# clock_timekeeper

`config.mk`:
```
export PLATFORM = sky130hd
export DESIGN_NAME = clock_timekeeper
export DESIGN_NICKNAME = d
export VERILOG_FILES = /design/src/rtl/clock_timekeeper.sv
export SDC_FILE = /design/constraint.sdc
export NUM_CORES = 1
export LEC_CHECK = 0
export CAP_MARGIN = 10
export CORE_ASPECT_RATIO = 2
export CORE_MARGIN = 10
export CORE_UTILIZATION = 55
export CTS_CLUSTER_DIAMETER = 120
export DETAILED_ROUTE_END_ITERATION = 8
export GPL_ROUTABILITY_DRIVEN = 1
export GPL_TIMING_DRIVEN = 1
export PLACE_DENSITY = 0.86
export REMOVE_ABC_BUFFERS = 1
export SYNTH_ARGS = -nofsm -noshare
export SYNTH_HDL_FRONTEND = slang
export SYNTH_SLANG_ARGS = --single-unit
```
`constraint.sdc`:
```
create_clock -name clock -period 10.37 [get_ports clock]
set_clock_uncertainty 0.2 [all_clocks]
set_input_delay 1.5555 -clock clock [delete_from_list [all_inputs] [get_ports clock]]
set_output_delay 1.5555 -clock clock [all_outputs]
set_load 0.05 [all_outputs]
```
`src/rtl/clock_timekeeper.sv`:
```
// Time-of-day keeper: H/M/S counters on a 1 Hz enable, button-driven edit FSM
// with auto-repeat, and registered BCD/blink/12h outputs for the display driver.
module clock_timekeeper #(
  parameter int unsigned H_MOD     = 24,
  parameter int unsigned M_MOD     = 60,
  parameter int unsigned S_MOD     = 60,
  parameter int unsigned RPT_DELAY = 50_000_000,
  parameter int unsigned RPT_RATE  = 10_000_000,
  parameter int unsigned CNT_W     = 27
) (
  input  logic       clock,
  input  logic       reset,
  input  logic       tick_1hz,
  input  logic       mode_button,
  input  logic       add_button,
  input  logic       sub_button,
  input  logic       fmt_12h,
  output logic [3:0] h_tens,
  output logic [3:0] h_units,
  output logic [3:0] m_tens,
  output logic [3:0] m_units,
  output logic [3:0] s_tens,
  output logic [3:0] s_units,
  output logic       pm,
  output logic [2:0] edit_sel,
  output logic       day_carry
);

  localparam int unsigned FW = 7;
  localparam logic [FW-1:0]    H_MAX   = FW'(H_MOD - 1);
  localparam logic [FW-1:0]    M_MAX   = FW'(M_MOD - 1);
  localparam logic [FW-1:0]    S_MAX   = FW'(S_MOD - 1);
  localparam logic [CNT_W-1:0] DELAY_C = CNT_W'(RPT_DELAY);
  localparam logic [CNT_W-1:0] RATE_C  = CNT_W'(RPT_RATE);
  localparam bit               FMT12_OK = (H_MOD == 24);

  typedef enum logic [1:0] {RUN = 2'd0, SET_H = 2'd1, SET_M = 2'd2, SET_S = 2'd3} state_t;

  state_t           state_q, state_d;
  logic [FW-1:0]    hrs_q, hrs_d, min_q, min_d, sec_q, sec_d;
  logic             phase_q, phase_d;
  logic [CNT_W-1:0] cnt_q, cnt_d;
  logic             rpt_on_q, rpt_on_d;
  logic             mode_prev_q, add_prev_q, sub_prev_q;
  logic [7:0]       h_bcd_q, h_bcd_d, m_bcd_q, m_bcd_d, s_bcd_q, s_bcd_d;
  logic             pm_q, pm_d, carry_q, carry_d;
  logic [2:0]       edit_sel_q, edit_sel_d;

  logic             mode_press, sel_press, step;
  logic [FW-1:0]    hdisp;

  function automatic logic [FW-1:0] wrap_step(input logic [FW-1:0] v, input logic up,
                                              input logic [FW-1:0] vmax);
    if (up) return (v == vmax) ? '0 : v + FW'(1);
    return (v == '0) ? vmax : v - FW'(1);
  endfunction

  function automatic logic [7:0] to_bcd(input logic [FW-1:0] v);
    return {4'(v / FW'(10)), 4'(v % FW'(10))};
  endfunction

  always_comb begin
    state_d    = state_q;
    hrs_d      = hrs_q;
    min_d      = min_q;
    sec_d      = sec_q;
    phase_d    = phase_q ^ tick_1hz;
    cnt_d      = cnt_q;
    rpt_on_d   = rpt_on_q;
    carry_d    = 1'b0;
    step       = 1'b0;
    mode_press = mode_button & ~mode_prev_q;
    sel_press  = add_button ? ~add_prev_q : (sub_button & ~sub_prev_q);

    // Run counting, or step arbitration for the field being edited
    if (state_q == RUN) begin
      cnt_d    = '0;
      rpt_on_d = 1'b0;
      if (tick_1hz) begin
        if (sec_q == S_MAX) begin
          sec_d = '0;
          if (min_q == M_MAX) begin
            min_d = '0;
            if (hrs_q == H_MAX) begin
              hrs_d   = '0;
              carry_d = 1'b1;
            end else begin
              hrs_d = hrs_q + FW'(1);
            end
          end else begin
            min_d = min_q + FW'(1);
          end
        end else begin
          sec_d = sec_q + FW'(1);
        end
      end
    end else if (mode_press || (add_button == sub_button)) begin
      cnt_d    = '0;
      rpt_on_d = 1'b0;
    end else if (sel_press) begin
      step     = 1'b1;
      cnt_d    = CNT_W'(1);
      rpt_on_d = 1'b0;
    end else if (cnt_q == (rpt_on_q ? RATE_C : DELAY_C)) begin
      step     = 1'b1;
      cnt_d    = CNT_W'(1);
      rpt_on_d = 1'b1;
    end else begin
      cnt_d = cnt_q + CNT_W'(1);
    end

    if (step) begin
      case (state_q)
        SET_H:   hrs_d = wrap_step(hrs_q, add_button, H_MAX);
        SET_M:   min_d = wrap_step(min_q, add_button, M_MAX);
        SET_S:   sec_d = wrap_step(sec_q, add_button, S_MAX);
        default: ;
      endcase
    end

    if (mode_press) begin
      case (state_q)
        RUN:     state_d = SET_H;
        SET_H:   state_d = SET_M;
        SET_M:   state_d = SET_S;
        default: state_d = RUN;
      endcase
    end

    // Display: 12 h remap leaves the 24 h storage untouched
    hdisp = hrs_q;
    pm_d  = 1'b0;
    if (FMT12_OK && fmt_12h) begin
      pm_d = (hrs_q >= FW'(12));
      if (hrs_q == '0)             hdisp = FW'(12);
      else if (hrs_q > FW'(12))    hdisp = hrs_q - FW'(12);
    end
    h_bcd_d = (phase_q && state_q == SET_H) ? 8'hFF : to_bcd(hdisp);
    m_bcd_d = (phase_q && state_q == SET_M) ? 8'hFF : to_bcd(min_q);
    s_bcd_d = (phase_q && state_q == SET_S) ? 8'hFF : to_bcd(sec_q);

    case (state_q)
      SET_H:   edit_sel_d = 3'b100;
      SET_M:   edit_sel_d = 3'b010;
      SET_S:   edit_sel_d = 3'b001;
      default: edit_sel_d = 3'b000;
    endcase
  end

  always_ff @(posedge clock or negedge reset) begin
    if (!reset) begin
      state_q     <= RUN;
      hrs_q       <= '0;
      min_q       <= '0;
      sec_q       <= '0;
      phase_q     <= 1'b0;
      cnt_q       <= '0;
      rpt_on_q    <= 1'b0;
      mode_prev_q <= 1'b0;
      add_prev_q  <= 1'b0;
      sub_prev_q  <= 1'b0;
      h_bcd_q     <= '0;
      m_bcd_q     <= '0;
      s_bcd_q     <= '0;
      pm_q        <= 1'b0;
      carry_q     <= 1'b0;
      edit_sel_q  <= '0;
    end else begin
      state_q     <= state_d;
      hrs_q       <= hrs_d;
      min_q       <= min_d;
      sec_q       <= sec_d;
      phase_q     <= phase_d;
      cnt_q       <= cnt_d;
      rpt_on_q    <= rpt_on_d;
      mode_prev_q <= mode_button;
      add_prev_q  <= add_button;
      sub_prev_q  <= sub_button;
      h_bcd_q     <= h_bcd_d;
      m_bcd_q     <= m_bcd_d;
      s_bcd_q     <= s_bcd_d;
      pm_q        <= pm_d;
      carry_q     <= carry_d;
      edit_sel_q  <= edit_sel_d;
    end
  end

  assign h_tens    = h_bcd_q[7:4];
  assign h_units   = h_bcd_q[3:0];
  assign m_tens    = m_bcd_q[7:4];
  assign m_units   = m_bcd_q[3:0];
  assign s_tens    = s_bcd_q[7:4];
  assign s_units   = s_bcd_q[3:0];
  assign pm        = pm_q;
  assign edit_sel  = edit_sel_q;
  assign day_carry = carry_q;

endmodule
```
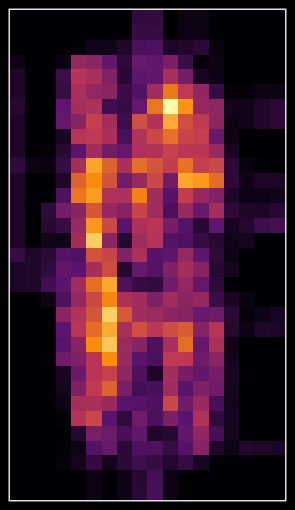
clock_timekeeper: wire density map
(3 px per um) The die is cut into 18 by 33 equal tiles; black is low, pale yellow is high, scaled to the fullest tile. Values are wire area over tile area, all layers added.
mean over tiles: 0.15
densest ninth of the die: middle
nearly empty tiles: 31%
fullest tile: 0.73
tiles over half the peak: 11%
routed wire length: 13800 um
post-DR wirelength/cell: 16.5 um
DR vias: 5175
All-Layer GR Usage: 18.5%

==> flow_summary.ini <==
; physical design summary
[drt]
drt_first_pass_iters = 5
drtIter0Drc = 485
wl_met1_um = 5040
routed.top_layer = met4

[synth]
top_area_cell = dfrtp_1
adder_share_pct = 5.27
yosys.stat.seqShare_pct = 37.2
xor_share_pct = 7.60
yosysUniqueCellTypes = 70
simple_gate_area_share_pct = 24.8
syn_inst = 688
flop_cell = dfrtp_1
compound_area_share_pct = 20.1

[sta]
tightest_slew_ns = 1.05
rsz0062_at_grt = no

[grt]
antenna_found_initial = 0
grtUsageMet3_pct = 3.22
grt_use_met2_pct = 34.8

[cells_and_area]
nNonClkInverters = 21
buf_share_pct = 5.74
clock_buffers = 10
buffers = 37
fillCellCount = 842
logic_area_um2 = 3320
stdcell_count = 838
nets = 728
area_dominant_class = logic gates
clk_share_pct = 4.48
comb_area_share_pct = 52.6

[pwr]
netSwitchingPower_mw = 0.941
p_leak_nw = 2.61
comb_power_share_pct = 55.0
p_per_area_nw_per_um2 = 307
swShare_pct = 48.6
clkPwrFrac_pct = 15.9
pwr-share-seq_pct = 29.1
ir_drop_uv = 186

[floorplanning]
fp.dieW_um = 91.7
floorplan.core_util_pct = 56.0

[setup_path]
r2r_start = hrs_q[2]$_DFF_PN0_
crit_path_end_kind = flop
rr_worst_depth = 11
start_kind = input pin
critical_path.top_delay_family = simple AND/OR/NAND/NOR gates
worstSetupPathType = input pin to flop

[clocking]
clkTransAtPathRegs_ns = 0.06
cts_resized = 0
cts_inserted_buffers = 9
worst_skew_pair.late_latency_ns = 0.34

[run_status]
outcome = completed
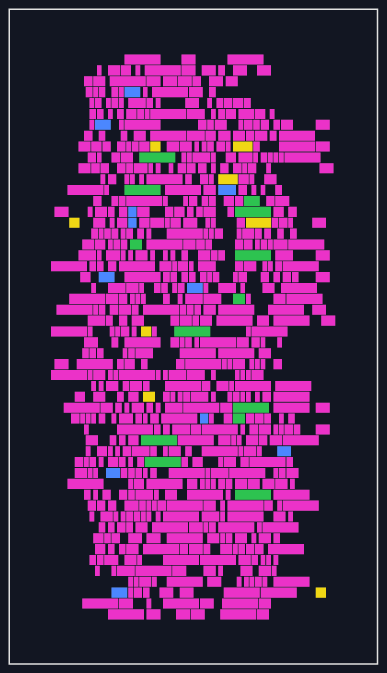
clock_timekeeper: sizing map
(4 px per um)
| size | colour | cells |
|---|---|---|
| x1 and smaller | magenta | 671 |
| x2 | blue | 11 |
| x6 and larger | green | 13 |
| x3 and x4 | yellow | 8 |

==> flip-flops by register name, indices dropped and copies added, names as in the netlist <==
name         flops
cnt_q           27
h_bcd_q          8
rpt_on_q         1
pm               1
state_q          2
m_bcd_q          8
min_q            7
mode_prev_q      1
sec_q            7
edit_sel         3
hrs_q            7
s_bcd_q          8
day_carry        1
sub_prev_q       1
phase_q          1
add_prev_q       1

# ohsm_monitor_flat

**src/rtl/ohsm_monitor_if.sv**
```systemverilog
`default_nettype none
// ============================================================================
// Module      : ohsm_monitor_if
// Description : Phase-bus and status bundle between sequencer side and the
//               one-hot phase monitor.
// Revision    : 1.0 - initial release
// ============================================================================
interface ohsm_monitor_if #(
    parameter int CNT_W = 8
);
    logic [3:0]       SGlobal_in;
    logic             clr_err;
    logic [1:0]       phase_idx;
    logic             phase_valid;
    logic             cycle_done;
    logic [CNT_W-1:0] cycle_count;
    logic             err_onehot;
    logic             err_seq;
    logic             synced;

    // Producer / observer side: drives the phase bus, reads monitor status.
    modport master (
        output SGlobal_in,
        output clr_err,
        input  phase_idx,
        input  phase_valid,
        input  cycle_done,
        input  cycle_count,
        input  err_onehot,
        input  err_seq,
        input  synced
    );

    modport slave (
        input  SGlobal_in,
        input  clr_err,
        output phase_idx,
        output phase_valid,
        output cycle_done,
        output cycle_count,
        output err_onehot,
        output err_seq,
        output synced
    );
endinterface
`default_nettype wire

```
**src/rtl/ohsm_monitor.sv**
```systemverilog
`default_nettype none
// ============================================================================
// Module      : ohsm_monitor
// Description : Receive-side checker for the 4-bit one-hot phase bus; decodes
//               the phase, checks encoding and S1->S2->S3->S4 order, counts
//               completed cycles and keeps sticky error flags.
// Revision    : 1.0 - initial release
// ============================================================================
module ohsm_monitor #(
    parameter int CNT_W = 8
) (
    input  wire logic      clk,
    input  wire logic      reset,
    ohsm_monitor_if.slave  bus
);

    localparam logic [3:0] c_S1 = 4'b1000;
    localparam logic [3:0] c_S2 = 4'b0100;
    localparam logic [3:0] c_S3 = 4'b0010;
    localparam logic [3:0] c_S4 = 4'b0001;
    localparam logic [CNT_W-1:0] c_CNT_MAX = {CNT_W{1'b1}};

    typedef enum logic [0:0] {
        WAIT_S1 = 1'b0,
        TRACK   = 1'b1
    } state_t;

    state_t           r_state;
    state_t           w_state_nxt;
    logic [3:0]       r_prev_phase;
    logic [3:0]       w_prev_nxt;
    logic [1:0]       r_phase_idx;
    logic [1:0]       w_idx_nxt;
    logic             r_phase_valid;
    logic             w_valid_nxt;
    logic             r_cycle_done;
    logic             w_done_nxt;
    logic [CNT_W-1:0] r_cycle_count;
    logic [CNT_W-1:0] w_count_nxt;
    logic             r_err_onehot;
    logic             r_err_seq;
    logic             w_onehot_set;
    logic             w_seq_set;
    logic             r_synced;

    logic [3:0]       w_code;
    logic             w_legal;
    logic [1:0]       w_dec;
    logic             w_succ_ok;

    assign w_code  = bus.SGlobal_in;
    assign w_legal = $onehot(w_code);

    always_comb begin
        w_dec = 2'd0;
        case (w_code)
            c_S1:    w_dec = 2'd0;
            c_S2:    w_dec = 2'd1;
            c_S3:    w_dec = 2'd2;
            c_S4:    w_dec = 2'd3;
            default: w_dec = 2'd0;
        endcase
    end

    // S1 is the only phase allowed to dwell.
    always_comb begin
        w_succ_ok = 1'b0;
        case (r_prev_phase)
            c_S1:    w_succ_ok = (w_code == c_S1) || (w_code == c_S2);
            c_S2:    w_succ_ok = (w_code == c_S3);
            c_S3:    w_succ_ok = (w_code == c_S4);
            c_S4:    w_succ_ok = (w_code == c_S1);
            default: w_succ_ok = 1'b0;
        endcase
    end

    always_comb begin
        w_state_nxt  = r_state;
        w_prev_nxt   = r_prev_phase;
        w_idx_nxt    = r_phase_idx;
        w_valid_nxt  = w_legal;
        w_done_nxt   = 1'b0;
        w_count_nxt  = r_cycle_count;
        w_onehot_set = 1'b0;
        w_seq_set    = 1'b0;

        if (!w_legal) begin
            w_onehot_set = 1'b1;
            w_state_nxt  = WAIT_S1;
        end else begin
            w_idx_nxt = w_dec;
            case (r_state)
                WAIT_S1: begin
                    if (w_code == c_S1) begin
                        w_state_nxt = TRACK;
                        w_prev_nxt  = c_S1;
                    end
                end
                TRACK: begin
                    if (w_succ_ok) begin
                        w_prev_nxt = w_code;
                        if (r_prev_phase == c_S4) begin
                            w_done_nxt = 1'b1;
                            if (r_cycle_count != c_CNT_MAX)
                                w_count_nxt = r_cycle_count + 1'b1;
                        end
                    end else begin
                        // A misplaced S1 does not re-lock here; the next sample will.
                        w_seq_set   = 1'b1;
                        w_state_nxt = WAIT_S1;
                    end
                end
                default: w_state_nxt = WAIT_S1;
            endcase
        end
    end

    always_ff @(posedge clk) begin
        if (reset) begin
            r_state       <= WAIT_S1;
            r_prev_phase  <= 4'd0;
            r_phase_idx   <= 2'd0;
            r_phase_valid <= 1'b0;
            r_cycle_done  <= 1'b0;
            r_cycle_count <= '0;
            r_err_onehot  <= 1'b0;
            r_err_seq     <= 1'b0;
            r_synced      <= 1'b0;
        end else begin
            r_state       <= w_state_nxt;
            r_prev_phase  <= w_prev_nxt;
            r_phase_idx   <= w_idx_nxt;
            r_phase_valid <= w_valid_nxt;
            r_cycle_done  <= w_done_nxt;
            r_cycle_count <= w_count_nxt;
            // A fresh error on the clearing edge takes priority.
            r_err_onehot  <= w_onehot_set | (r_err_onehot & ~bus.clr_err);
            r_err_seq     <= w_seq_set    | (r_err_seq    & ~bus.clr_err);
            r_synced      <= (w_state_nxt == TRACK);
        end
    end

    assign bus.phase_idx   = r_phase_idx;
    assign bus.phase_valid = r_phase_valid;
    assign bus.cycle_done  = r_cycle_done;
    assign bus.cycle_count = r_cycle_count;
    assign bus.err_onehot  = r_err_onehot;
    assign bus.err_seq     = r_err_seq;
    assign bus.synced      = r_synced;

endmodule
`default_nettype wire

```
**src/flat_wrapper.sv**
```systemverilog
// flat-port wrapper written by rule: the top's interface ports become plain ports
module ohsm_monitor_flat 
#(
    parameter int CNT_W = 8
)
  (clk, reset, bus_SGlobal_in, bus_clr_err, bus_phase_idx, bus_phase_valid, bus_cycle_done, bus_cycle_count, bus_err_onehot, bus_err_seq, bus_synced);
  ohsm_monitor_if #(.CNT_W(CNT_W)) bus_i ();
  input  wire logic clk;
  input  wire logic reset;
  input wire logic [$bits(bus_i.SGlobal_in)-1:0] bus_SGlobal_in;
  input wire logic [$bits(bus_i.clr_err)-1:0] bus_clr_err;
  output wire logic [$bits(bus_i.phase_idx)-1:0] bus_phase_idx;
  output wire logic [$bits(bus_i.phase_valid)-1:0] bus_phase_valid;
  output wire logic [$bits(bus_i.cycle_done)-1:0] bus_cycle_done;
  output wire logic [$bits(bus_i.cycle_count)-1:0] bus_cycle_count;
  output wire logic [$bits(bus_i.err_onehot)-1:0] bus_err_onehot;
  output wire logic [$bits(bus_i.err_seq)-1:0] bus_err_seq;
  output wire logic [$bits(bus_i.synced)-1:0] bus_synced;
  assign bus_i.SGlobal_in = bus_SGlobal_in;
  assign bus_i.clr_err = bus_clr_err;
  assign bus_phase_idx = bus_i.phase_idx;
  assign bus_phase_valid = bus_i.phase_valid;
  assign bus_cycle_done = bus_i.cycle_done;
  assign bus_cycle_count = bus_i.cycle_count;
  assign bus_err_onehot = bus_i.err_onehot;
  assign bus_err_seq = bus_i.err_seq;
  assign bus_synced = bus_i.synced;
  ohsm_monitor #(.CNT_W(CNT_W)) u_core (.clk(clk), .reset(reset), .bus(bus_i));
endmodule
```
**config.mk**
```make
export PLATFORM = sky130hd
export DESIGN_NAME = ohsm_monitor_flat
export DESIGN_NICKNAME = d
export VERILOG_FILES = /design/src/rtl/ohsm_monitor_if.sv /design/src/rtl/ohsm_monitor.sv /design/src/flat_wrapper.sv
export SDC_FILE = /design/constraint.sdc
export NUM_CORES = 1
export LEC_CHECK = 0
export CORE_MARGIN = 3
export CORE_UTILIZATION = 50
export CTS_CLUSTER_DIAMETER = 150
export DETAILED_ROUTE_END_ITERATION = 10
export PLACE_DENSITY = 0.77
export SYNTH_ARGS = -nofsm -noshare
export SYNTH_HDL_FRONTEND = slang
export SYNTH_SLANG_ARGS = --single-unit
export TNS_END_PERCENT = 1
```
**constraint.sdc**
```tcl
create_clock -name clk -period 3.4 [get_ports clk]
set_input_delay 0.34 -clock clk [delete_from_list [all_inputs] [get_ports clk]]
set_output_delay 0.34 -clock clk [all_outputs]
set_load 0.01 [all_outputs]
```
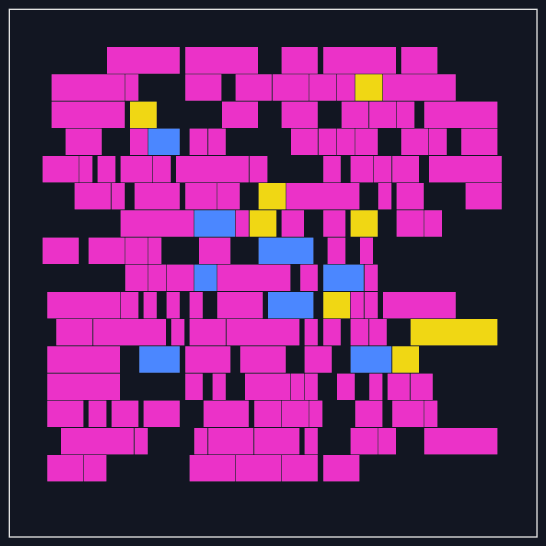
ohsm_monitor_flat: sizing map
(10 px per um)
| size | colour | cells |
|---|---|---|
| x3 and x4 | yellow | 8 |
| x2 | blue | 8 |
| x1 and smaller | magenta | 129 |

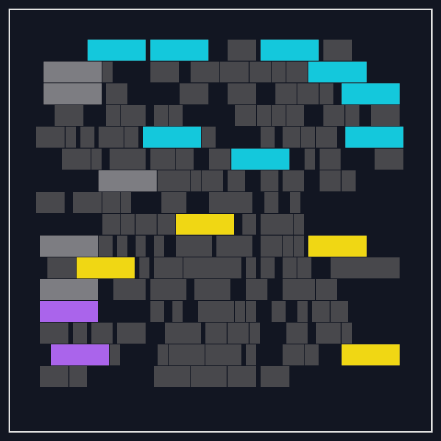
ohsm_monitor_flat: register map, names as in the netlist
(8 px per um) Other sequential cells in the stronger grey, the rest of the logic in the fainter grey.
| name in the netlist | colour | flops |
|---|---|---|
| u_core.bus.cycle_count | cyan | 8 |
| u_core.r_prev_phase | yellow | 4 |
| u_core.bus.phase_idx | purple | 2 |

-- where the power goes --
group | internal [mW] | leakage [nW] | total, mW | switching, mW
Clock | 0.0449 | 0.0139 | 0.122 | 0.0771
Combinational | 0.0333 | 0.318 | 0.0680 | 0.0347
Sequential | 0.229 | 0.154 | 0.232 | 0.00378
-- flip-flops by register name (all words and copies together), names as in the netlist --
register and flops:
u_core.bus.cycle_count 8, u_core.r_prev_phase 4, u_core.bus.phase_valid 1, u_core.bus.phase_idx 2, u_core.r_state 1, u_core.bus.err_seq 1
u_core.bus.err_onehot 1, u_core.bus.cycle_done 1
==> flow_summary.ini <==
; physical design summary
[grt]
grt_first_pass_wirelength_um = 4240
grt_pass1_vias = 976
busiest_layer = met2
grt_start_max_net_pins = 23
antenna_found_initial = 0

[synth]
compound_area_share_pct = 19.6
yosys_warnings = 0
avgSynthCellArea_um2 = 8.84
simple_gate_area_share_pct = 23.9
syn_inst = 123
yosys.stat.seqShare_pct = 35.0
async_flop_share_pct = 0
syn-num-nets = 141
ys_seq_elements = 19
ys_chip_area_um2 = 1090
ys_cells = 123
top_area_cell = dfxtp_1
common_cells = 19 x dfxtp_1, 13 x a21oi_1, 11 x nand2_1, 10 x ha_1
most_common_cell = dfxtp_1

[cells_and_area]
nets = 164
logic_area_um2 = 652
flop_area_um2 = 380
clk_share_pct = 2.21
logic_gates = 90
nNonClkInverters = 8
final_core_util_pct = 67.9
buffers = 24
buf_share_pct = 17.1
drive_above_1_share_pct = 11.0

[setup_path]
endpoint = u_core.bus.cycle_count[7]$_SDFFE_PP0P_
crit_arrival_ns = 3.16
crit_path_end_kind = flop
critical_path.top_delay_family = adder cells
r2r_start = u_core.r_prev_phase[2]$_SDFFE_PP0P_
worst_path_max_delay_cell = clkdlybuf4s50_1

[min_path]
min_path_type = flop to flop
hold_depth = 2

[placed_design]
place_ws_ns = 0.163
placed_cells = 168
post_dp_cell_area_um2 = 1330
gp_congestion = 0.844
hpwl_um = 1790

[clocking]
cts_max_level = 1
clkTransAtPathRegs_ns = 0.12
worst_skew_pair.late_latency_ns = 0.31
numClockSinks = 19
hold_buffers = 0

[drt]
drc = 0
wl_um = 2400
route.met3.wl_um = 84
wl_met1_um = 1190
wl_met2_um = 1100

[sta]
rsz0062_at_grt = no
period_needed_ns = 2.93
setup_tns_ns = 0
finalHoldViolCount = 0
finClkSkew_ns = 0.00681
timing.fmax_mhz = 341

[run]
warnings = 32

[floorplanning]
die_area_um2 = 2770
rows = 16
dieHeight_um = 52.6
nWellTaps = 27
io_pins = 22

[run_status]
outcome = completed

[pwr]
p_leak_nw = 0.486

# mem_stage_flat

mem_stage_flat, clock wiring as the flow saved it:
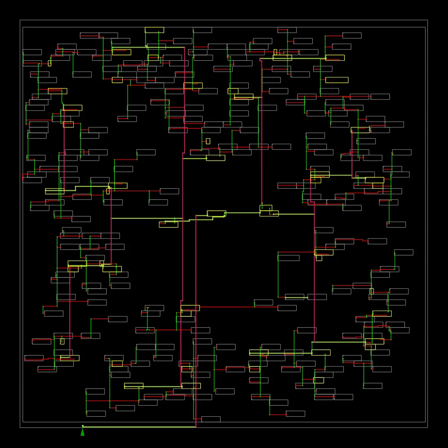
mem_stage_flat, wire density map:
(2 px per um) The die is cut into 40 by 40 equal tiles; black is low, pale yellow is high, scaled to the fullest tile. Values are wire area over tile area, all layers added.
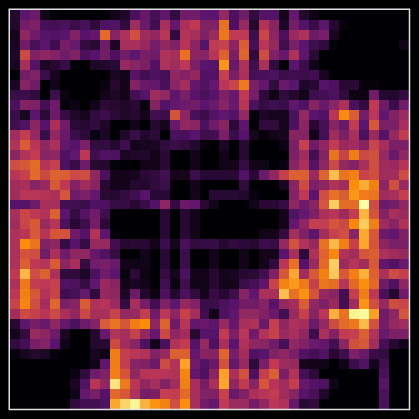
mem_stage_flat, clock distribution:
(2 px per um)
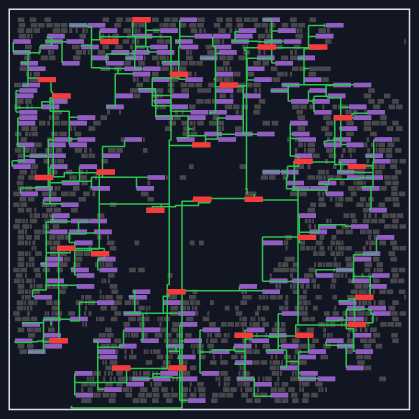
**src/rtl/mem_stage_if.sv**
```systemverilog
// Dcache request/response bus between the MEM stage and the data cache.
// master: req/we/addr/wdata/wstrb out, ready/rdata in; slave: the reverse.
interface mem_stage_if;
    logic        mem_dcache_req_o;
    logic        mem_dcache_we_o;
    logic [31:0] mem_dcache_addr_o;
    logic [31:0] mem_dcache_wdata_o;
    logic [3:0]  mem_dcache_wstrb_o;
    logic        dcache_ready_i;
    logic [31:0] dcache_rdata_i;

    modport master (
        output mem_dcache_req_o,
        output mem_dcache_we_o,
        output mem_dcache_addr_o,
        output mem_dcache_wdata_o,
        output mem_dcache_wstrb_o,
        input  dcache_ready_i,
        input  dcache_rdata_i
    );

    modport slave (
        input  mem_dcache_req_o,
        input  mem_dcache_we_o,
        input  mem_dcache_addr_o,
        input  mem_dcache_wdata_o,
        input  mem_dcache_wstrb_o,
        output dcache_ready_i,
        output dcache_rdata_i
    );
endinterface

```
**src/rtl/mem_stage.sv**
```systemverilog
// MEM stage: issues loads/stores to the Dcache (IDLE/WAIT FSM), aligns
// load data, and registers the result bundle to WB.
// Ports: clk, rst_n (async low); ex_* from EX; dc (mem_stage_if.master);
// mem_stall_o to flow control; mem_valid_o + mem_reg_* / mem_csr_* to WB.
// Optional macro MEM_MISALIGN_CHECK_EN adds mem_misalign_o and traps
// misaligned half/word accesses instead of issuing them.
module mem_stage (
    input  logic        clk,
    input  logic        rst_n,
    input  logic [31:0] ex_reg_wdata_i,
    input  logic [4:0]  ex_reg_waddr_i,
    input  logic        ex_reg_we_i,
    input  logic [31:0] ex_csr_wdata_i,
    input  logic [11:0] ex_csr_waddr_i,
    input  logic        ex_csr_we_i,
    input  logic        ex_mtype_i,
    input  logic        ex_mem_rw_i,
    input  logic [1:0]  ex_mem_width_i,
    input  logic        ex_mem_rdtype_i,
    input  logic [31:0] ex_mem_addr_i,
    input  logic [31:0] ex_mem_wr_data_i,
    mem_stage_if.master dc,
    output logic        mem_stall_o,
    output logic        mem_valid_o,
    output logic [31:0] mem_reg_wdata_o,
    output logic [4:0]  mem_reg_waddr_o,
    output logic        mem_reg_we_o,
    output logic [31:0] mem_csr_wdata_o,
    output logic [11:0] mem_csr_waddr_o,
`ifdef MEM_MISALIGN_CHECK_EN
    output logic        mem_csr_we_o,
    output logic        mem_misalign_o
`else
    output logic        mem_csr_we_o
`endif
);

    typedef enum logic {IDLE, WAIT} state_t;

    state_t state;

    logic [31:0] hold_reg_wdata;
    logic [4:0]  hold_reg_waddr;
    logic        hold_reg_we;
    logic [31:0] hold_csr_wdata;
    logic [11:0] hold_csr_waddr;
    logic        hold_csr_we;
    logic        hold_rw;
    logic [1:0]  hold_width;
    logic        hold_rdtype;
    logic [31:0] hold_addr;
    logic [31:0] hold_wr_data;

    logic [31:0] cur_reg_wdata;
    logic [4:0]  cur_reg_waddr;
    logic        cur_reg_we;
    logic [31:0] cur_csr_wdata;
    logic [11:0] cur_csr_waddr;
    logic        cur_csr_we;
    logic        cur_mtype;
    logic        cur_rw;
    logic [1:0]  cur_width;
    logic        cur_rdtype;
    logic [31:0] cur_addr;
    logic [31:0] cur_wr_data;

    logic        misal;
    logic        req;
    logic        stall;
    logic [31:0] lane;
    logic [31:0] load_data;
    logic [31:0] st_data;
    logic [3:0]  st_strb;
    logic [31:0] wb_reg_wdata;
    logic        wb_reg_we;

    // In WAIT the request is replayed from the holding registers so the
    // Dcache sees a stable request whatever EX presents meanwhile.
    always_comb begin
        cur_reg_wdata = ex_reg_wdata_i;
        cur_reg_waddr = ex_reg_waddr_i;
        cur_reg_we    = ex_reg_we_i;
        cur_csr_wdata = ex_csr_wdata_i;
        cur_csr_waddr = ex_csr_waddr_i;
        cur_csr_we    = ex_csr_we_i;
        cur_mtype     = ex_mtype_i;
        cur_rw        = ex_mem_rw_i;
        cur_width     = ex_mem_width_i;
        cur_rdtype    = ex_mem_rdtype_i;
        cur_addr      = ex_mem_addr_i;
        cur_wr_data   = ex_mem_wr_data_i;
        if (state == WAIT) begin
            cur_reg_wdata = hold_reg_wdata;
            cur_reg_waddr = hold_reg_waddr;
            cur_reg_we    = hold_reg_we;
            cur_csr_wdata = hold_csr_wdata;
            cur_csr_waddr = hold_csr_waddr;
            cur_csr_we    = hold_csr_we;
            cur_mtype     = 1'b1;
            cur_rw        = hold_rw;
            cur_width     = hold_width;
            cur_rdtype    = hold_rdtype;
            cur_addr      = hold_addr;
            cur_wr_data   = hold_wr_data;
        end
    end

`ifdef MEM_MISALIGN_CHECK_EN
    assign misal = cur_mtype &&
                   ((cur_width == 2'b01 && cur_addr[0]) ||
                    (cur_width[1] && cur_addr[1:0] != 2'b00));
`else
    assign misal = 1'b0;
`endif

    // Gated by rst_n so req/stall drop the instant reset asserts.
    assign req   = rst_n && cur_mtype && !misal;
    assign stall = req && !dc.dcache_ready_i;

    // Width 11 falls into the word branch via cur_width[1].
    always_comb begin
        lane      = dc.dcache_rdata_i >> {cur_addr[1:0], 3'b000};
        load_data = dc.dcache_rdata_i;
        st_data   = cur_wr_data;
        st_strb   = 4'b1111;
        unique case (1'b1)
            (cur_width == 2'b00): begin
                load_data = cur_rdtype ? {24'b0, lane[7:0]}
                                       : {{24{lane[7]}}, lane[7:0]};
                st_data   = {4{cur_wr_data[7:0]}};
                st_strb   = 4'b0001 << cur_addr[1:0];
            end
            (cur_width == 2'b01): begin
                lane      = cur_addr[1] ? {16'b0, dc.dcache_rdata_i[31:16]}
                                        : {16'b0, dc.dcache_rdata_i[15:0]};
                load_data = cur_rdtype ? {16'b0, lane[15:0]}
                                       : {{16{lane[15]}}, lane[15:0]};
                st_data   = {2{cur_wr_data[15:0]}};
                st_strb   = cur_addr[1] ? 4'b1100 : 4'b0011;
            end
            cur_width[1]: begin
                load_data = dc.dcache_rdata_i;
            end
        endcase
    end

    assign dc.mem_dcache_req_o   = req;
    assign dc.mem_dcache_we_o    = cur_rw;
    assign dc.mem_dcache_addr_o  = {cur_addr[31:2], 2'b00};
    assign dc.mem_dcache_wdata_o = st_data;
    assign dc.mem_dcache_wstrb_o = st_strb;
    assign mem_stall_o           = stall;

    assign wb_reg_wdata = (cur_mtype && !cur_rw && !misal) ? load_data
                                                           : cur_reg_wdata;
    assign wb_reg_we    = cur_reg_we && !(cur_mtype && (cur_rw || misal));

    always_ff @(posedge clk or negedge rst_n) begin
        if (!rst_n) begin
            state           <= IDLE;
            hold_reg_wdata  <= '0;
            hold_reg_waddr  <= '0;
            hold_reg_we     <= 1'b0;
            hold_csr_wdata  <= '0;
            hold_csr_waddr  <= '0;
            hold_csr_we     <= 1'b0;
            hold_rw         <= 1'b0;
            hold_width      <= '0;
            hold_rdtype     <= 1'b0;
            hold_addr       <= '0;
            hold_wr_data    <= '0;
            mem_valid_o     <= 1'b0;
            mem_reg_wdata_o <= '0;
            mem_reg_waddr_o <= '0;
            mem_reg_we_o    <= 1'b0;
            mem_csr_wdata_o <= '0;
            mem_csr_waddr_o <= '0;
            mem_csr_we_o    <= 1'b0;
`ifdef MEM_MISALIGN_CHECK_EN
            mem_misalign_o  <= 1'b0;
`endif
        end else if (stall) begin
            mem_valid_o <= 1'b0;
`ifdef MEM_MISALIGN_CHECK_EN
            mem_misalign_o <= 1'b0;
`endif
            if (state == IDLE) begin
                state          <= WAIT;
                hold_reg_wdata <= ex_reg_wdata_i;
                hold_reg_waddr <= ex_reg_waddr_i;
                hold_reg_we    <= ex_reg_we_i;
                hold_csr_wdata <= ex_csr_wdata_i;
                hold_csr_waddr <= ex_csr_waddr_i;
                hold_csr_we    <= ex_csr_we_i;
                hold_rw        <= ex_mem_rw_i;
                hold_width     <= ex_mem_width_i;
                hold_rdtype    <= ex_mem_rdtype_i;
                hold_addr      <= ex_mem_addr_i;
                hold_wr_data   <= ex_mem_wr_data_i;
            end
        end else begin
            state           <= IDLE;
            mem_valid_o     <= 1'b1;
            mem_reg_wdata_o <= wb_reg_wdata;
            mem_reg_waddr_o <= cur_reg_waddr;
            mem_reg_we_o    <= wb_reg_we;
            mem_csr_wdata_o <= cur_csr_wdata;
            mem_csr_waddr_o <= cur_csr_waddr;
            mem_csr_we_o    <= cur_csr_we;
`ifdef MEM_MISALIGN_CHECK_EN
            mem_misalign_o  <= misal;
`endif
        end
    end

endmodule

```
**src/flat_wrapper.sv**
```systemverilog
// flat-port wrapper written by rule: the top's interface ports become plain ports
module mem_stage_flat 
  (clk, rst_n, ex_reg_wdata_i, ex_reg_waddr_i, ex_reg_we_i, ex_csr_wdata_i, ex_csr_waddr_i, ex_csr_we_i, ex_mtype_i, ex_mem_rw_i, ex_mem_width_i, ex_mem_rdtype_i, ex_mem_addr_i, ex_mem_wr_data_i, mem_stall_o, mem_valid_o, mem_reg_wdata_o, mem_reg_waddr_o, mem_reg_we_o, mem_csr_wdata_o, mem_csr_waddr_o, mem_csr_we_o, dc_mem_dcache_req_o, dc_mem_dcache_we_o, dc_mem_dcache_addr_o, dc_mem_dcache_wdata_o, dc_mem_dcache_wstrb_o, dc_dcache_ready_i, dc_dcache_rdata_i);
  mem_stage_if dc_i ();
  input  logic clk;
  input  logic rst_n;
  input  logic [31:0] ex_reg_wdata_i;
  input  logic [4:0] ex_reg_waddr_i;
  input  logic ex_reg_we_i;
  input  logic [31:0] ex_csr_wdata_i;
  input  logic [11:0] ex_csr_waddr_i;
  input  logic ex_csr_we_i;
  input  logic ex_mtype_i;
  input  logic ex_mem_rw_i;
  input  logic [1:0] ex_mem_width_i;
  input  logic ex_mem_rdtype_i;
  input  logic [31:0] ex_mem_addr_i;
  input  logic [31:0] ex_mem_wr_data_i;
  output logic mem_stall_o;
  output logic mem_valid_o;
  output logic [31:0] mem_reg_wdata_o;
  output logic [4:0] mem_reg_waddr_o;
  output logic mem_reg_we_o;
  output logic [31:0] mem_csr_wdata_o;
  output logic [11:0] mem_csr_waddr_o;
  output logic mem_csr_we_o;
  output wire logic [$bits(dc_i.mem_dcache_req_o)-1:0] dc_mem_dcache_req_o;
  output wire logic [$bits(dc_i.mem_dcache_we_o)-1:0] dc_mem_dcache_we_o;
  output wire logic [$bits(dc_i.mem_dcache_addr_o)-1:0] dc_mem_dcache_addr_o;
  output wire logic [$bits(dc_i.mem_dcache_wdata_o)-1:0] dc_mem_dcache_wdata_o;
  output wire logic [$bits(dc_i.mem_dcache_wstrb_o)-1:0] dc_mem_dcache_wstrb_o;
  input wire logic [$bits(dc_i.dcache_ready_i)-1:0] dc_dcache_ready_i;
  input wire logic [$bits(dc_i.dcache_rdata_i)-1:0] dc_dcache_rdata_i;
  assign dc_mem_dcache_req_o = dc_i.mem_dcache_req_o;
  assign dc_mem_dcache_we_o = dc_i.mem_dcache_we_o;
  assign dc_mem_dcache_addr_o = dc_i.mem_dcache_addr_o;
  assign dc_mem_dcache_wdata_o = dc_i.mem_dcache_wdata_o;
  assign dc_mem_dcache_wstrb_o = dc_i.mem_dcache_wstrb_o;
  assign dc_i.dcache_ready_i = dc_dcache_ready_i;
  assign dc_i.dcache_rdata_i = dc_dcache_rdata_i;
  mem_stage u_core (.clk(clk), .rst_n(rst_n), .ex_reg_wdata_i(ex_reg_wdata_i), .ex_reg_waddr_i(ex_reg_waddr_i), .ex_reg_we_i(ex_reg_we_i), .ex_csr_wdata_i(ex_csr_wdata_i), .ex_csr_waddr_i(ex_csr_waddr_i), .ex_csr_we_i(ex_csr_we_i), .ex_mtype_i(ex_mtype_i), .ex_mem_rw_i(ex_mem_rw_i), .ex_mem_width_i(ex_mem_width_i), .ex_mem_rdtype_i(ex_mem_rdtype_i), .ex_mem_addr_i(ex_mem_addr_i), .ex_mem_wr_data_i(ex_mem_wr_data_i), .dc(dc_i), .mem_stall_o(mem_stall_o), .mem_valid_o(mem_valid_o), .mem_reg_wdata_o(mem_reg_wdata_o), .mem_reg_waddr_o(mem_reg_waddr_o), .mem_reg_we_o(mem_reg_we_o), .mem_csr_wdata_o(mem_csr_wdata_o), .mem_csr_waddr_o(mem_csr_waddr_o), .mem_csr_we_o(mem_csr_we_o));
endmodule
```
**config.mk**
```make
export PLATFORM = sky130hd
export DESIGN_NAME = mem_stage_flat
export DESIGN_NICKNAME = d
export VERILOG_FILES = /design/src/rtl/mem_stage_if.sv /design/src/rtl/mem_stage.sv /design/src/flat_wrapper.sv
export SDC_FILE = /design/constraint.sdc
export NUM_CORES = 1
export LEC_CHECK = 0
export CAP_MARGIN = 25
export CORE_UTILIZATION = 30
export DETAILED_ROUTE_END_ITERATION = 8
export SLEW_MARGIN = 20
export SYNTH_ARGS = -nofsm -noshare
export SYNTH_HDL_FRONTEND = slang
export SYNTH_SLANG_ARGS = --single-unit
```
**constraint.sdc**
```tcl
create_clock -name clk -period 5 [get_ports clk]
set_clock_uncertainty 0.05 [all_clocks]
set_input_delay 0.5 -clock clk [delete_from_list [all_inputs] [get_ports clk]]
set_output_delay 0.5 -clock clk [all_outputs]
set_load 0.02 [all_outputs]
```
==> flow_summary.ini <==
; physical design summary
[synth]
synth-edff-count = 0
avgSynthCellArea_um2 = 10.8
yosys.stat.seqShare_pct = 50.5
synth.area.top_cells = dfrtp_1 51%, mux2_2 17%, mux2i_1 8.1%
synth_top_area_share_pct = 50.5
yosys_warnings = 0
simple_gate_area_share_pct = 8.88

[clocking]
cts_max_level = 1
cts_resized = 0
clockBufferDepth = 3
numClockSinks = 236

[floorplanning]
nWellTaps = 511

[drt]
via_per_inst = 4.86
drt_first_pass_iters = 5
postRouteAntennaNets = 0
drc = 0

[cells_and_area]
drive_above_1_share_pct = 18.7
post-route-cell-area_um2 = 16300
final_cell_mix = 338 x clkdlybuf4s50_1, 235 x dfrtp_1, 220 x nand2_1, 179 x mux2_2, 107 x o21ai_0
area_dominant_class = sequential cells

[setup_path]
rr_worst_depth = 5
slowest_delay_ns = 0.99
crit_required_ns = 4.45
crit_arrival_ns = 3.61
crit_path_max_fanout = 60

[sta]
finalHoldViolCount = 0
timing.fmax_mhz = 240
fin_ws_ns = 0.837
setup_tns_ns = 0
rsz0062_at_grt = no

[placed_design]
hpwl_um = 24900

[run]
warnings = 26

[grt]
grt_first_pass_wirelength_um = 55000

[pwr]
p_per_area_nw_per_um2 = 365

[run_status]
outcome = completed
## Picture notes: 'clock wiring as the flow saved it' of mem_stage_flat
clock group power: 2.08 mW
Clock Latency Late Sink: 0.55 ns
flip-flop and latch count: 236

## Picture notes: 'wire density map' of mem_stage_flat
mean over tiles: 0.15
fullest tile: 0.54
emptiest ninth of the die: middle
post-DR wirelength/cell: 19.0 um
routed wire length: 36000 um
All-Layer GR Usage: 17.9%
DR vias: 9188

## Picture notes: 'clock distribution' of mem_stage_flat
[flip-flops] purple | count: 236
[clock wires] green | length: 3550 um
[clock-net drivers] red | count: 28
routed clock nets: 29

==> logic make-up (layout without fill, tap and decap cells) <==
logic type | after synthesis | after routing
muxes | 275 | 275
DFF | 236 | 236
AOI/OAI and AO/OA | 186 | 186
buffers and inverters | 115 | 411
and+or+nand+nor | 267 | 267
other | 1 | 5
==> power by group <==
group | total (mW) | switching [mW] | internal, mW
Clock | 2.08 | 0.818 | 1.27
Combinational | 1.41 | 0.685 | 0.728
Sequential | 2.45 | 0.193 | 2.26

# xor_share_arb

`config.mk`:
```
export PLATFORM = sky130hd
export DESIGN_NAME = xor_share_arb
export DESIGN_NICKNAME = d
export VERILOG_FILES = /design/src/rtl/xor_share_arb.sv
export SDC_FILE = /design/constraint.sdc
export NUM_CORES = 1
export LEC_CHECK = 0
export ABC_AREA = 1
export ABC_CLOCK_PERIOD_IN_PS = 2590
export CORE_UTILIZATION = 38
export CTS_CLUSTER_SIZE = 8
export DETAILED_ROUTE_END_ITERATION = 12
export PLACE_DENSITY = 0.79
export SLEW_MARGIN = 5
export SYNTH_ARGS = -nofsm -noshare
export SYNTH_HDL_FRONTEND = slang
export SYNTH_SLANG_ARGS = --single-unit
```
`constraint.sdc`:
```
create_clock -name clk -period 2.59 [get_ports clk]
set_input_delay 0.518 -clock clk [delete_from_list [all_inputs] [get_ports clk]]
set_output_delay 0.518 -clock clk [all_outputs]
set_load 0.05 [all_outputs]
```
`src/rtl/xor_share_arb.sv`:
```
// Round-robin arbiter sharing one XOR datapath among nreq requesters.
// A single registered result slot is offered on a valid/ready port.
module xor_share_arb #(
    parameter int unsigned width = 4,
    parameter int unsigned nreq  = 4,
    parameter int unsigned idw   = 2
) (
    input  logic                  clk,
    input  logic                  rst,
    input  logic [nreq-1:0]       req,
    input  logic [nreq*width-1:0] opa,
    input  logic [nreq*width-1:0] opb,
    output logic [nreq-1:0]       gnt,
    output logic [width-1:0]      res,
    output logic [idw-1:0]        res_id,
    output logic                  res_valid,
    input  logic                  res_ready
);

    typedef enum logic [0:0] {StIdle, StFull} state_e;

    state_e           state_q, state_d;
    logic [idw-1:0]   ptr_q, ptr_d;
    logic [width-1:0] res_q;
    logic [idw-1:0]   res_id_q;
    logic             slot_free;
    logic             grant_en;
    logic [nreq-1:0]  masked;
    logic [idw-1:0]   win;
    logic [width-1:0] sel_a, sel_b;
    int               off;
    int               w_int;

    // Rotate requests so bit j means requester (ptr + j) mod nreq.
    always_comb begin
        masked = nreq'({req, req} >> ptr_q);
        off    = 0;
        for (int j = nreq - 1; j >= 0; j--) begin
            if (masked[j]) begin
                off = j;
            end
        end
        w_int = int'(ptr_q) + off;
        if (w_int >= int'(nreq)) begin
            w_int = w_int - int'(nreq);
        end
        win   = idw'(w_int);
        ptr_d = (w_int == int'(nreq) - 1) ? '0 : idw'(w_int + 1);
        sel_a = width'(opa >> (width * win));
        sel_b = width'(opb >> (width * win));
    end

    always_ff @(posedge clk) begin
        if (rst) begin
            state_q <= StIdle;
        end else begin
            state_q <= state_d;
        end
    end

    always_comb begin
        state_d = state_q;
        if (grant_en) begin
            state_d = StFull;
        end else if (state_q == StFull && res_ready) begin
            state_d = StIdle;
        end
    end

    always_comb begin
        slot_free = (state_q == StIdle) | res_ready;
        grant_en  = slot_free & (|req) & ~rst;
        gnt       = grant_en ? (nreq'(1) << win) : '0;
        res_valid = (state_q == StFull);
    end

    always_ff @(posedge clk) begin
        if (rst) begin
            ptr_q    <= '0;
            res_q    <= '0;
            res_id_q <= '0;
        end else if (grant_en) begin
            ptr_q    <= ptr_d;
            res_q    <= sel_a ^ sel_b;
            res_id_q <= win;
        end
    end

    assign res    = res_q;
    assign res_id = res_id_q;

endmodule

```
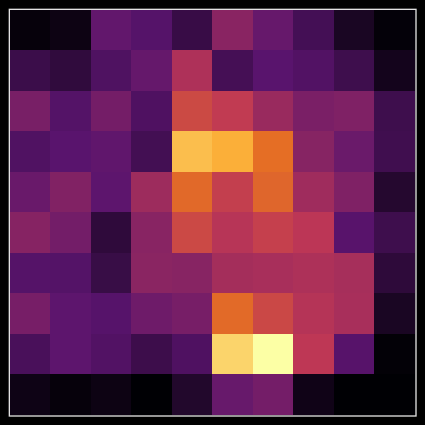
xor_share_arb: wire density map
(8 px per um) The die is cut into 10 by 10 equal tiles; black is low, pale yellow is high, scaled to the fullest tile. Values are wire area over tile area, all layers added.
nearly empty tiles: 7.0%
mean over tiles: 0.19
tiles over half the peak: 14%
fullest tile: 0.63
densest ninth of the die: middle
DR vias: 1229
routed wire length: 3060 um
All-Layer GR Usage: 24.5%
post-DR wirelength/cell: 12.4 um

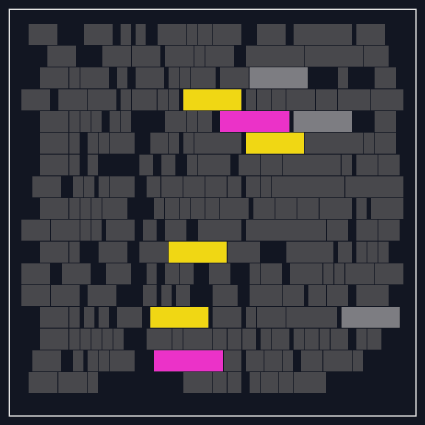
xor_share_arb: register map, names as in the netlist
(8 px per um) Other sequential cells in the stronger grey, the rest of the logic in the fainter grey.
| name in the netlist | colour | flops |
|---|---|---|
| ptr_q | magenta | 2 |
| res | yellow | 4 |

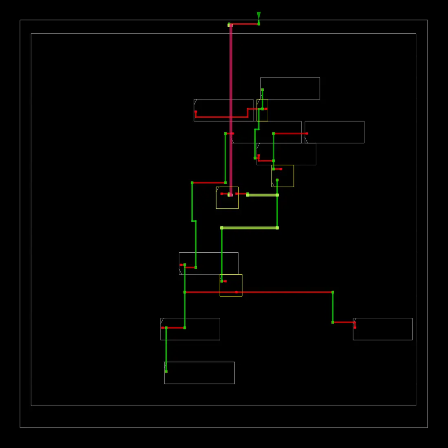
xor_share_arb: clock wiring as the flow saved it
Clock Latency Late Sink: 0.27 ns
cts bufs inserted: 3
clock skew: 0.0148 ns
Clock buffer cells: 4

==> flow_summary.ini <==
; physical design summary
[run_status]
outcome = complete, but fails checks
violations = negative setup slack

[cells_and_area]
logic_area_um2 = 776
buffers = 72
nFlopsAndLatches = 9
buf_share_pct = 39.7
fillCellCount = 158
final_cell_mix = 57 x nand2_1, 41 x clkdlybuf4s50_1, 21 x buf_4, 14 x nand3_1
area_dominant_class = logic gates
lay_top_count = nand2_1
clk_share_pct = 1.48

[setup_path]
worstSetupStartpoint = req[3]
crit_path_max_fanout = 5
worst-path-stages = 14
crit_arrival_ns = 2.30
start_kind = input pin

[placed_design]
placed_cells = 235
post_dp_cell_area_um2 = 1610

[pwr]
powerClk_mw = 0.116
p_total_mw = 1.41
p_leak_nw = 0.827

[grt]
grt_start_max_net_pins = 14
antenna_found_initial = 0
grt_pass1_vias = 1204

[clocking]
numClockSinks = 9

[drt]
wl_met1_um = 1160
wl_met2_um = 1700
drt_first_pass_iters = 4
route.met3.wl_um = 165

[synth]
top_area_cell = nand2_1
syn_area_um2 = 900
synth.area.top_cells = nand2_1 27%, dfxtp_1 20%, nand3_1 11%
synth-edff-count = 0
flop_cell = dfxtp_1
syn_inst = 148

[sta]
setup-violations-final = 4
timing.fmax_mhz = 354
fin_ws_ns = -0.232
finalCritPeriodShare_pct = 109
fin_hold_ws_ns = 0.494
finalHoldViolCount = 0

[run]
cap_violations = 0

[min_path]
whs_endpoint = res_id[1]$_SDFFE_PP0N_
hold_depth = 2

[floorplanning]
rows = 17
io_pins = 50
-- cells by family (layout without fill, tap and decap cells) --
| kind of cell | after synthesis | count (layout) |
|---|---|---|
| simple gates | 100 | 100 |
| buf+inv | 15 | 86 |
| compound gates | 11 | 11 |
| xor+xnor | 9 | 9 |
| flops | 9 | 9 |
| fa+ha+maj | 2 | 2 |
| mux | 2 | 2 |

# fold_scheduler

fold_scheduler, sizing map:
(8 px per um)
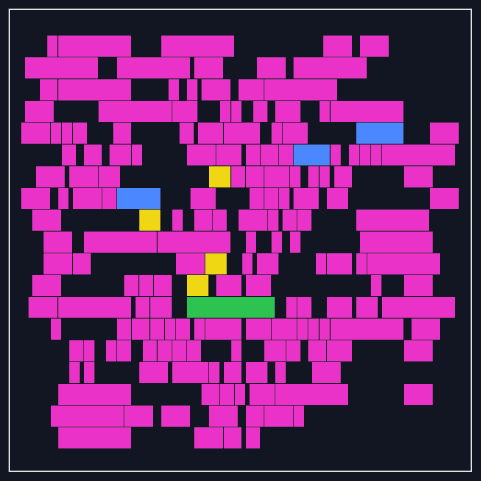
fold_scheduler, wire density map:
(6 px per um) The die is cut into 12 by 12 equal tiles; black is low, pale yellow is high, scaled to the fullest tile. Values are wire area over tile area, all layers added.
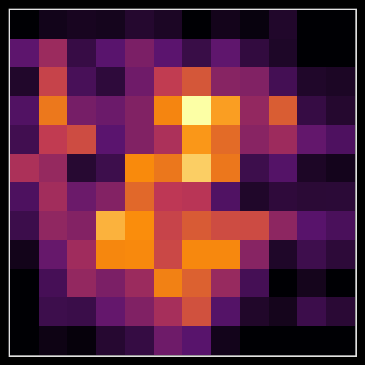
fold_scheduler, register map, names as in the netlist:
(6 px per um) Other sequential cells in the stronger grey, the rest of the logic in the fainter grey.
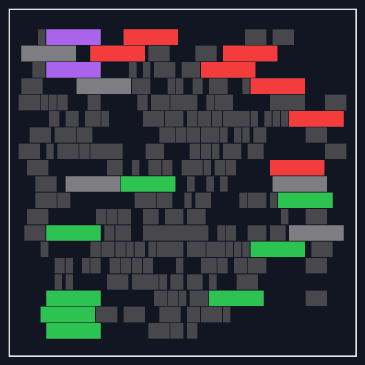
===== config.mk =====
export PLATFORM = sky130hd
export DESIGN_NAME = fold_scheduler
export DESIGN_NICKNAME = d
export VERILOG_FILES = /design/src/rtl/hdc_ctrl_pkg.sv /design/src/rtl/fold_chan_counter.sv /design/src/rtl/fold_scheduler.sv
export SDC_FILE = /design/constraint.sdc
export NUM_CORES = 1
export LEC_CHECK = 0
export ABC_CLOCK_PERIOD_IN_PS = 3200
export CAP_MARGIN = 10
export CORE_UTILIZATION = 43
export DETAILED_ROUTE_END_ITERATION = 10
export PLACE_DENSITY = 0.68
export SYNTH_ARGS = -nofsm -noshare
export SYNTH_HDL_FRONTEND = slang
export SYNTH_SLANG_ARGS = --single-unit

===== constraint.sdc =====
create_clock -name clk -period 3.2 [get_ports clk]
set_input_delay 0.48 -clock clk [delete_from_list [all_inputs] [get_ports clk]]
set_output_delay 0.48 -clock clk [all_outputs]
set_load 0.01 [all_outputs]

===== src/rtl/hdc_ctrl_pkg.sv =====
// Shared control definitions for the folded HDC front end: scheduler state,
// hypervector geometry and index-width helpers.
package hdc_ctrl_pkg;

  localparam int HV_DIMENSION = 2000;

  // Index width for a counter of `value` entries; never below one bit.
  function automatic int ceil_log2(input int value);
    int w;
    w = 0;
    for (int i = 0; i < 31; i++) begin
      if ((1 << i) < value) w = i + 1;
    end
    return (w < 1) ? 1 : w;
  endfunction

  localparam int NUM_FOLDS_DEF         = 100;
  localparam int NUM_FOLDS_WIDTH_DEF   = ceil_log2(NUM_FOLDS_DEF);
  localparam int NUM_CHANNEL_DEF       = 214;
  localparam int NUM_CHANNEL_WIDTH_DEF = ceil_log2(NUM_CHANNEL_DEF);

  typedef enum logic [1:0] {
    IDLE  = 2'd0,
    RUN   = 2'd1,
    FLUSH = 2'd2
  } fold_sched_state_t;

endpackage


===== src/rtl/fold_chan_counter.sv =====
// Nested channel (inner) / fold (outer) counter with registered boundary flags.
module fold_chan_counter
  import hdc_ctrl_pkg::*;
#(
  parameter int NUM_FOLDS         = NUM_FOLDS_DEF,
  parameter int NUM_FOLDS_WIDTH   = ceil_log2(NUM_FOLDS),
  parameter int NUM_CHANNEL       = NUM_CHANNEL_DEF,
  parameter int NUM_CHANNEL_WIDTH = ceil_log2(NUM_CHANNEL)
) (
  input  logic                         clk,
  input  logic                         rst,
  input  logic                         clear,
  input  logic                         load,
  input  logic                         advance,
  output logic [NUM_FOLDS_WIDTH-1:0]   fold_idx,
  output logic [NUM_CHANNEL_WIDTH-1:0] chan_idx,
  output logic                         first_chan,
  output logic                         last_chan,
  output logic                         last_fold,
  output logic                         wrap_all
);

  localparam logic [NUM_FOLDS_WIDTH-1:0]   FOLD_MAX = NUM_FOLDS_WIDTH'(NUM_FOLDS - 1);
  localparam logic [NUM_CHANNEL_WIDTH-1:0] CHAN_MAX = NUM_CHANNEL_WIDTH'(NUM_CHANNEL - 1);

  logic [NUM_FOLDS_WIDTH-1:0]   fold_q, fold_d;
  logic [NUM_CHANNEL_WIDTH-1:0] chan_q, chan_d;
  logic                         first_q, first_d;
  logic                         last_chan_q, last_chan_d;
  logic                         last_fold_q, last_fold_d;
  logic                         chan_at_max, fold_at_max;

  assign chan_at_max = (chan_q == CHAN_MAX);
  assign fold_at_max = (fold_q == FOLD_MAX);
  assign wrap_all    = advance && chan_at_max && fold_at_max;

  always_comb begin
    fold_d      = fold_q;
    chan_d      = chan_q;
    first_d     = first_q;
    last_chan_d = last_chan_q;
    last_fold_d = last_fold_q;
    if (clear) begin
      fold_d      = '0;
      chan_d      = '0;
      first_d     = 1'b0;
      last_chan_d = 1'b0;
      last_fold_d = 1'b0;
    end else if (load) begin
      fold_d      = '0;
      chan_d      = '0;
      first_d     = 1'b1;
      last_chan_d = (NUM_CHANNEL == 1);
      last_fold_d = (NUM_FOLDS == 1);
    end else if (advance) begin
      if (chan_at_max) begin
        chan_d = '0;
        fold_d = fold_q + 1'b1;
      end else begin
        chan_d = chan_q + 1'b1;
      end
      // Flags describe the beat that will be presented next.
      first_d     = (chan_d == '0);
      last_chan_d = (chan_d == CHAN_MAX);
      last_fold_d = (fold_d == FOLD_MAX);
    end
  end

  always_ff @(posedge clk or negedge rst) begin
    if (!rst) begin
      fold_q      <= '0;
      chan_q      <= '0;
      first_q     <= 1'b0;
      last_chan_q <= 1'b0;
      last_fold_q <= 1'b0;
    end else begin
      fold_q      <= fold_d;
      chan_q      <= chan_d;
      first_q     <= first_d;
      last_chan_q <= last_chan_d;
      last_fold_q <= last_fold_d;
    end
  end

  assign fold_idx   = fold_q;
  assign chan_idx   = chan_q;
  assign first_chan = first_q;
  assign last_chan  = last_chan_q;
  assign last_fold  = last_fold_q;

endmodule


===== src/rtl/fold_scheduler.sv =====
// Sequences one sample through every (fold, channel) step beat, then waits for pipe_done.
// Optional performance counters are enabled with FOLD_SCHED_PERF_EN.
module fold_scheduler
  import hdc_ctrl_pkg::*;
#(
  parameter int NUM_FOLDS         = NUM_FOLDS_DEF,
  parameter int NUM_FOLDS_WIDTH   = ceil_log2(NUM_FOLDS),
  parameter int NUM_CHANNEL       = NUM_CHANNEL_DEF,
  parameter int NUM_CHANNEL_WIDTH = ceil_log2(NUM_CHANNEL)
) (
  input  logic                         clk,
  input  logic                         rst,
  input  logic                         start_valid,
  output logic                         start_ready,
  output logic                         step_valid,
  input  logic                         step_ready,
  output logic [NUM_FOLDS_WIDTH-1:0]   fold_idx,
  output logic [NUM_CHANNEL_WIDTH-1:0] chan_idx,
  output logic                         first_chan,
  output logic                         last_chan,
  output logic                         last_fold,
  input  logic                         pipe_done,
  output logic                         busy,
  output logic                         done,
  output fold_sched_state_t            state_dbg
`ifdef FOLD_SCHED_PERF_EN
  ,
  output logic [31:0]                  stall_cycles,
  output logic [31:0]                  sample_cycles
`endif
);

  // Handshake: a beat transfers on any rising edge where step_valid && step_ready;
  // step_valid and the index/flag outputs stay frozen until that happens.

  fold_sched_state_t state_q, state_d;
  logic step_valid_q, step_valid_d;
  logic done_q, done_d;
  logic start_fire, beat_fire;
  logic cnt_load, cnt_advance, wrap_all;

  assign start_fire = (state_q == IDLE) && start_valid;
  assign beat_fire  = step_valid_q && step_ready;

  always_comb begin
    state_d      = state_q;
    step_valid_d = step_valid_q;
    done_d       = 1'b0;
    cnt_load     = 1'b0;
    cnt_advance  = 1'b0;
    case (state_q)
      IDLE: begin
        if (start_fire) begin
          state_d      = RUN;
          step_valid_d = 1'b1;
          cnt_load     = 1'b1;
        end
      end
      RUN: begin
        if (beat_fire) begin
          cnt_advance = 1'b1;
          if (wrap_all) begin
            state_d      = FLUSH;
            step_valid_d = 1'b0;
          end
        end
      end
      FLUSH: begin
        if (pipe_done) begin
          state_d = IDLE;
          done_d  = 1'b1;
        end
      end
      default: begin
        state_d      = IDLE;
        step_valid_d = 1'b0;
      end
    endcase
  end

  always_ff @(posedge clk or negedge rst) begin
    if (!rst) begin
      state_q      <= IDLE;
      step_valid_q <= 1'b0;
      done_q       <= 1'b0;
    end else begin
      state_q      <= state_d;
      step_valid_q <= step_valid_d;
      done_q       <= done_d;
    end
  end

  // The final accepted beat also returns the counters to zero.
  fold_chan_counter #(
    .NUM_FOLDS         (NUM_FOLDS),
    .NUM_FOLDS_WIDTH   (NUM_FOLDS_WIDTH),
    .NUM_CHANNEL       (NUM_CHANNEL),
    .NUM_CHANNEL_WIDTH (NUM_CHANNEL_WIDTH)
  ) u_counter (
    .clk        (clk),
    .rst        (rst),
    .clear      (wrap_all),
    .load       (cnt_load),
    .advance    (cnt_advance),
    .fold_idx   (fold_idx),
    .chan_idx   (chan_idx),
    .first_chan (first_chan),
    .last_chan  (last_chan),
    .last_fold  (last_fold),
    .wrap_all   (wrap_all)
  );

  assign start_ready = (state_q == IDLE);
  assign busy        = (state_q != IDLE);
  assign step_valid  = step_valid_q;
  assign done        = done_q;
  assign state_dbg   = state_q;

`ifdef FOLD_SCHED_PERF_EN
  logic [31:0] stall_q, stall_d;
  logic [31:0] sample_q, sample_d;

  always_comb begin
    stall_d  = stall_q;
    sample_d = sample_q;
    if (start_fire) begin
      stall_d  = '0;
      sample_d = '0;
    end else begin
      if ((state_q == RUN) && step_valid_q && !step_ready && (stall_q != '1))
        stall_d = stall_q + 32'd1;
      if ((state_q != IDLE) && (sample_q != '1))
        sample_d = sample_q + 32'd1;
    end
  end

  always_ff @(posedge clk or negedge rst) begin
    if (!rst) begin
      stall_q  <= '0;
      sample_q <= '0;
    end else begin
      stall_q  <= stall_d;
      sample_q <= sample_d;
    end
  end

  assign stall_cycles  = stall_q;
  assign sample_cycles = sample_q;
`endif

endmodule


==> flow_summary.ini <==
; physical design summary
[synth]
logic_family = simple AND/OR/NAND/NOR gates
yosysUniqueCellTypes = 40
syn-num-nets = 161
xor_share_pct = 7.26
avgSynthCellArea_um2 = 8.68
yosys.stat.seqShare_pct = 41.5
flop_cell = dfrtp_1
mux_share_pct = 2.26
syn_area_um2 = 1330

[run]
cap_violations = 0
warnings = 27

[sta]
setup_tns_ns = 0
timing.fmax_mhz = 459

[grt]
overflow = 0
grt_first_pass_wirelength_um = 5210
grt_start_max_net_pins = 23
track_usage_pct = 20.4

[min_path]
hp-start = u_counter.last_chan$_DFFE_PN0P_
min_path_type = flop to flop

[clocking]
clockBufferDepth = 2
hold_buffers = 0

[run_status]
outcome = complete, but fails checks
violations = design-rule violations

[drt]
wl_met2_um = 1480
drc = 2
wl_um = 3150
num_vias = 1200
postRouteAntennaNets = 0
route.met3.wl_um = 192

[cells_and_area]
nFlopsAndLatches = 22
diodes = 0
clock_buffers = 3
stdcell_count = 210

[pwr]
p_int_mw = 0.573
comb-power_mw = 0.252
powerClk_mw = 0.213

[setup_path]
slowest_delay_ns = 0.52
endpoint = u_counter.chan_idx[5]$_DFFE_PN0P_
crit_arrival_ns = 2.38
crit-reg2reg-capture = u_counter.chan_idx[5]$_DFFE_PN0P_
crit_required_ns = 3.39

[floorplanning]
die_area_um2 = 3310
Notes on 'sizing map' of fold_scheduler above:
| size | colour | cells |
|---|---|---|
| x6 and larger | green | 1 |
| x2 | blue | 3 |
| x3 and x4 | yellow | 4 |
| x1 and smaller | magenta | 171 |
Layout area overhead: 26.1%
Final WS setup: 1.02 ns
Design Area, Final: 1670 um2

Notes on 'wire density map' of fold_scheduler above:
fullest tile: 0.51
mean over tiles: 0.15
emptiest ninth of the die: bottom right

Notes on 'register map, names as in the netlist' of fold_scheduler above:
| name in the netlist | colour | flops |
|---|---|---|
| state_dbg | purple | 2 |
| u_counter.fold_idx | red | 7 |
| u_counter.chan_idx | green | 8 |
not coloured: 5
Seq. pwr: 0.388 mW
FF/Latch Area: 551 um2
Core Util, Final: 59.2%
flop share of the area: 32.9%

==> registers in the layout, summed over array words and instances (netlist names) <==
signal,count
u_counter.first_chan,1
u_counter.chan_idx,8
state_dbg,2
step_valid,1
u_counter.fold_idx,7
u_counter.last_fold,1
u_counter.last_chan,1
done,1
==> tightest hold or removal path: stages, from the launching register on <==
cell     delay, ns
dfrtp_1       0.37
nand2_1       0.05
o31ai_1       0.05
==> synth_stat cells (4+ instances only) <==
cell and n:
a21oi_1 7, clkbuf_1 4, dfrtp_1 22, inv_1 6, nand2_1 15, nand3_1 8
nor2_1 23, nor3_1 4, o21ai_0 10, xnor2_1 6, xor2_1 5

# mmio_stepper_cmd

==> config.mk <==
export PLATFORM = sky130hd
export DESIGN_NAME = mmio_stepper_cmd
export DESIGN_NICKNAME = d
export VERILOG_FILES = /design/src/rtl/mmio_cmd_pkg.sv /design/src/rtl/stepper_phase_gen.sv /design/src/rtl/mmio_stepper_cmd.sv
export SDC_FILE = /design/constraint.sdc
export NUM_CORES = 1
export LEC_CHECK = 0
export CORE_ASPECT_RATIO = 0.6
export CORE_UTILIZATION = 54
export CTS_BUF_LIST = sky130_fd_sc_hd__clkbuf_4
export CTS_CLUSTER_SIZE = 20
export DETAILED_ROUTE_END_ITERATION = 12
export HOLD_SLACK_MARGIN = 0.06
export PLACE_DENSITY_LB_ADDON = 0.1
export SLEW_MARGIN = 20
export SYNTH_ARGS = -nofsm -noshare
export SYNTH_HDL_FRONTEND = slang
export SYNTH_SLANG_ARGS = --single-unit
==> constraint.sdc <==
create_clock -name clock -period 3.05 [get_ports clock]
set_clock_uncertainty 0.1 [all_clocks]
set_input_delay 0.915 -clock clock [delete_from_list [all_inputs] [get_ports clock]]
set_output_delay 0.915 -clock clock [all_outputs]
set_load 0.1 [all_outputs]
==> src/rtl/mmio_cmd_pkg.sv <==
// mmio_cmd_pkg: command word layout, FSM encodings, status layout and coil phase table
// shared by the stepper command consumer and its per-axis phase generators.
package mmio_cmd_pkg;

  localparam int CMD_CNT_MSB   = 15;
  localparam int CMD_AXIS_BIT  = 16;
  localparam int CMD_DIR_BIT   = 17;
  localparam int CMD_CLAW_BIT  = 18;
  localparam int CMD_CLR_BIT   = 30;
  localparam int CMD_ABORT_BIT = 31;

  localparam int STAT_BUSY_BIT  = 31;
  localparam int STAT_PEND_BIT  = 30;
  localparam int STAT_LIMIT_BIT = 29;
  localparam int STAT_OVF_BIT   = 28;

  localparam logic [1:0] ST_IDLE = 2'd0;
  localparam logic [1:0] ST_RUN  = 2'd1;
  localparam logic [1:0] ST_CLAW = 2'd2;
  localparam logic [1:0] ST_DONE = 2'd3;

  // Field order matches data[18:0] so a command word can be cast directly.
  typedef struct packed {
    logic        claw;
    logic        dir;
    logic        axis;
    logic [15:0] count;
  } cmd_t;

  typedef struct packed {
    logic claw;
    logic dir;
    logic axis;
  } move_t;

  function automatic logic [3:0] phase_of(input logic [1:0] idx);
    logic [3:0] pat;
    case (idx)
      2'd0:    pat = 4'b1100;
      2'd1:    pat = 4'b0110;
      2'd2:    pat = 4'b0011;
      2'd3:    pat = 4'b1001;
      default: pat = 4'b0000;
    endcase
    return pat;
  endfunction

endpackage

==> src/rtl/stepper_phase_gen.sv <==
// stepper_phase_gen: 2-bit coil index with step/dir control and a registered 4-bit phase output.
// Build option MMIO_STEPPER_HOLD_EN: keep the last pattern while disabled instead of driving 4'b0000.
module stepper_phase_gen
  import mmio_cmd_pkg::*;
(
  input  logic       clock,
  input  logic       reset_n,
  input  logic       step,
  input  logic       dir,
  input  logic       enable,
  output logic [3:0] phase
);

  logic [1:0] idx_r;
  logic [1:0] idx_nx_s;

  // Next coil index: reverse steps wrap 0 -> 3, forward steps wrap 3 -> 0.
  always_comb begin
    if (step && dir) begin
      idx_nx_s = idx_r - 2'd1;
    end else if (step) begin
      idx_nx_s = idx_r + 2'd1;
    end else begin
      idx_nx_s = idx_r;
    end
  end

  // Index and phase registers; the enabled pattern already reflects a step taken this edge.
  always_ff @(posedge clock or negedge reset_n) begin
    if (!reset_n) begin
      idx_r <= 2'd0;
      phase <= 4'b0000;
    end else begin
      idx_r <= idx_nx_s;
      if (enable) begin
        phase <= phase_of(idx_nx_s);
`ifdef MMIO_STEPPER_HOLD_EN
      end else begin
        phase <= phase;
`else
      end else begin
        phase <= 4'b0000;
`endif
      end
    end
  end

endmodule

==> src/rtl/mmio_stepper_cmd.sv <==
// mmio_stepper_cmd: snoops dmem stores to CMD_ADDR and executes them as X/Y stepper moves
// with an optional claw-drop pulse. Build option MMIO_STEPPER_HOLD_EN keeps coils energized when idle.
module mmio_stepper_cmd
  import mmio_cmd_pkg::*;
#(
  parameter logic [11:0] CMD_ADDR = 12'd1001,
  parameter int unsigned STEP_DIV = 32'd100000
) (
  input  logic        clock,
  input  logic        reset_n,
  input  logic        wren,
  input  logic [11:0] address_dmem,
  input  logic [31:0] data,
  input  logic        stop_x,
  input  logic        stop_y,
  output logic [3:0]  x_phase,
  output logic [3:0]  y_phase,
  output logic        claw_go,
  output logic        busy,
  output logic [31:0] status
);

  localparam int DIV_W = $clog2(STEP_DIV);
  localparam logic [DIV_W-1:0] DIV_LAST = DIV_W'(STEP_DIV - 32'd1);

  logic [1:0]       state_r,       state_nx;
  move_t            move_r,        move_nx;
  logic [15:0]      rem_r,         rem_nx;
  logic [DIV_W-1:0] div_r,         div_nx;
  cmd_t             pend_r,        pend_nx;
  logic             pend_valid_r,  pend_valid_nx;
  logic             limit_r,       limit_nx;
  logic             ovf_r,         ovf_nx;
  logic             busy_r;
  logic             claw_go_r;
  logic             sx_meta_r, sx_sync_r, sy_meta_r, sy_sync_r;

  cmd_t             wr_cmd_s;
  cmd_t             load_cmd_s;
  logic             wr_s, enq_s, load_s, step_s, stop_s;
  logic             x_en_s, y_en_s;
  logic [31:0]      status_s;
  logic             data_unused_s;

  assign wr_cmd_s      = cmd_t'(data[CMD_CLAW_BIT:0]);
  assign data_unused_s = ^data[29:19];

  // Two-flop synchronizers for the asynchronous limit switches.
  always_ff @(posedge clock or negedge reset_n) begin
    if (!reset_n) begin
      sx_meta_r <= 1'b0;
      sx_sync_r <= 1'b0;
      sy_meta_r <= 1'b0;
      sy_sync_r <= 1'b0;
    end else begin
      sx_meta_r <= stop_x;
      sx_sync_r <= sx_meta_r;
      sy_meta_r <= stop_y;
      sy_sync_r <= sy_meta_r;
    end
  end

  // Command decode, pending routing, step divider and move sequencing.
  always_comb begin
    state_nx      = state_r;
    move_nx       = move_r;
    rem_nx        = rem_r;
    div_nx        = div_r;
    pend_nx       = pend_r;
    pend_valid_nx = pend_valid_r;
    limit_nx      = limit_r;
    ovf_nx        = ovf_r;
    load_s        = 1'b0;
    load_cmd_s    = pend_r;
    step_s        = 1'b0;
    wr_s          = wren && (address_dmem == CMD_ADDR);
    enq_s         = wr_s && !data[CMD_ABORT_BIT]
                    && ((wr_cmd_s.count != 16'd0) || wr_cmd_s.claw);
    stop_s        = move_r.axis ? sy_sync_r : sx_sync_r;

    if (wr_s && data[CMD_CLR_BIT]) begin
      limit_nx = 1'b0;
      ovf_nx   = 1'b0;
    end else begin
      limit_nx = limit_r;
      ovf_nx   = ovf_r;
    end

    // Enqueue is resolved first so a write landing in DONE is visible to the pending load.
    if (enq_s && (state_r == ST_IDLE) && !pend_valid_r) begin
      load_s     = 1'b1;
      load_cmd_s = wr_cmd_s;
    end else if (enq_s && !pend_valid_r) begin
      pend_nx       = wr_cmd_s;
      pend_valid_nx = 1'b1;
    end else if (enq_s) begin
      ovf_nx = 1'b1;
    end else begin
      pend_nx = pend_r;
    end

    if (wr_s && data[CMD_ABORT_BIT]) begin
      state_nx      = ST_IDLE;
      rem_nx        = 16'd0;
      div_nx        = '0;
      pend_valid_nx = 1'b0;
    end else begin
      case (state_r)
        ST_IDLE: begin
          state_nx = ST_IDLE;
        end
        ST_RUN: begin
          if (stop_s) begin
            rem_nx   = 16'd0;
            div_nx   = '0;
            limit_nx = 1'b1;
            state_nx = ST_DONE;
          end else if (rem_r == 16'd0) begin
            div_nx   = '0;
            state_nx = move_r.claw ? ST_CLAW : ST_DONE;
          end else if (div_r == DIV_LAST) begin
            div_nx = '0;
            step_s = 1'b1;
            rem_nx = rem_r - 16'd1;
          end else begin
            div_nx = div_r + {{(DIV_W-1){1'b0}}, 1'b1};
          end
        end
        ST_CLAW: begin
          state_nx = ST_DONE;
        end
        ST_DONE: begin
          if (pend_valid_nx) begin
            load_s        = 1'b1;
            load_cmd_s    = pend_nx;
            pend_valid_nx = 1'b0;
          end else begin
            state_nx = ST_IDLE;
          end
        end
        default: begin
          state_nx = ST_IDLE;
        end
      endcase

      if (load_s) begin
        move_nx.claw = load_cmd_s.claw;
        move_nx.dir  = load_cmd_s.dir;
        move_nx.axis = load_cmd_s.axis;
        rem_nx       = load_cmd_s.count;
        div_nx       = '0;
        state_nx     = (load_cmd_s.count != 16'd0) ? ST_RUN : ST_CLAW;
      end else begin
        move_nx = move_nx;
      end
    end
  end

  // Sequencer state, sticky flags and registered control outputs.
  always_ff @(posedge clock or negedge reset_n) begin
    if (!reset_n) begin
      state_r      <= ST_IDLE;
      move_r       <= '0;
      rem_r        <= 16'd0;
      div_r        <= '0;
      pend_r       <= '0;
      pend_valid_r <= 1'b0;
      limit_r      <= 1'b0;
      ovf_r        <= 1'b0;
      busy_r       <= 1'b0;
      claw_go_r    <= 1'b0;
    end else begin
      state_r      <= state_nx;
      move_r       <= move_nx;
      rem_r        <= rem_nx;
      div_r        <= div_nx;
      pend_r       <= pend_nx;
      pend_valid_r <= pend_valid_nx;
      limit_r      <= limit_nx;
      ovf_r        <= ovf_nx;
      busy_r       <= (state_nx != ST_IDLE);
      claw_go_r    <= (state_nx == ST_CLAW);
    end
  end

  // Drive enables look at next state so the first pattern appears on RUN entry.
  assign x_en_s = (state_nx == ST_RUN) && !move_nx.axis;
  assign y_en_s = (state_nx == ST_RUN) &&  move_nx.axis;

  stepper_phase_gen u_x_phase (
    .clock   (clock),
    .reset_n (reset_n),
    .step    (step_s && !move_r.axis),
    .dir     (move_r.dir),
    .enable  (x_en_s),
    .phase   (x_phase)
  );

  stepper_phase_gen u_y_phase (
    .clock   (clock),
    .reset_n (reset_n),
    .step    (step_s && move_r.axis),
    .dir     (move_r.dir),
    .enable  (y_en_s),
    .phase   (y_phase)
  );

  // Status word assembled from registered flags for the read-back mux.
  always_comb begin
    status_s                 = 32'd0;
    status_s[STAT_BUSY_BIT]  = busy_r;
    status_s[STAT_PEND_BIT]  = pend_valid_r;
    status_s[STAT_LIMIT_BIT] = limit_r;
    status_s[STAT_OVF_BIT]   = ovf_r;
    status_s[CMD_CNT_MSB:0]  = rem_r;
  end

  assign status  = status_s;
  assign busy    = busy_r;
  assign claw_go = claw_go_r;

endmodule

==> flow_summary.ini <==
; physical design summary
[clocking]
numClockSinks = 78
clockBufferDepth = 2
clockRootBuffer = clkbuf_4

[run_status]
outcome = completed

[min_path]
whs_endpoint = sx_sync_r$_DFF_PN0_

[cells_and_area]
drive_above_1_share_pct = 27.1
flop_area_um2 = 1950
logic_gates = 347
final_core_util_pct = 73.3
fillCellCount = 592
post-route-cell-area_um2 = 5890

[synth]
syn_inst = 459
xor_share_pct = 2.68

[sta]
rsz0062_at_grt = no
timing.fmax_mhz = 340

[setup_path]
slowest_delay_ns = 0.43
crit_path_end_kind = flop
rr_worst_depth = 12

[placed_design]
gp_congestion = 0.949
[report_power, final]
group | internal, mW | switching [mW] | total (mW) | leakage (nW)
registers | 1.16 | 0.175 | 1.34 | 1.05
clock network | 0.352 | 0.380 | 0.731 | 0.0833
logic | 0.566 | 1.39 | 1.96 | 1.81
total | 2.08 | 1.95 | 4.03 | 2.94
[timing repair]
item / 4_1_cts / 5_1_grt
setup buffers: 0 / 1
hold buffers: 0 / 0
endpoints found under the setup margin: 0 / 13
resized: 0 / 7
[routing by layer]
layer  routed length [um]  up-vias
met3                  935       21
met4                  172        0
met2                 5250      164
li1                     -     1931
met5                    0        -
met1                 5570     1980
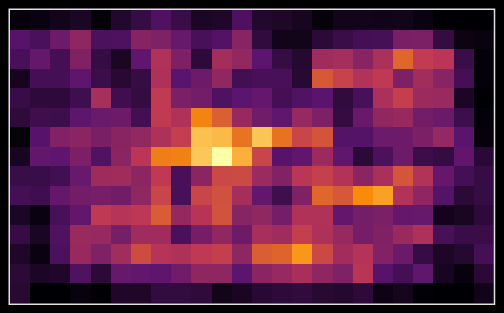
mmio_stepper_cmd: wire density map
(4 px per um) The die is cut into 24 by 15 equal tiles; black is low, pale yellow is high, scaled to the fullest tile. Values are wire area over tile area, all layers added.
tiles over half the peak: 13%
fullest tile: 0.75
nearly empty tiles: 5.0%

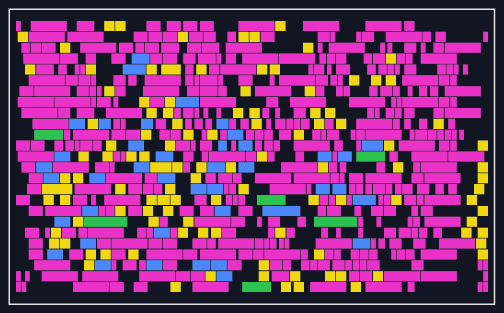
mmio_stepper_cmd: sizing map
(4 px per um)
| size | colour | cells | most used |
|---|---|---|---|
| x2 | blue | 41 | mux2_2 |
| x6 and larger | green | 6 | buf_12 |
| x1 and smaller | magenta | 426 | dfrtp_1 |
| x3 and x4 | yellow | 111 | buf_4 |


# alu_seq_unit

alu_seq_unit, wire density map:
(2 px per um) The die is cut into 37 by 37 equal tiles; black is low, pale yellow is high, scaled to the fullest tile. Values are wire area over tile area, all layers added.
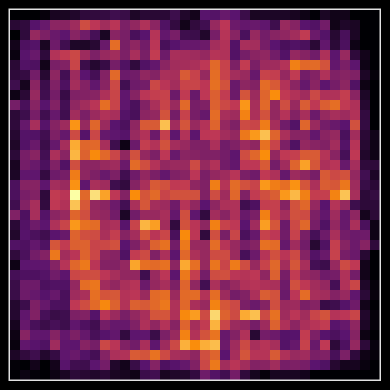
alu_seq_unit, the metal 3 layer:
(2 px per um)
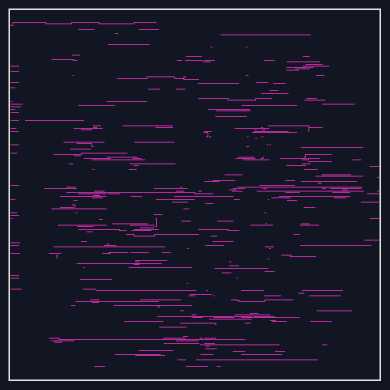
alu_seq_unit, clock wiring as the flow saved it:
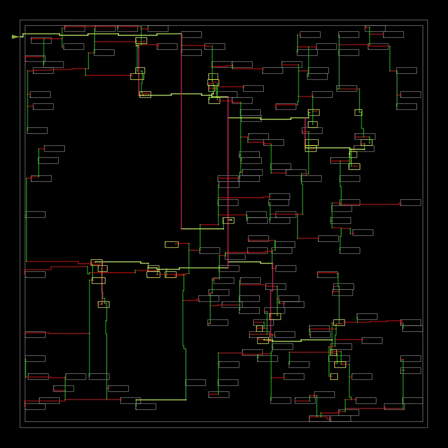
### src/rtl/alu_seq_unit.sv
// Sequential N-bit ALU: single-cycle AND/OR/ADD/SLT with b-invert and group flags,
// plus iterative shifts (one bit per cycle) and shift-add multiply behind a valid/ready handshake.
module alu_seq_unit #(
    parameter int unsigned WIDTH = 32
) (
    input  logic             clk,
    input  logic             rst_n,
    input  logic             in_valid,
    output logic             in_ready,
    input  logic [WIDTH-1:0] a,
    input  logic [WIDTH-1:0] b,
    input  logic             cin,
    input  logic [3:0]       op,
    output logic             out_valid,
    input  logic             out_ready,
    output logic [WIDTH-1:0] result,
    output logic             g,
    output logic             p,
    output logic             set,
    output logic             overflow,
    output logic             zero
);

    localparam int unsigned SHW = $clog2(WIDTH);
    localparam int unsigned CW  = SHW + 1;

    localparam logic [1:0] S_IDLE = 2'd0;
    localparam logic [1:0] S_BUSY = 2'd1;
    localparam logic [1:0] S_DONE = 2'd2;

    logic [1:0]       state_q, state_d;
    logic [WIDTH-1:0] a_q, a_d;
    logic [WIDTH-1:0] b_q, b_d;
    logic [WIDTH-1:0] acc_q, acc_d;
    logic [CW-1:0]    cnt_q, cnt_d;
    logic [1:0]       mop_q, mop_d;
    logic [WIDTH-1:0] result_q, result_d;
    logic             g_q, g_d;
    logic             p_q, p_d;
    logic             set_q, set_d;
    logic             ovf_q, ovf_d;
    logic             zero_q, zero_d;

    logic [WIDTH-1:0] b_eff;
    logic             ci;
    logic [WIDTH:0]   gen_sum;
    logic [WIDTH-1:0] add_sum;
    logic             add_ovf;
    logic             slt;
    logic [WIDTH-1:0] sc_res;
    logic [WIDTH-1:0] shift_a;
    logic [WIDTH-1:0] mul_acc;
    logic [WIDTH-1:0] step_res;
    logic             accept;

    // Single-cycle datapath; the carry-in-0 sum gives g and is reused for the full add.
    always_comb begin
        b_eff   = op[2] ? ~b : b;
        ci      = op[2] | cin;
        gen_sum = (WIDTH+1)'(a) + (WIDTH+1)'(b_eff);
        add_sum = gen_sum[WIDTH-1:0] + WIDTH'(ci);
        add_ovf = (a[WIDTH-1] == b_eff[WIDTH-1]) && (add_sum[WIDTH-1] != a[WIDTH-1]);
        slt     = $signed(a) < $signed(b);
        case (op[1:0])
            2'b00:   sc_res = a & b_eff;
            2'b01:   sc_res = a | b_eff;
            2'b10:   sc_res = add_sum;
            default: sc_res = WIDTH'(slt);
        endcase
    end

    // One iteration of the active multi-cycle op; SRA refills from the retained sign bit.
    always_comb begin
        case (mop_q)
            2'b00:   shift_a = a_q << 1;
            2'b01:   shift_a = a_q >> 1;
            default: shift_a = {a_q[WIDTH-1], a_q[WIDTH-1:1]};
        endcase
        mul_acc  = b_q[0] ? (acc_q + a_q) : acc_q;
        step_res = (mop_q == 2'b11) ? mul_acc : shift_a;
    end

    assign in_ready = (state_q == S_IDLE) || ((state_q == S_DONE) && out_ready);
    assign accept   = in_valid && in_ready;

    always_comb begin
        state_d  = state_q;
        a_d      = a_q;
        b_d      = b_q;
        acc_d    = acc_q;
        cnt_d    = cnt_q;
        mop_d    = mop_q;
        result_d = result_q;
        g_d      = g_q;
        p_d      = p_q;
        set_d    = set_q;
        ovf_d    = ovf_q;
        zero_d   = zero_q;

        case (state_q)
            S_BUSY: begin
                cnt_d = cnt_q - CW'(1);
                if (mop_q == 2'b11) begin
                    acc_d = mul_acc;
                    a_d   = a_q << 1;
                    b_d   = b_q >> 1;
                end else begin
                    a_d = shift_a;
                end
                if (cnt_q == CW'(1)) begin
                    state_d  = S_DONE;
                    result_d = step_res;
                    zero_d   = (step_res == '0);
                end
            end
            S_DONE: begin
                if (out_ready) begin
                    state_d = S_IDLE;
                end
            end
            S_IDLE: begin
                state_d = S_IDLE;
            end
            default: begin
                state_d = S_IDLE;
            end
        endcase

        // Acceptance overrides the DONE->IDLE drain so a new op can follow without a bubble.
        if (accept) begin
            a_d   = a;
            b_d   = b;
            mop_d = op[1:0];
            acc_d = '0;
            cnt_d = '0;
            g_d   = 1'b0;
            p_d   = 1'b0;
            set_d = 1'b0;
            ovf_d = 1'b0;
            if (!op[3]) begin
                state_d  = S_DONE;
                result_d = sc_res;
                zero_d   = (sc_res == '0);
                g_d      = gen_sum[WIDTH];
                p_d      = &(a | b_eff);
                set_d    = slt;
                ovf_d    = add_ovf;
            end else if (op[2]) begin
                state_d  = S_DONE;
                result_d = '0;
                zero_d   = 1'b1;
            end else if (op[1:0] == 2'b11) begin
                state_d = S_BUSY;
                cnt_d   = CW'(WIDTH);
            end else if (b[SHW-1:0] == '0) begin
                state_d  = S_DONE;
                result_d = a;
                zero_d   = (a == '0);
            end else begin
                state_d = S_BUSY;
                cnt_d   = CW'(b[SHW-1:0]);
            end
        end
    end

    always_ff @(posedge clk or negedge rst_n) begin
        if (!rst_n) begin
            state_q  <= S_IDLE;
            a_q      <= '0;
            b_q      <= '0;
            acc_q    <= '0;
            cnt_q    <= '0;
            mop_q    <= '0;
            result_q <= '0;
            g_q      <= 1'b0;
            p_q      <= 1'b0;
            set_q    <= 1'b0;
            ovf_q    <= 1'b0;
            zero_q   <= 1'b0;
        end else begin
            state_q  <= state_d;
            a_q      <= a_d;
            b_q      <= b_d;
            acc_q    <= acc_d;
            cnt_q    <= cnt_d;
            mop_q    <= mop_d;
            result_q <= result_d;
            g_q      <= g_d;
            p_q      <= p_d;
            set_q    <= set_d;
            ovf_q    <= ovf_d;
            zero_q   <= zero_d;
        end
    end

    assign out_valid = (state_q == S_DONE);
    assign result    = result_q;
    assign g         = g_q;
    assign p         = p_q;
    assign set       = set_q;
    assign overflow  = ovf_q;
    assign zero      = zero_q;

endmodule

### config.mk
export PLATFORM = sky130hd
export DESIGN_NAME = alu_seq_unit
export DESIGN_NICKNAME = d
export VERILOG_FILES = /design/src/rtl/alu_seq_unit.sv
export SDC_FILE = /design/constraint.sdc
export NUM_CORES = 1
export LEC_CHECK = 0
export CAP_MARGIN = 40
export CORE_MARGIN = 2
export CORE_UTILIZATION = 45
export CTS_BUF_LIST = sky130_fd_sc_hd__clkbuf_8
export CTS_CLUSTER_SIZE = 30
export DETAILED_ROUTE_END_ITERATION = 16
export HOLD_SLACK_MARGIN = 0.12
export PLACE_DENSITY_LB_ADDON = 0.05
export SYNTH_ARGS = -nofsm -noshare
export SYNTH_HDL_FRONTEND = slang
export SYNTH_SLANG_ARGS = --single-unit
### constraint.sdc
create_clock -name clk -period 10.4 [get_ports clk]
set_clock_uncertainty 0.2 [all_clocks]
set_input_delay 2.08 -clock clk [delete_from_list [all_inputs] [get_ports clk]]
set_output_delay 2.08 -clock clk [all_outputs]
set_load 0.05 [all_outputs]
==> flow_summary.ini <==
; physical design summary
[run_status]
outcome = completed

[min_path]
min_path_type = flop to flop
hold_depth = 2

[synth]
ys_chip_area_um2 = 14700
most_common_cell = nand2_1
logic_family = AND-OR/OR-AND gates
flop_cell = dfrtp_1
syn_area_um2 = 14700
xor_share_pct = 6.31
yosys.stat.seqShare_pct = 24.3
syn-num-nets = 2135
common_cells = 203 x nand2_1, 175 x nor2_1, 166 x a21oi_1, 147 x o21ai_0, 143 x dfrtp_1

[cells_and_area]
buffers = 137
comb_area_share_pct = 61.8
logic_gates = 1549
clk_share_pct = 2.46
diodes = 0
final_cell_mix = 202 x nand2_1, 171 x nor2_1, 165 x a21oi_1, 147 x o21ai_0, 141 x dfrtp_1
seq_share_pct = 21.6

[drt]
routed.top_layer = met4
via_per_inst = 6.22
drc = 0

[clocking]
hold_buffers = 0
clockRootBuffer = clkbuf_8
clockBufferDepth = 2
cts_resized = 0

[pwr]
powerClk_mw = 0.491
swShare_pct = 53.6
pwr-share-seq_pct = 26.6
p_per_area_nw_per_um2 = 236
p_total_mw = 3.92

[floorplanning]
io_pins = 112
die_area_um2 = 34100

[grt]
busiest_layer = met2
use_met1_pct = 44.6
antenna_found_initial = 0
overflow = 0
grt_pass1_vias = 14200

[placed_design]
hpwl_um = 41300

[setup_path]
crit_arrival_ns = 7.01
crit-reg2reg-capture = zero$_DFF_PN0_
endpoint = zero$_DFF_PN0_
crit_path_max_fanout = 7
worstSetupPathType = input pin to flop

[sta]
period_needed_ns = 6.78
rsz0062_at_grt = no
fin_hold_ws_ns = 0.298
About 'wire density map' of alu_seq_unit:
tiles over half the peak: 24%
mean over tiles: 0.26
nearly empty tiles: 3.4%
DR vias: 15100
post-DR wirelength/cell: 22.7 um
routed wire length: 55000 um
All-Layer GR Usage: 32.3%

About 'the metal 3 layer' of alu_seq_unit:
nets with wire on the layer: 202
main direction: horizontal
met3 GRT Util: 5.07%

About 'clock wiring as the flow saved it' of alu_seq_unit:
flip-flop and latch count: 143
Clock Latency Late Sink: 0.51 ns
cts bufs inserted: 17

registers in the layout, summed over array words and instances (netlist names):
register  flops
state_q       2
a_q          32
zero          1
set           1
acc_q        32
overflow      1
b_q          32
mop_q         2
cnt_q         6
p             1
g             1
result       32
critical path, stage by stage:
cell,delay [ns]
clkdlybuf4s50_1,0.52
xor2_1,0.22
ha_1,0.28
fa_1,0.41
a21o_1,0.21
a21oi_2,0.24
nor4bb_1,0.30
o32ai_1,0.24
or4_1,0.68
xnor2_1,0.18
a211o_1,0.30
a311o_1,0.27
nor4_1,0.28
o2111ai_1,0.16
nor4_1,0.33
nand4_1,0.16
o21ai_2,0.15

# systolic_stream_deser

systolic_stream_deser, sizing map:
(4 px per um)
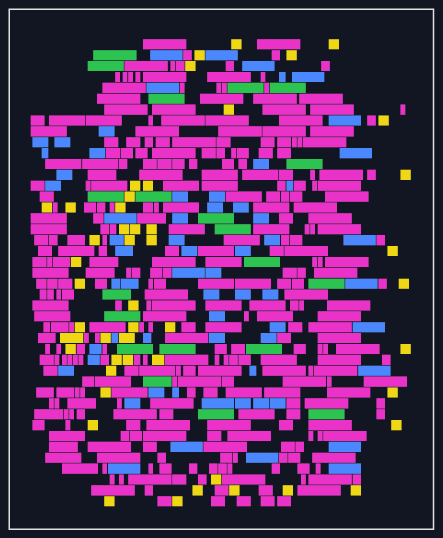
systolic_stream_deser, register map, names as in the netlist:
(3 px per um) Other sequential cells in the stronger grey, the rest of the logic in the fainter grey.
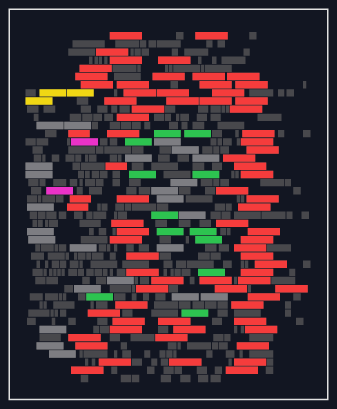
[config.mk]
export PLATFORM = sky130hd
export DESIGN_NAME = systolic_stream_deser
export DESIGN_NICKNAME = d
export VERILOG_FILES = /design/src/rtl/systolic_stream_deser_pkg.sv /design/src/rtl/systolic_stream_deser_fifo2w.sv /design/src/rtl/systolic_stream_deser.sv
export SDC_FILE = /design/constraint.sdc
export NUM_CORES = 1
export LEC_CHECK = 0
export CORE_ASPECT_RATIO = 1.25
export CORE_MARGIN = 5
export CORE_UTILIZATION = 49
export DETAILED_ROUTE_END_ITERATION = 12
export HOLD_SLACK_MARGIN = 0.05
export PLACE_DENSITY = 0.68
export SYNTH_ARGS = -nofsm -noshare
export SYNTH_HDL_FRONTEND = slang
export SYNTH_SLANG_ARGS = --single-unit
[constraint.sdc]
create_clock -name clk -period 3.8 [get_ports clk]
set_input_delay 0.95 -clock clk [delete_from_list [all_inputs] [get_ports clk]]
set_output_delay 0.95 -clock clk [all_outputs]
set_load 0.1 [all_outputs]
[src/rtl/systolic_stream_deser_pkg.sv]
// Shared constants and the queued-entry layout for the systolic tile
// nibble-stream deserializer.
package systolic_pkg;

    localparam int NIB_W  = 4;
    localparam int WORD_W = 16;
    localparam int BEATS  = 4;

    localparam logic [1:0] TAG_PASS0  = 2'd0;
    localparam logic [1:0] TAG_PASS1  = 2'd1;
    localparam logic [1:0] TAG_ACC_LO = 2'd2;
    localparam logic [1:0] TAG_ACC_HI = 2'd3;

    localparam logic LANE_COL = 1'b0;
    localparam logic LANE_ROW = 1'b1;

    typedef struct packed {
        logic              lane;
        logic [1:0]        tag;
        logic [WORD_W-1:0] data;
    } deser_entry_t;

    // Accumulator readback frames carry tag 2 or 3.
    function automatic logic tag_is_readback(input logic [1:0] tag);
        return (tag >= TAG_ACC_LO);
    endfunction

endpackage

[src/rtl/systolic_stream_deser_fifo2w.sv]
// Two-write / one-read first-word-fall-through FIFO. The caller guarantees
// that writes never exceed the free space; wr1 is only used together with wr0.
module systolic_fifo2w
    import systolic_pkg::*;
#(
    parameter int DEPTH = 4
) (
    input  logic                     clk,
    input  logic                     rst_n,
    input  logic                     wr0_en,
    input  deser_entry_t             wr0_data,
    input  logic                     wr1_en,
    input  deser_entry_t             wr1_data,
    input  logic                     rd_en,
    output logic                     rd_valid,
    output deser_entry_t             rd_data,
    output logic [$clog2(DEPTH):0]   count
);

    localparam int AW = $clog2(DEPTH);
    localparam int CW = AW + 1;

    deser_entry_t  mem [DEPTH];
    logic [AW-1:0] wptr;
    logic [AW-1:0] rptr;
    logic [AW-1:0] wptr_p1;
    logic          pop;

    assign wptr_p1  = wptr + AW'(1);
    assign rd_valid = (count != '0);
    assign pop      = rd_en && rd_valid;
    // Empty FIFO presents zeros rather than stale storage.
    assign rd_data  = rd_valid ? mem[rptr] : '0;

    // Storage writes; slot for wr1 follows the wr0 slot.
    always_ff @(posedge clk) begin
        if (wr0_en) mem[wptr] <= wr0_data;
        if (wr1_en) mem[wptr_p1] <= wr1_data;
    end

    // Pointer and occupancy bookkeeping.
    always_ff @(posedge clk or negedge rst_n) begin
        if (!rst_n) begin
            wptr  <= '0;
            rptr  <= '0;
            count <= '0;
        end else begin
            wptr  <= wptr + AW'(wr0_en) + AW'(wr1_en);
            rptr  <= rptr + AW'(pop);
            count <= count + CW'(wr0_en) + CW'(wr1_en) - CW'(pop);
        end
    end

endmodule

[src/rtl/systolic_stream_deser.sv]
// Reassembles the tile's column/row nibble streams into 16-bit words with a
// 2-bit tag, filters them, and queues them for a valid/ready host port.
// Optional feature macro: SYSTOLIC_DESER_ALIGN_CHECK_EN (frame alignment
// checker driving align_err; tied low when undefined).
module systolic_stream_deser #(
    parameter int DEPTH     = 4,
    parameter bit KEEP_PASS = 1'b1
) (
    input  logic        clk,
    input  logic        rst_n,
    input  logic        en,
    input  logic        frame_sync,
    input  logic [3:0]  col_nib,
    input  logic        col_ctrl,
    input  logic [3:0]  row_nib,
    input  logic        row_ctrl,
    output logic        out_valid,
    input  logic        out_ready,
    output logic [15:0] out_data,
    output logic        out_lane,
    output logic [1:0]  out_tag,
    input  logic        clr_flags,
    output logic        overflow,
    output logic        align_err
);

    import systolic_pkg::*;

    localparam int PW = $clog2(BEATS);
    localparam int CW = $clog2(DEPTH) + 1;

    logic [PW-1:0]         phase;
    logic                  synced;
    logic [3*NIB_W-1:0]    col_shift;
    logic [3*NIB_W-1:0]    row_shift;
    logic [2:0]            col_cshift;
    logic [2:0]            row_cshift;

    logic                  frame_done;
    deser_entry_t          col_entry;
    deser_entry_t          row_entry;
    logic                  col_keep;
    logic                  row_keep;
    logic                  pop;
    logic [CW-1:0]         fifo_count;
    logic [CW:0]           free_slots;
    logic                  wr0_en;
    logic                  wr1_en;
    deser_entry_t          wr0_data;
    deser_entry_t          wr1_data;
    logic                  drop;
    deser_entry_t          head;

    // A frame completes on the fourth beat only when it was not restarted
    // by frame_sync on that same beat.
    assign frame_done = en && synced && !frame_sync && (phase == PW'(BEATS - 1));

    // ctrl[3:2] of the frame sit at cshift[2:1] when the last beat arrives.
    assign col_entry = '{lane: LANE_COL, tag: col_cshift[2:1], data: {col_shift, col_nib}};
    assign row_entry = '{lane: LANE_ROW, tag: row_cshift[2:1], data: {row_shift, row_nib}};

    assign col_keep = frame_done && (KEEP_PASS || tag_is_readback(col_entry.tag));
    assign row_keep = frame_done && (KEEP_PASS || tag_is_readback(row_entry.tag));

    assign pop        = out_valid && out_ready;
    assign free_slots = (CW+1)'(DEPTH) - {1'b0, fifo_count} + {{CW{1'b0}}, pop};

    // Beat phase, sync state and MSB-first nibble/ctrl shift registers.
    always_ff @(posedge clk or negedge rst_n) begin
        if (!rst_n) begin
            phase      <= '0;
            synced     <= 1'b0;
            col_shift  <= '0;
            row_shift  <= '0;
            col_cshift <= '0;
            row_cshift <= '0;
        end else if (en) begin
            phase      <= frame_sync ? PW'(1) : phase + PW'(1);
            if (frame_sync) synced <= 1'b1;
            col_shift  <= {col_shift[2*NIB_W-1:0], col_nib};
            row_shift  <= {row_shift[2*NIB_W-1:0], row_nib};
            col_cshift <= {col_cshift[1:0], col_ctrl};
            row_cshift <= {row_cshift[1:0], row_ctrl};
        end
    end

    // Admission: column word takes priority when only one slot is free.
    always_comb begin
        wr0_en   = 1'b0;
        wr1_en   = 1'b0;
        wr0_data = col_entry;
        wr1_data = row_entry;
        drop     = 1'b0;
        if (col_keep && row_keep) begin
            if (free_slots >= (CW+1)'(2)) begin
                wr0_en = 1'b1;
                wr1_en = 1'b1;
            end else if (free_slots == (CW+1)'(1)) begin
                wr0_en = 1'b1;
                drop   = 1'b1;
            end else begin
                drop   = 1'b1;
            end
        end else if (col_keep || row_keep) begin
            wr0_data = col_keep ? col_entry : row_entry;
            if (free_slots != '0) wr0_en = 1'b1;
            else                  drop   = 1'b1;
        end
    end

    systolic_fifo2w #(.DEPTH(DEPTH)) u_fifo (
        .clk      (clk),
        .rst_n    (rst_n),
        .wr0_en   (wr0_en),
        .wr0_data (wr0_data),
        .wr1_en   (wr1_en),
        .wr1_data (wr1_data),
        .rd_en    (out_ready),
        .rd_valid (out_valid),
        .rd_data  (head),
        .count    (fifo_count)
    );

    assign out_data = head.data;
    assign out_lane = head.lane;
    assign out_tag  = head.tag;

    // Sticky overflow; a drop in the clearing cycle keeps it set.
    always_ff @(posedge clk or negedge rst_n) begin
        if (!rst_n)         overflow <= 1'b0;
        else if (drop)      overflow <= 1'b1;
        else if (clr_flags) overflow <= 1'b0;
    end

`ifdef SYSTOLIC_DESER_ALIGN_CHECK_EN
    logic align_set;

    // Sync arriving off beat 0, or a beat 0 arriving without sync.
    assign align_set = en && synced &&
                       (frame_sync ? (phase != '0) : (phase == '0));

    // Sticky alignment error; set wins over clear.
    always_ff @(posedge clk or negedge rst_n) begin
        if (!rst_n)         align_err <= 1'b0;
        else if (align_set) align_err <= 1'b1;
        else if (clr_flags) align_err <= 1'b0;
    end
`else
    assign align_err = 1'b0;
`endif

endmodule

==> flow_summary.ini <==
; physical design summary
[run_status]
outcome = completed

[cells_and_area]
final_core_util_pct = 59.7
nets = 472

[setup_path]
critPathBufInv = 4
crit_arrival_ns = 3.69
r2r_slack_ns = 0.46
r2r_start = u_fifo.count[2]$_DFF_PN0_
crit_path_end_kind = flop

[clocking]
cts_tree = built
clockBufferDepth = 2
cts_max_level = 4

[placed_design]
place_ws_ns = -0.0268
post_dp_cell_area_um2 = 6130

[synth]
simple_gate_area_share_pct = 9.70
ys_chip_area_um2 = 5610
adder_share_pct = 2.41
compound_area_share_pct = 11.0

[sta]
finalHoldViolCount = 0
timing.fmax_mhz = 293
finClkSkew_ns = 0.00986

[pwr]
netSwitchingPower_mw = 2.55
comb-power_mw = 2.63
comb_power_share_pct = 46.3

[run]
warnings = 26

[drt]
drtIter0Drc = 307
## Picture notes: 'sizing map' of systolic_stream_deser
| size | colour | cells | most used |
|---|---|---|---|
| x3 and x4 | yellow | 48 | buf_4 |
| x1 and smaller | magenta | 329 | edfxtp_1 |
| x6 and larger | green | 20 | clkbuf_16 |
| x2 | blue | 63 | mux2_2 |

## Picture notes: 'register map, names as in the netlist' of systolic_stream_deser
| name in the netlist | colour | flops |
|---|---|---|
| u_fifo.mem | red | 76 |
| col_shift | green | 12 |
| u_fifo.rptr | magenta | 2 |
| row_cshift | yellow | 3 |
not coloured: 24
FF/Latch Area: 3270 um2
Seq. pwr: 1.65 mW

[area by class of cell]
type | count | area share, %
flip-flops and latches | 117 | 49.1
multi-input cells | 238 | 32.0
repair buffers | 60 | 7.67
clock buffers | 20 | 6.57
well taps | 135 | 2.54
clock inverters | 12 | 1.34
inverters | 13 | 0.734
[routing by layer]
layer	share of wire (%)	GRT usage (%)	vias to the layer above	wire (um)
met3	6.8	5.58	17	859
met2	53	34.7	156	6720
met1	38	23.3	1870	4790
met4	1.6	7.16	0	198
met5	0	0	-	0
li1	-	-	1627	-


==> gallery <==
Clock wiring as the flow saved it.
picture 1
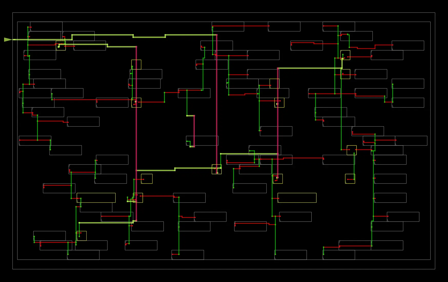
picture 2
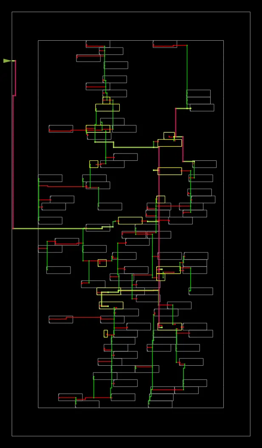
picture 3
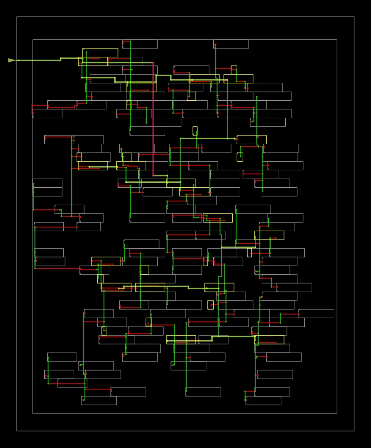
picture 4
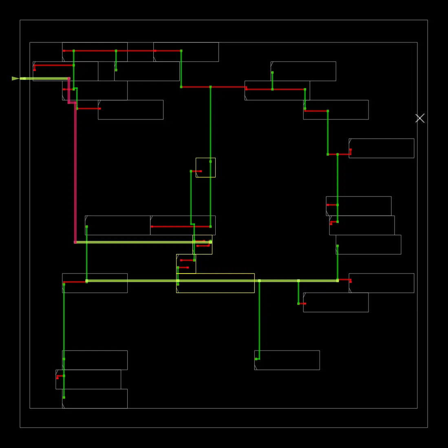
picture 5
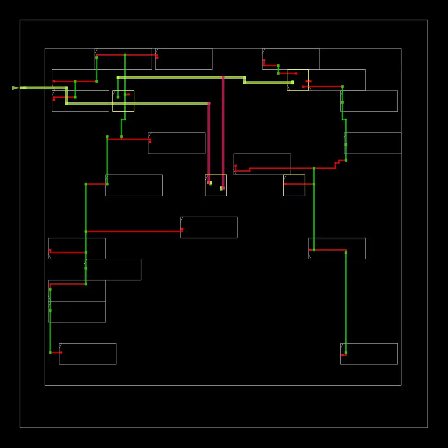
| from | picture |
|---|---|
| fold_scheduler | picture 4 |
| ohsm_monitor_flat | picture 5 |
| clock_timekeeper | picture 2 |
| mmio_stepper_cmd | picture 1 |
| systolic_stream_deser | picture 3 |
Of these, most sequential cells: picture 3
Of these, most clock buffers: picture 3


==> gallery <==
The metal 3 layer.
(a)
(4 px per um)
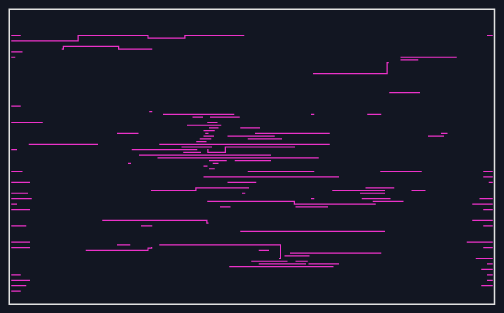
(b)
(8 px per um)
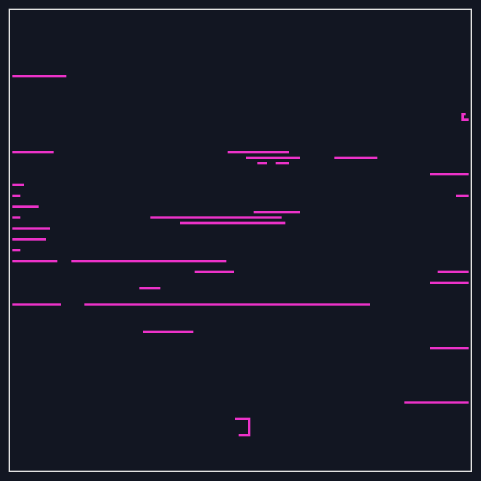
(c)
(4 px per um)
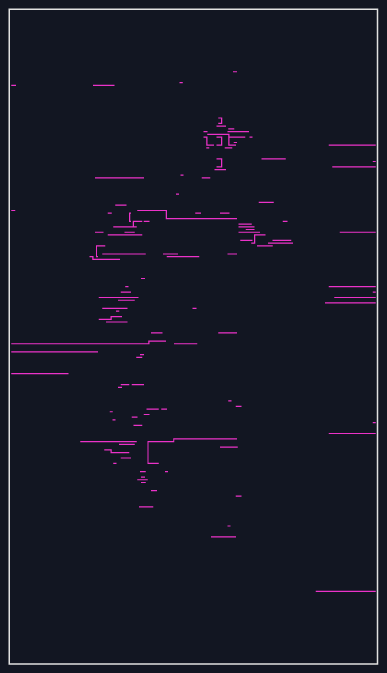
(d)
(2 px per um)
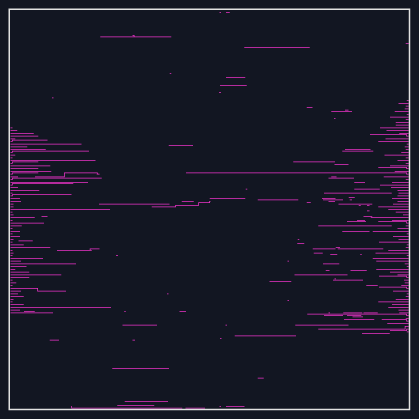
(e)
(10 px per um)
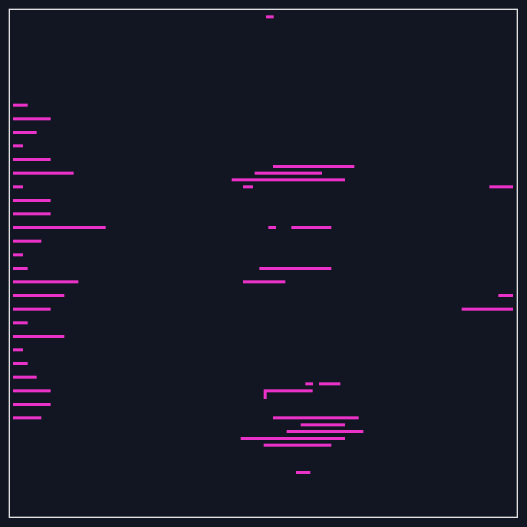
(f)
(10 px per um)
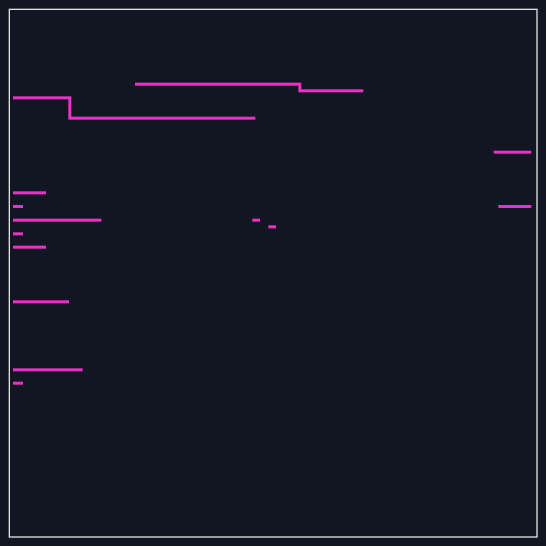
(b) is fold_scheduler.
(c) is clock_timekeeper.
(d) is mem_stage_flat.
(e) is xor_share_arb.
(a) is mmio_stepper_cmd.
(f) is ohsm_monitor_flat.

Key to (b):
share of all routed wire: 6.1%
wire length on this layer: 192 um
nets with wire on the layer: 29
main direction: horizontal
longest straight run: 35.4 um

No activity file was given, so power comes from the tool's default toggle rates.
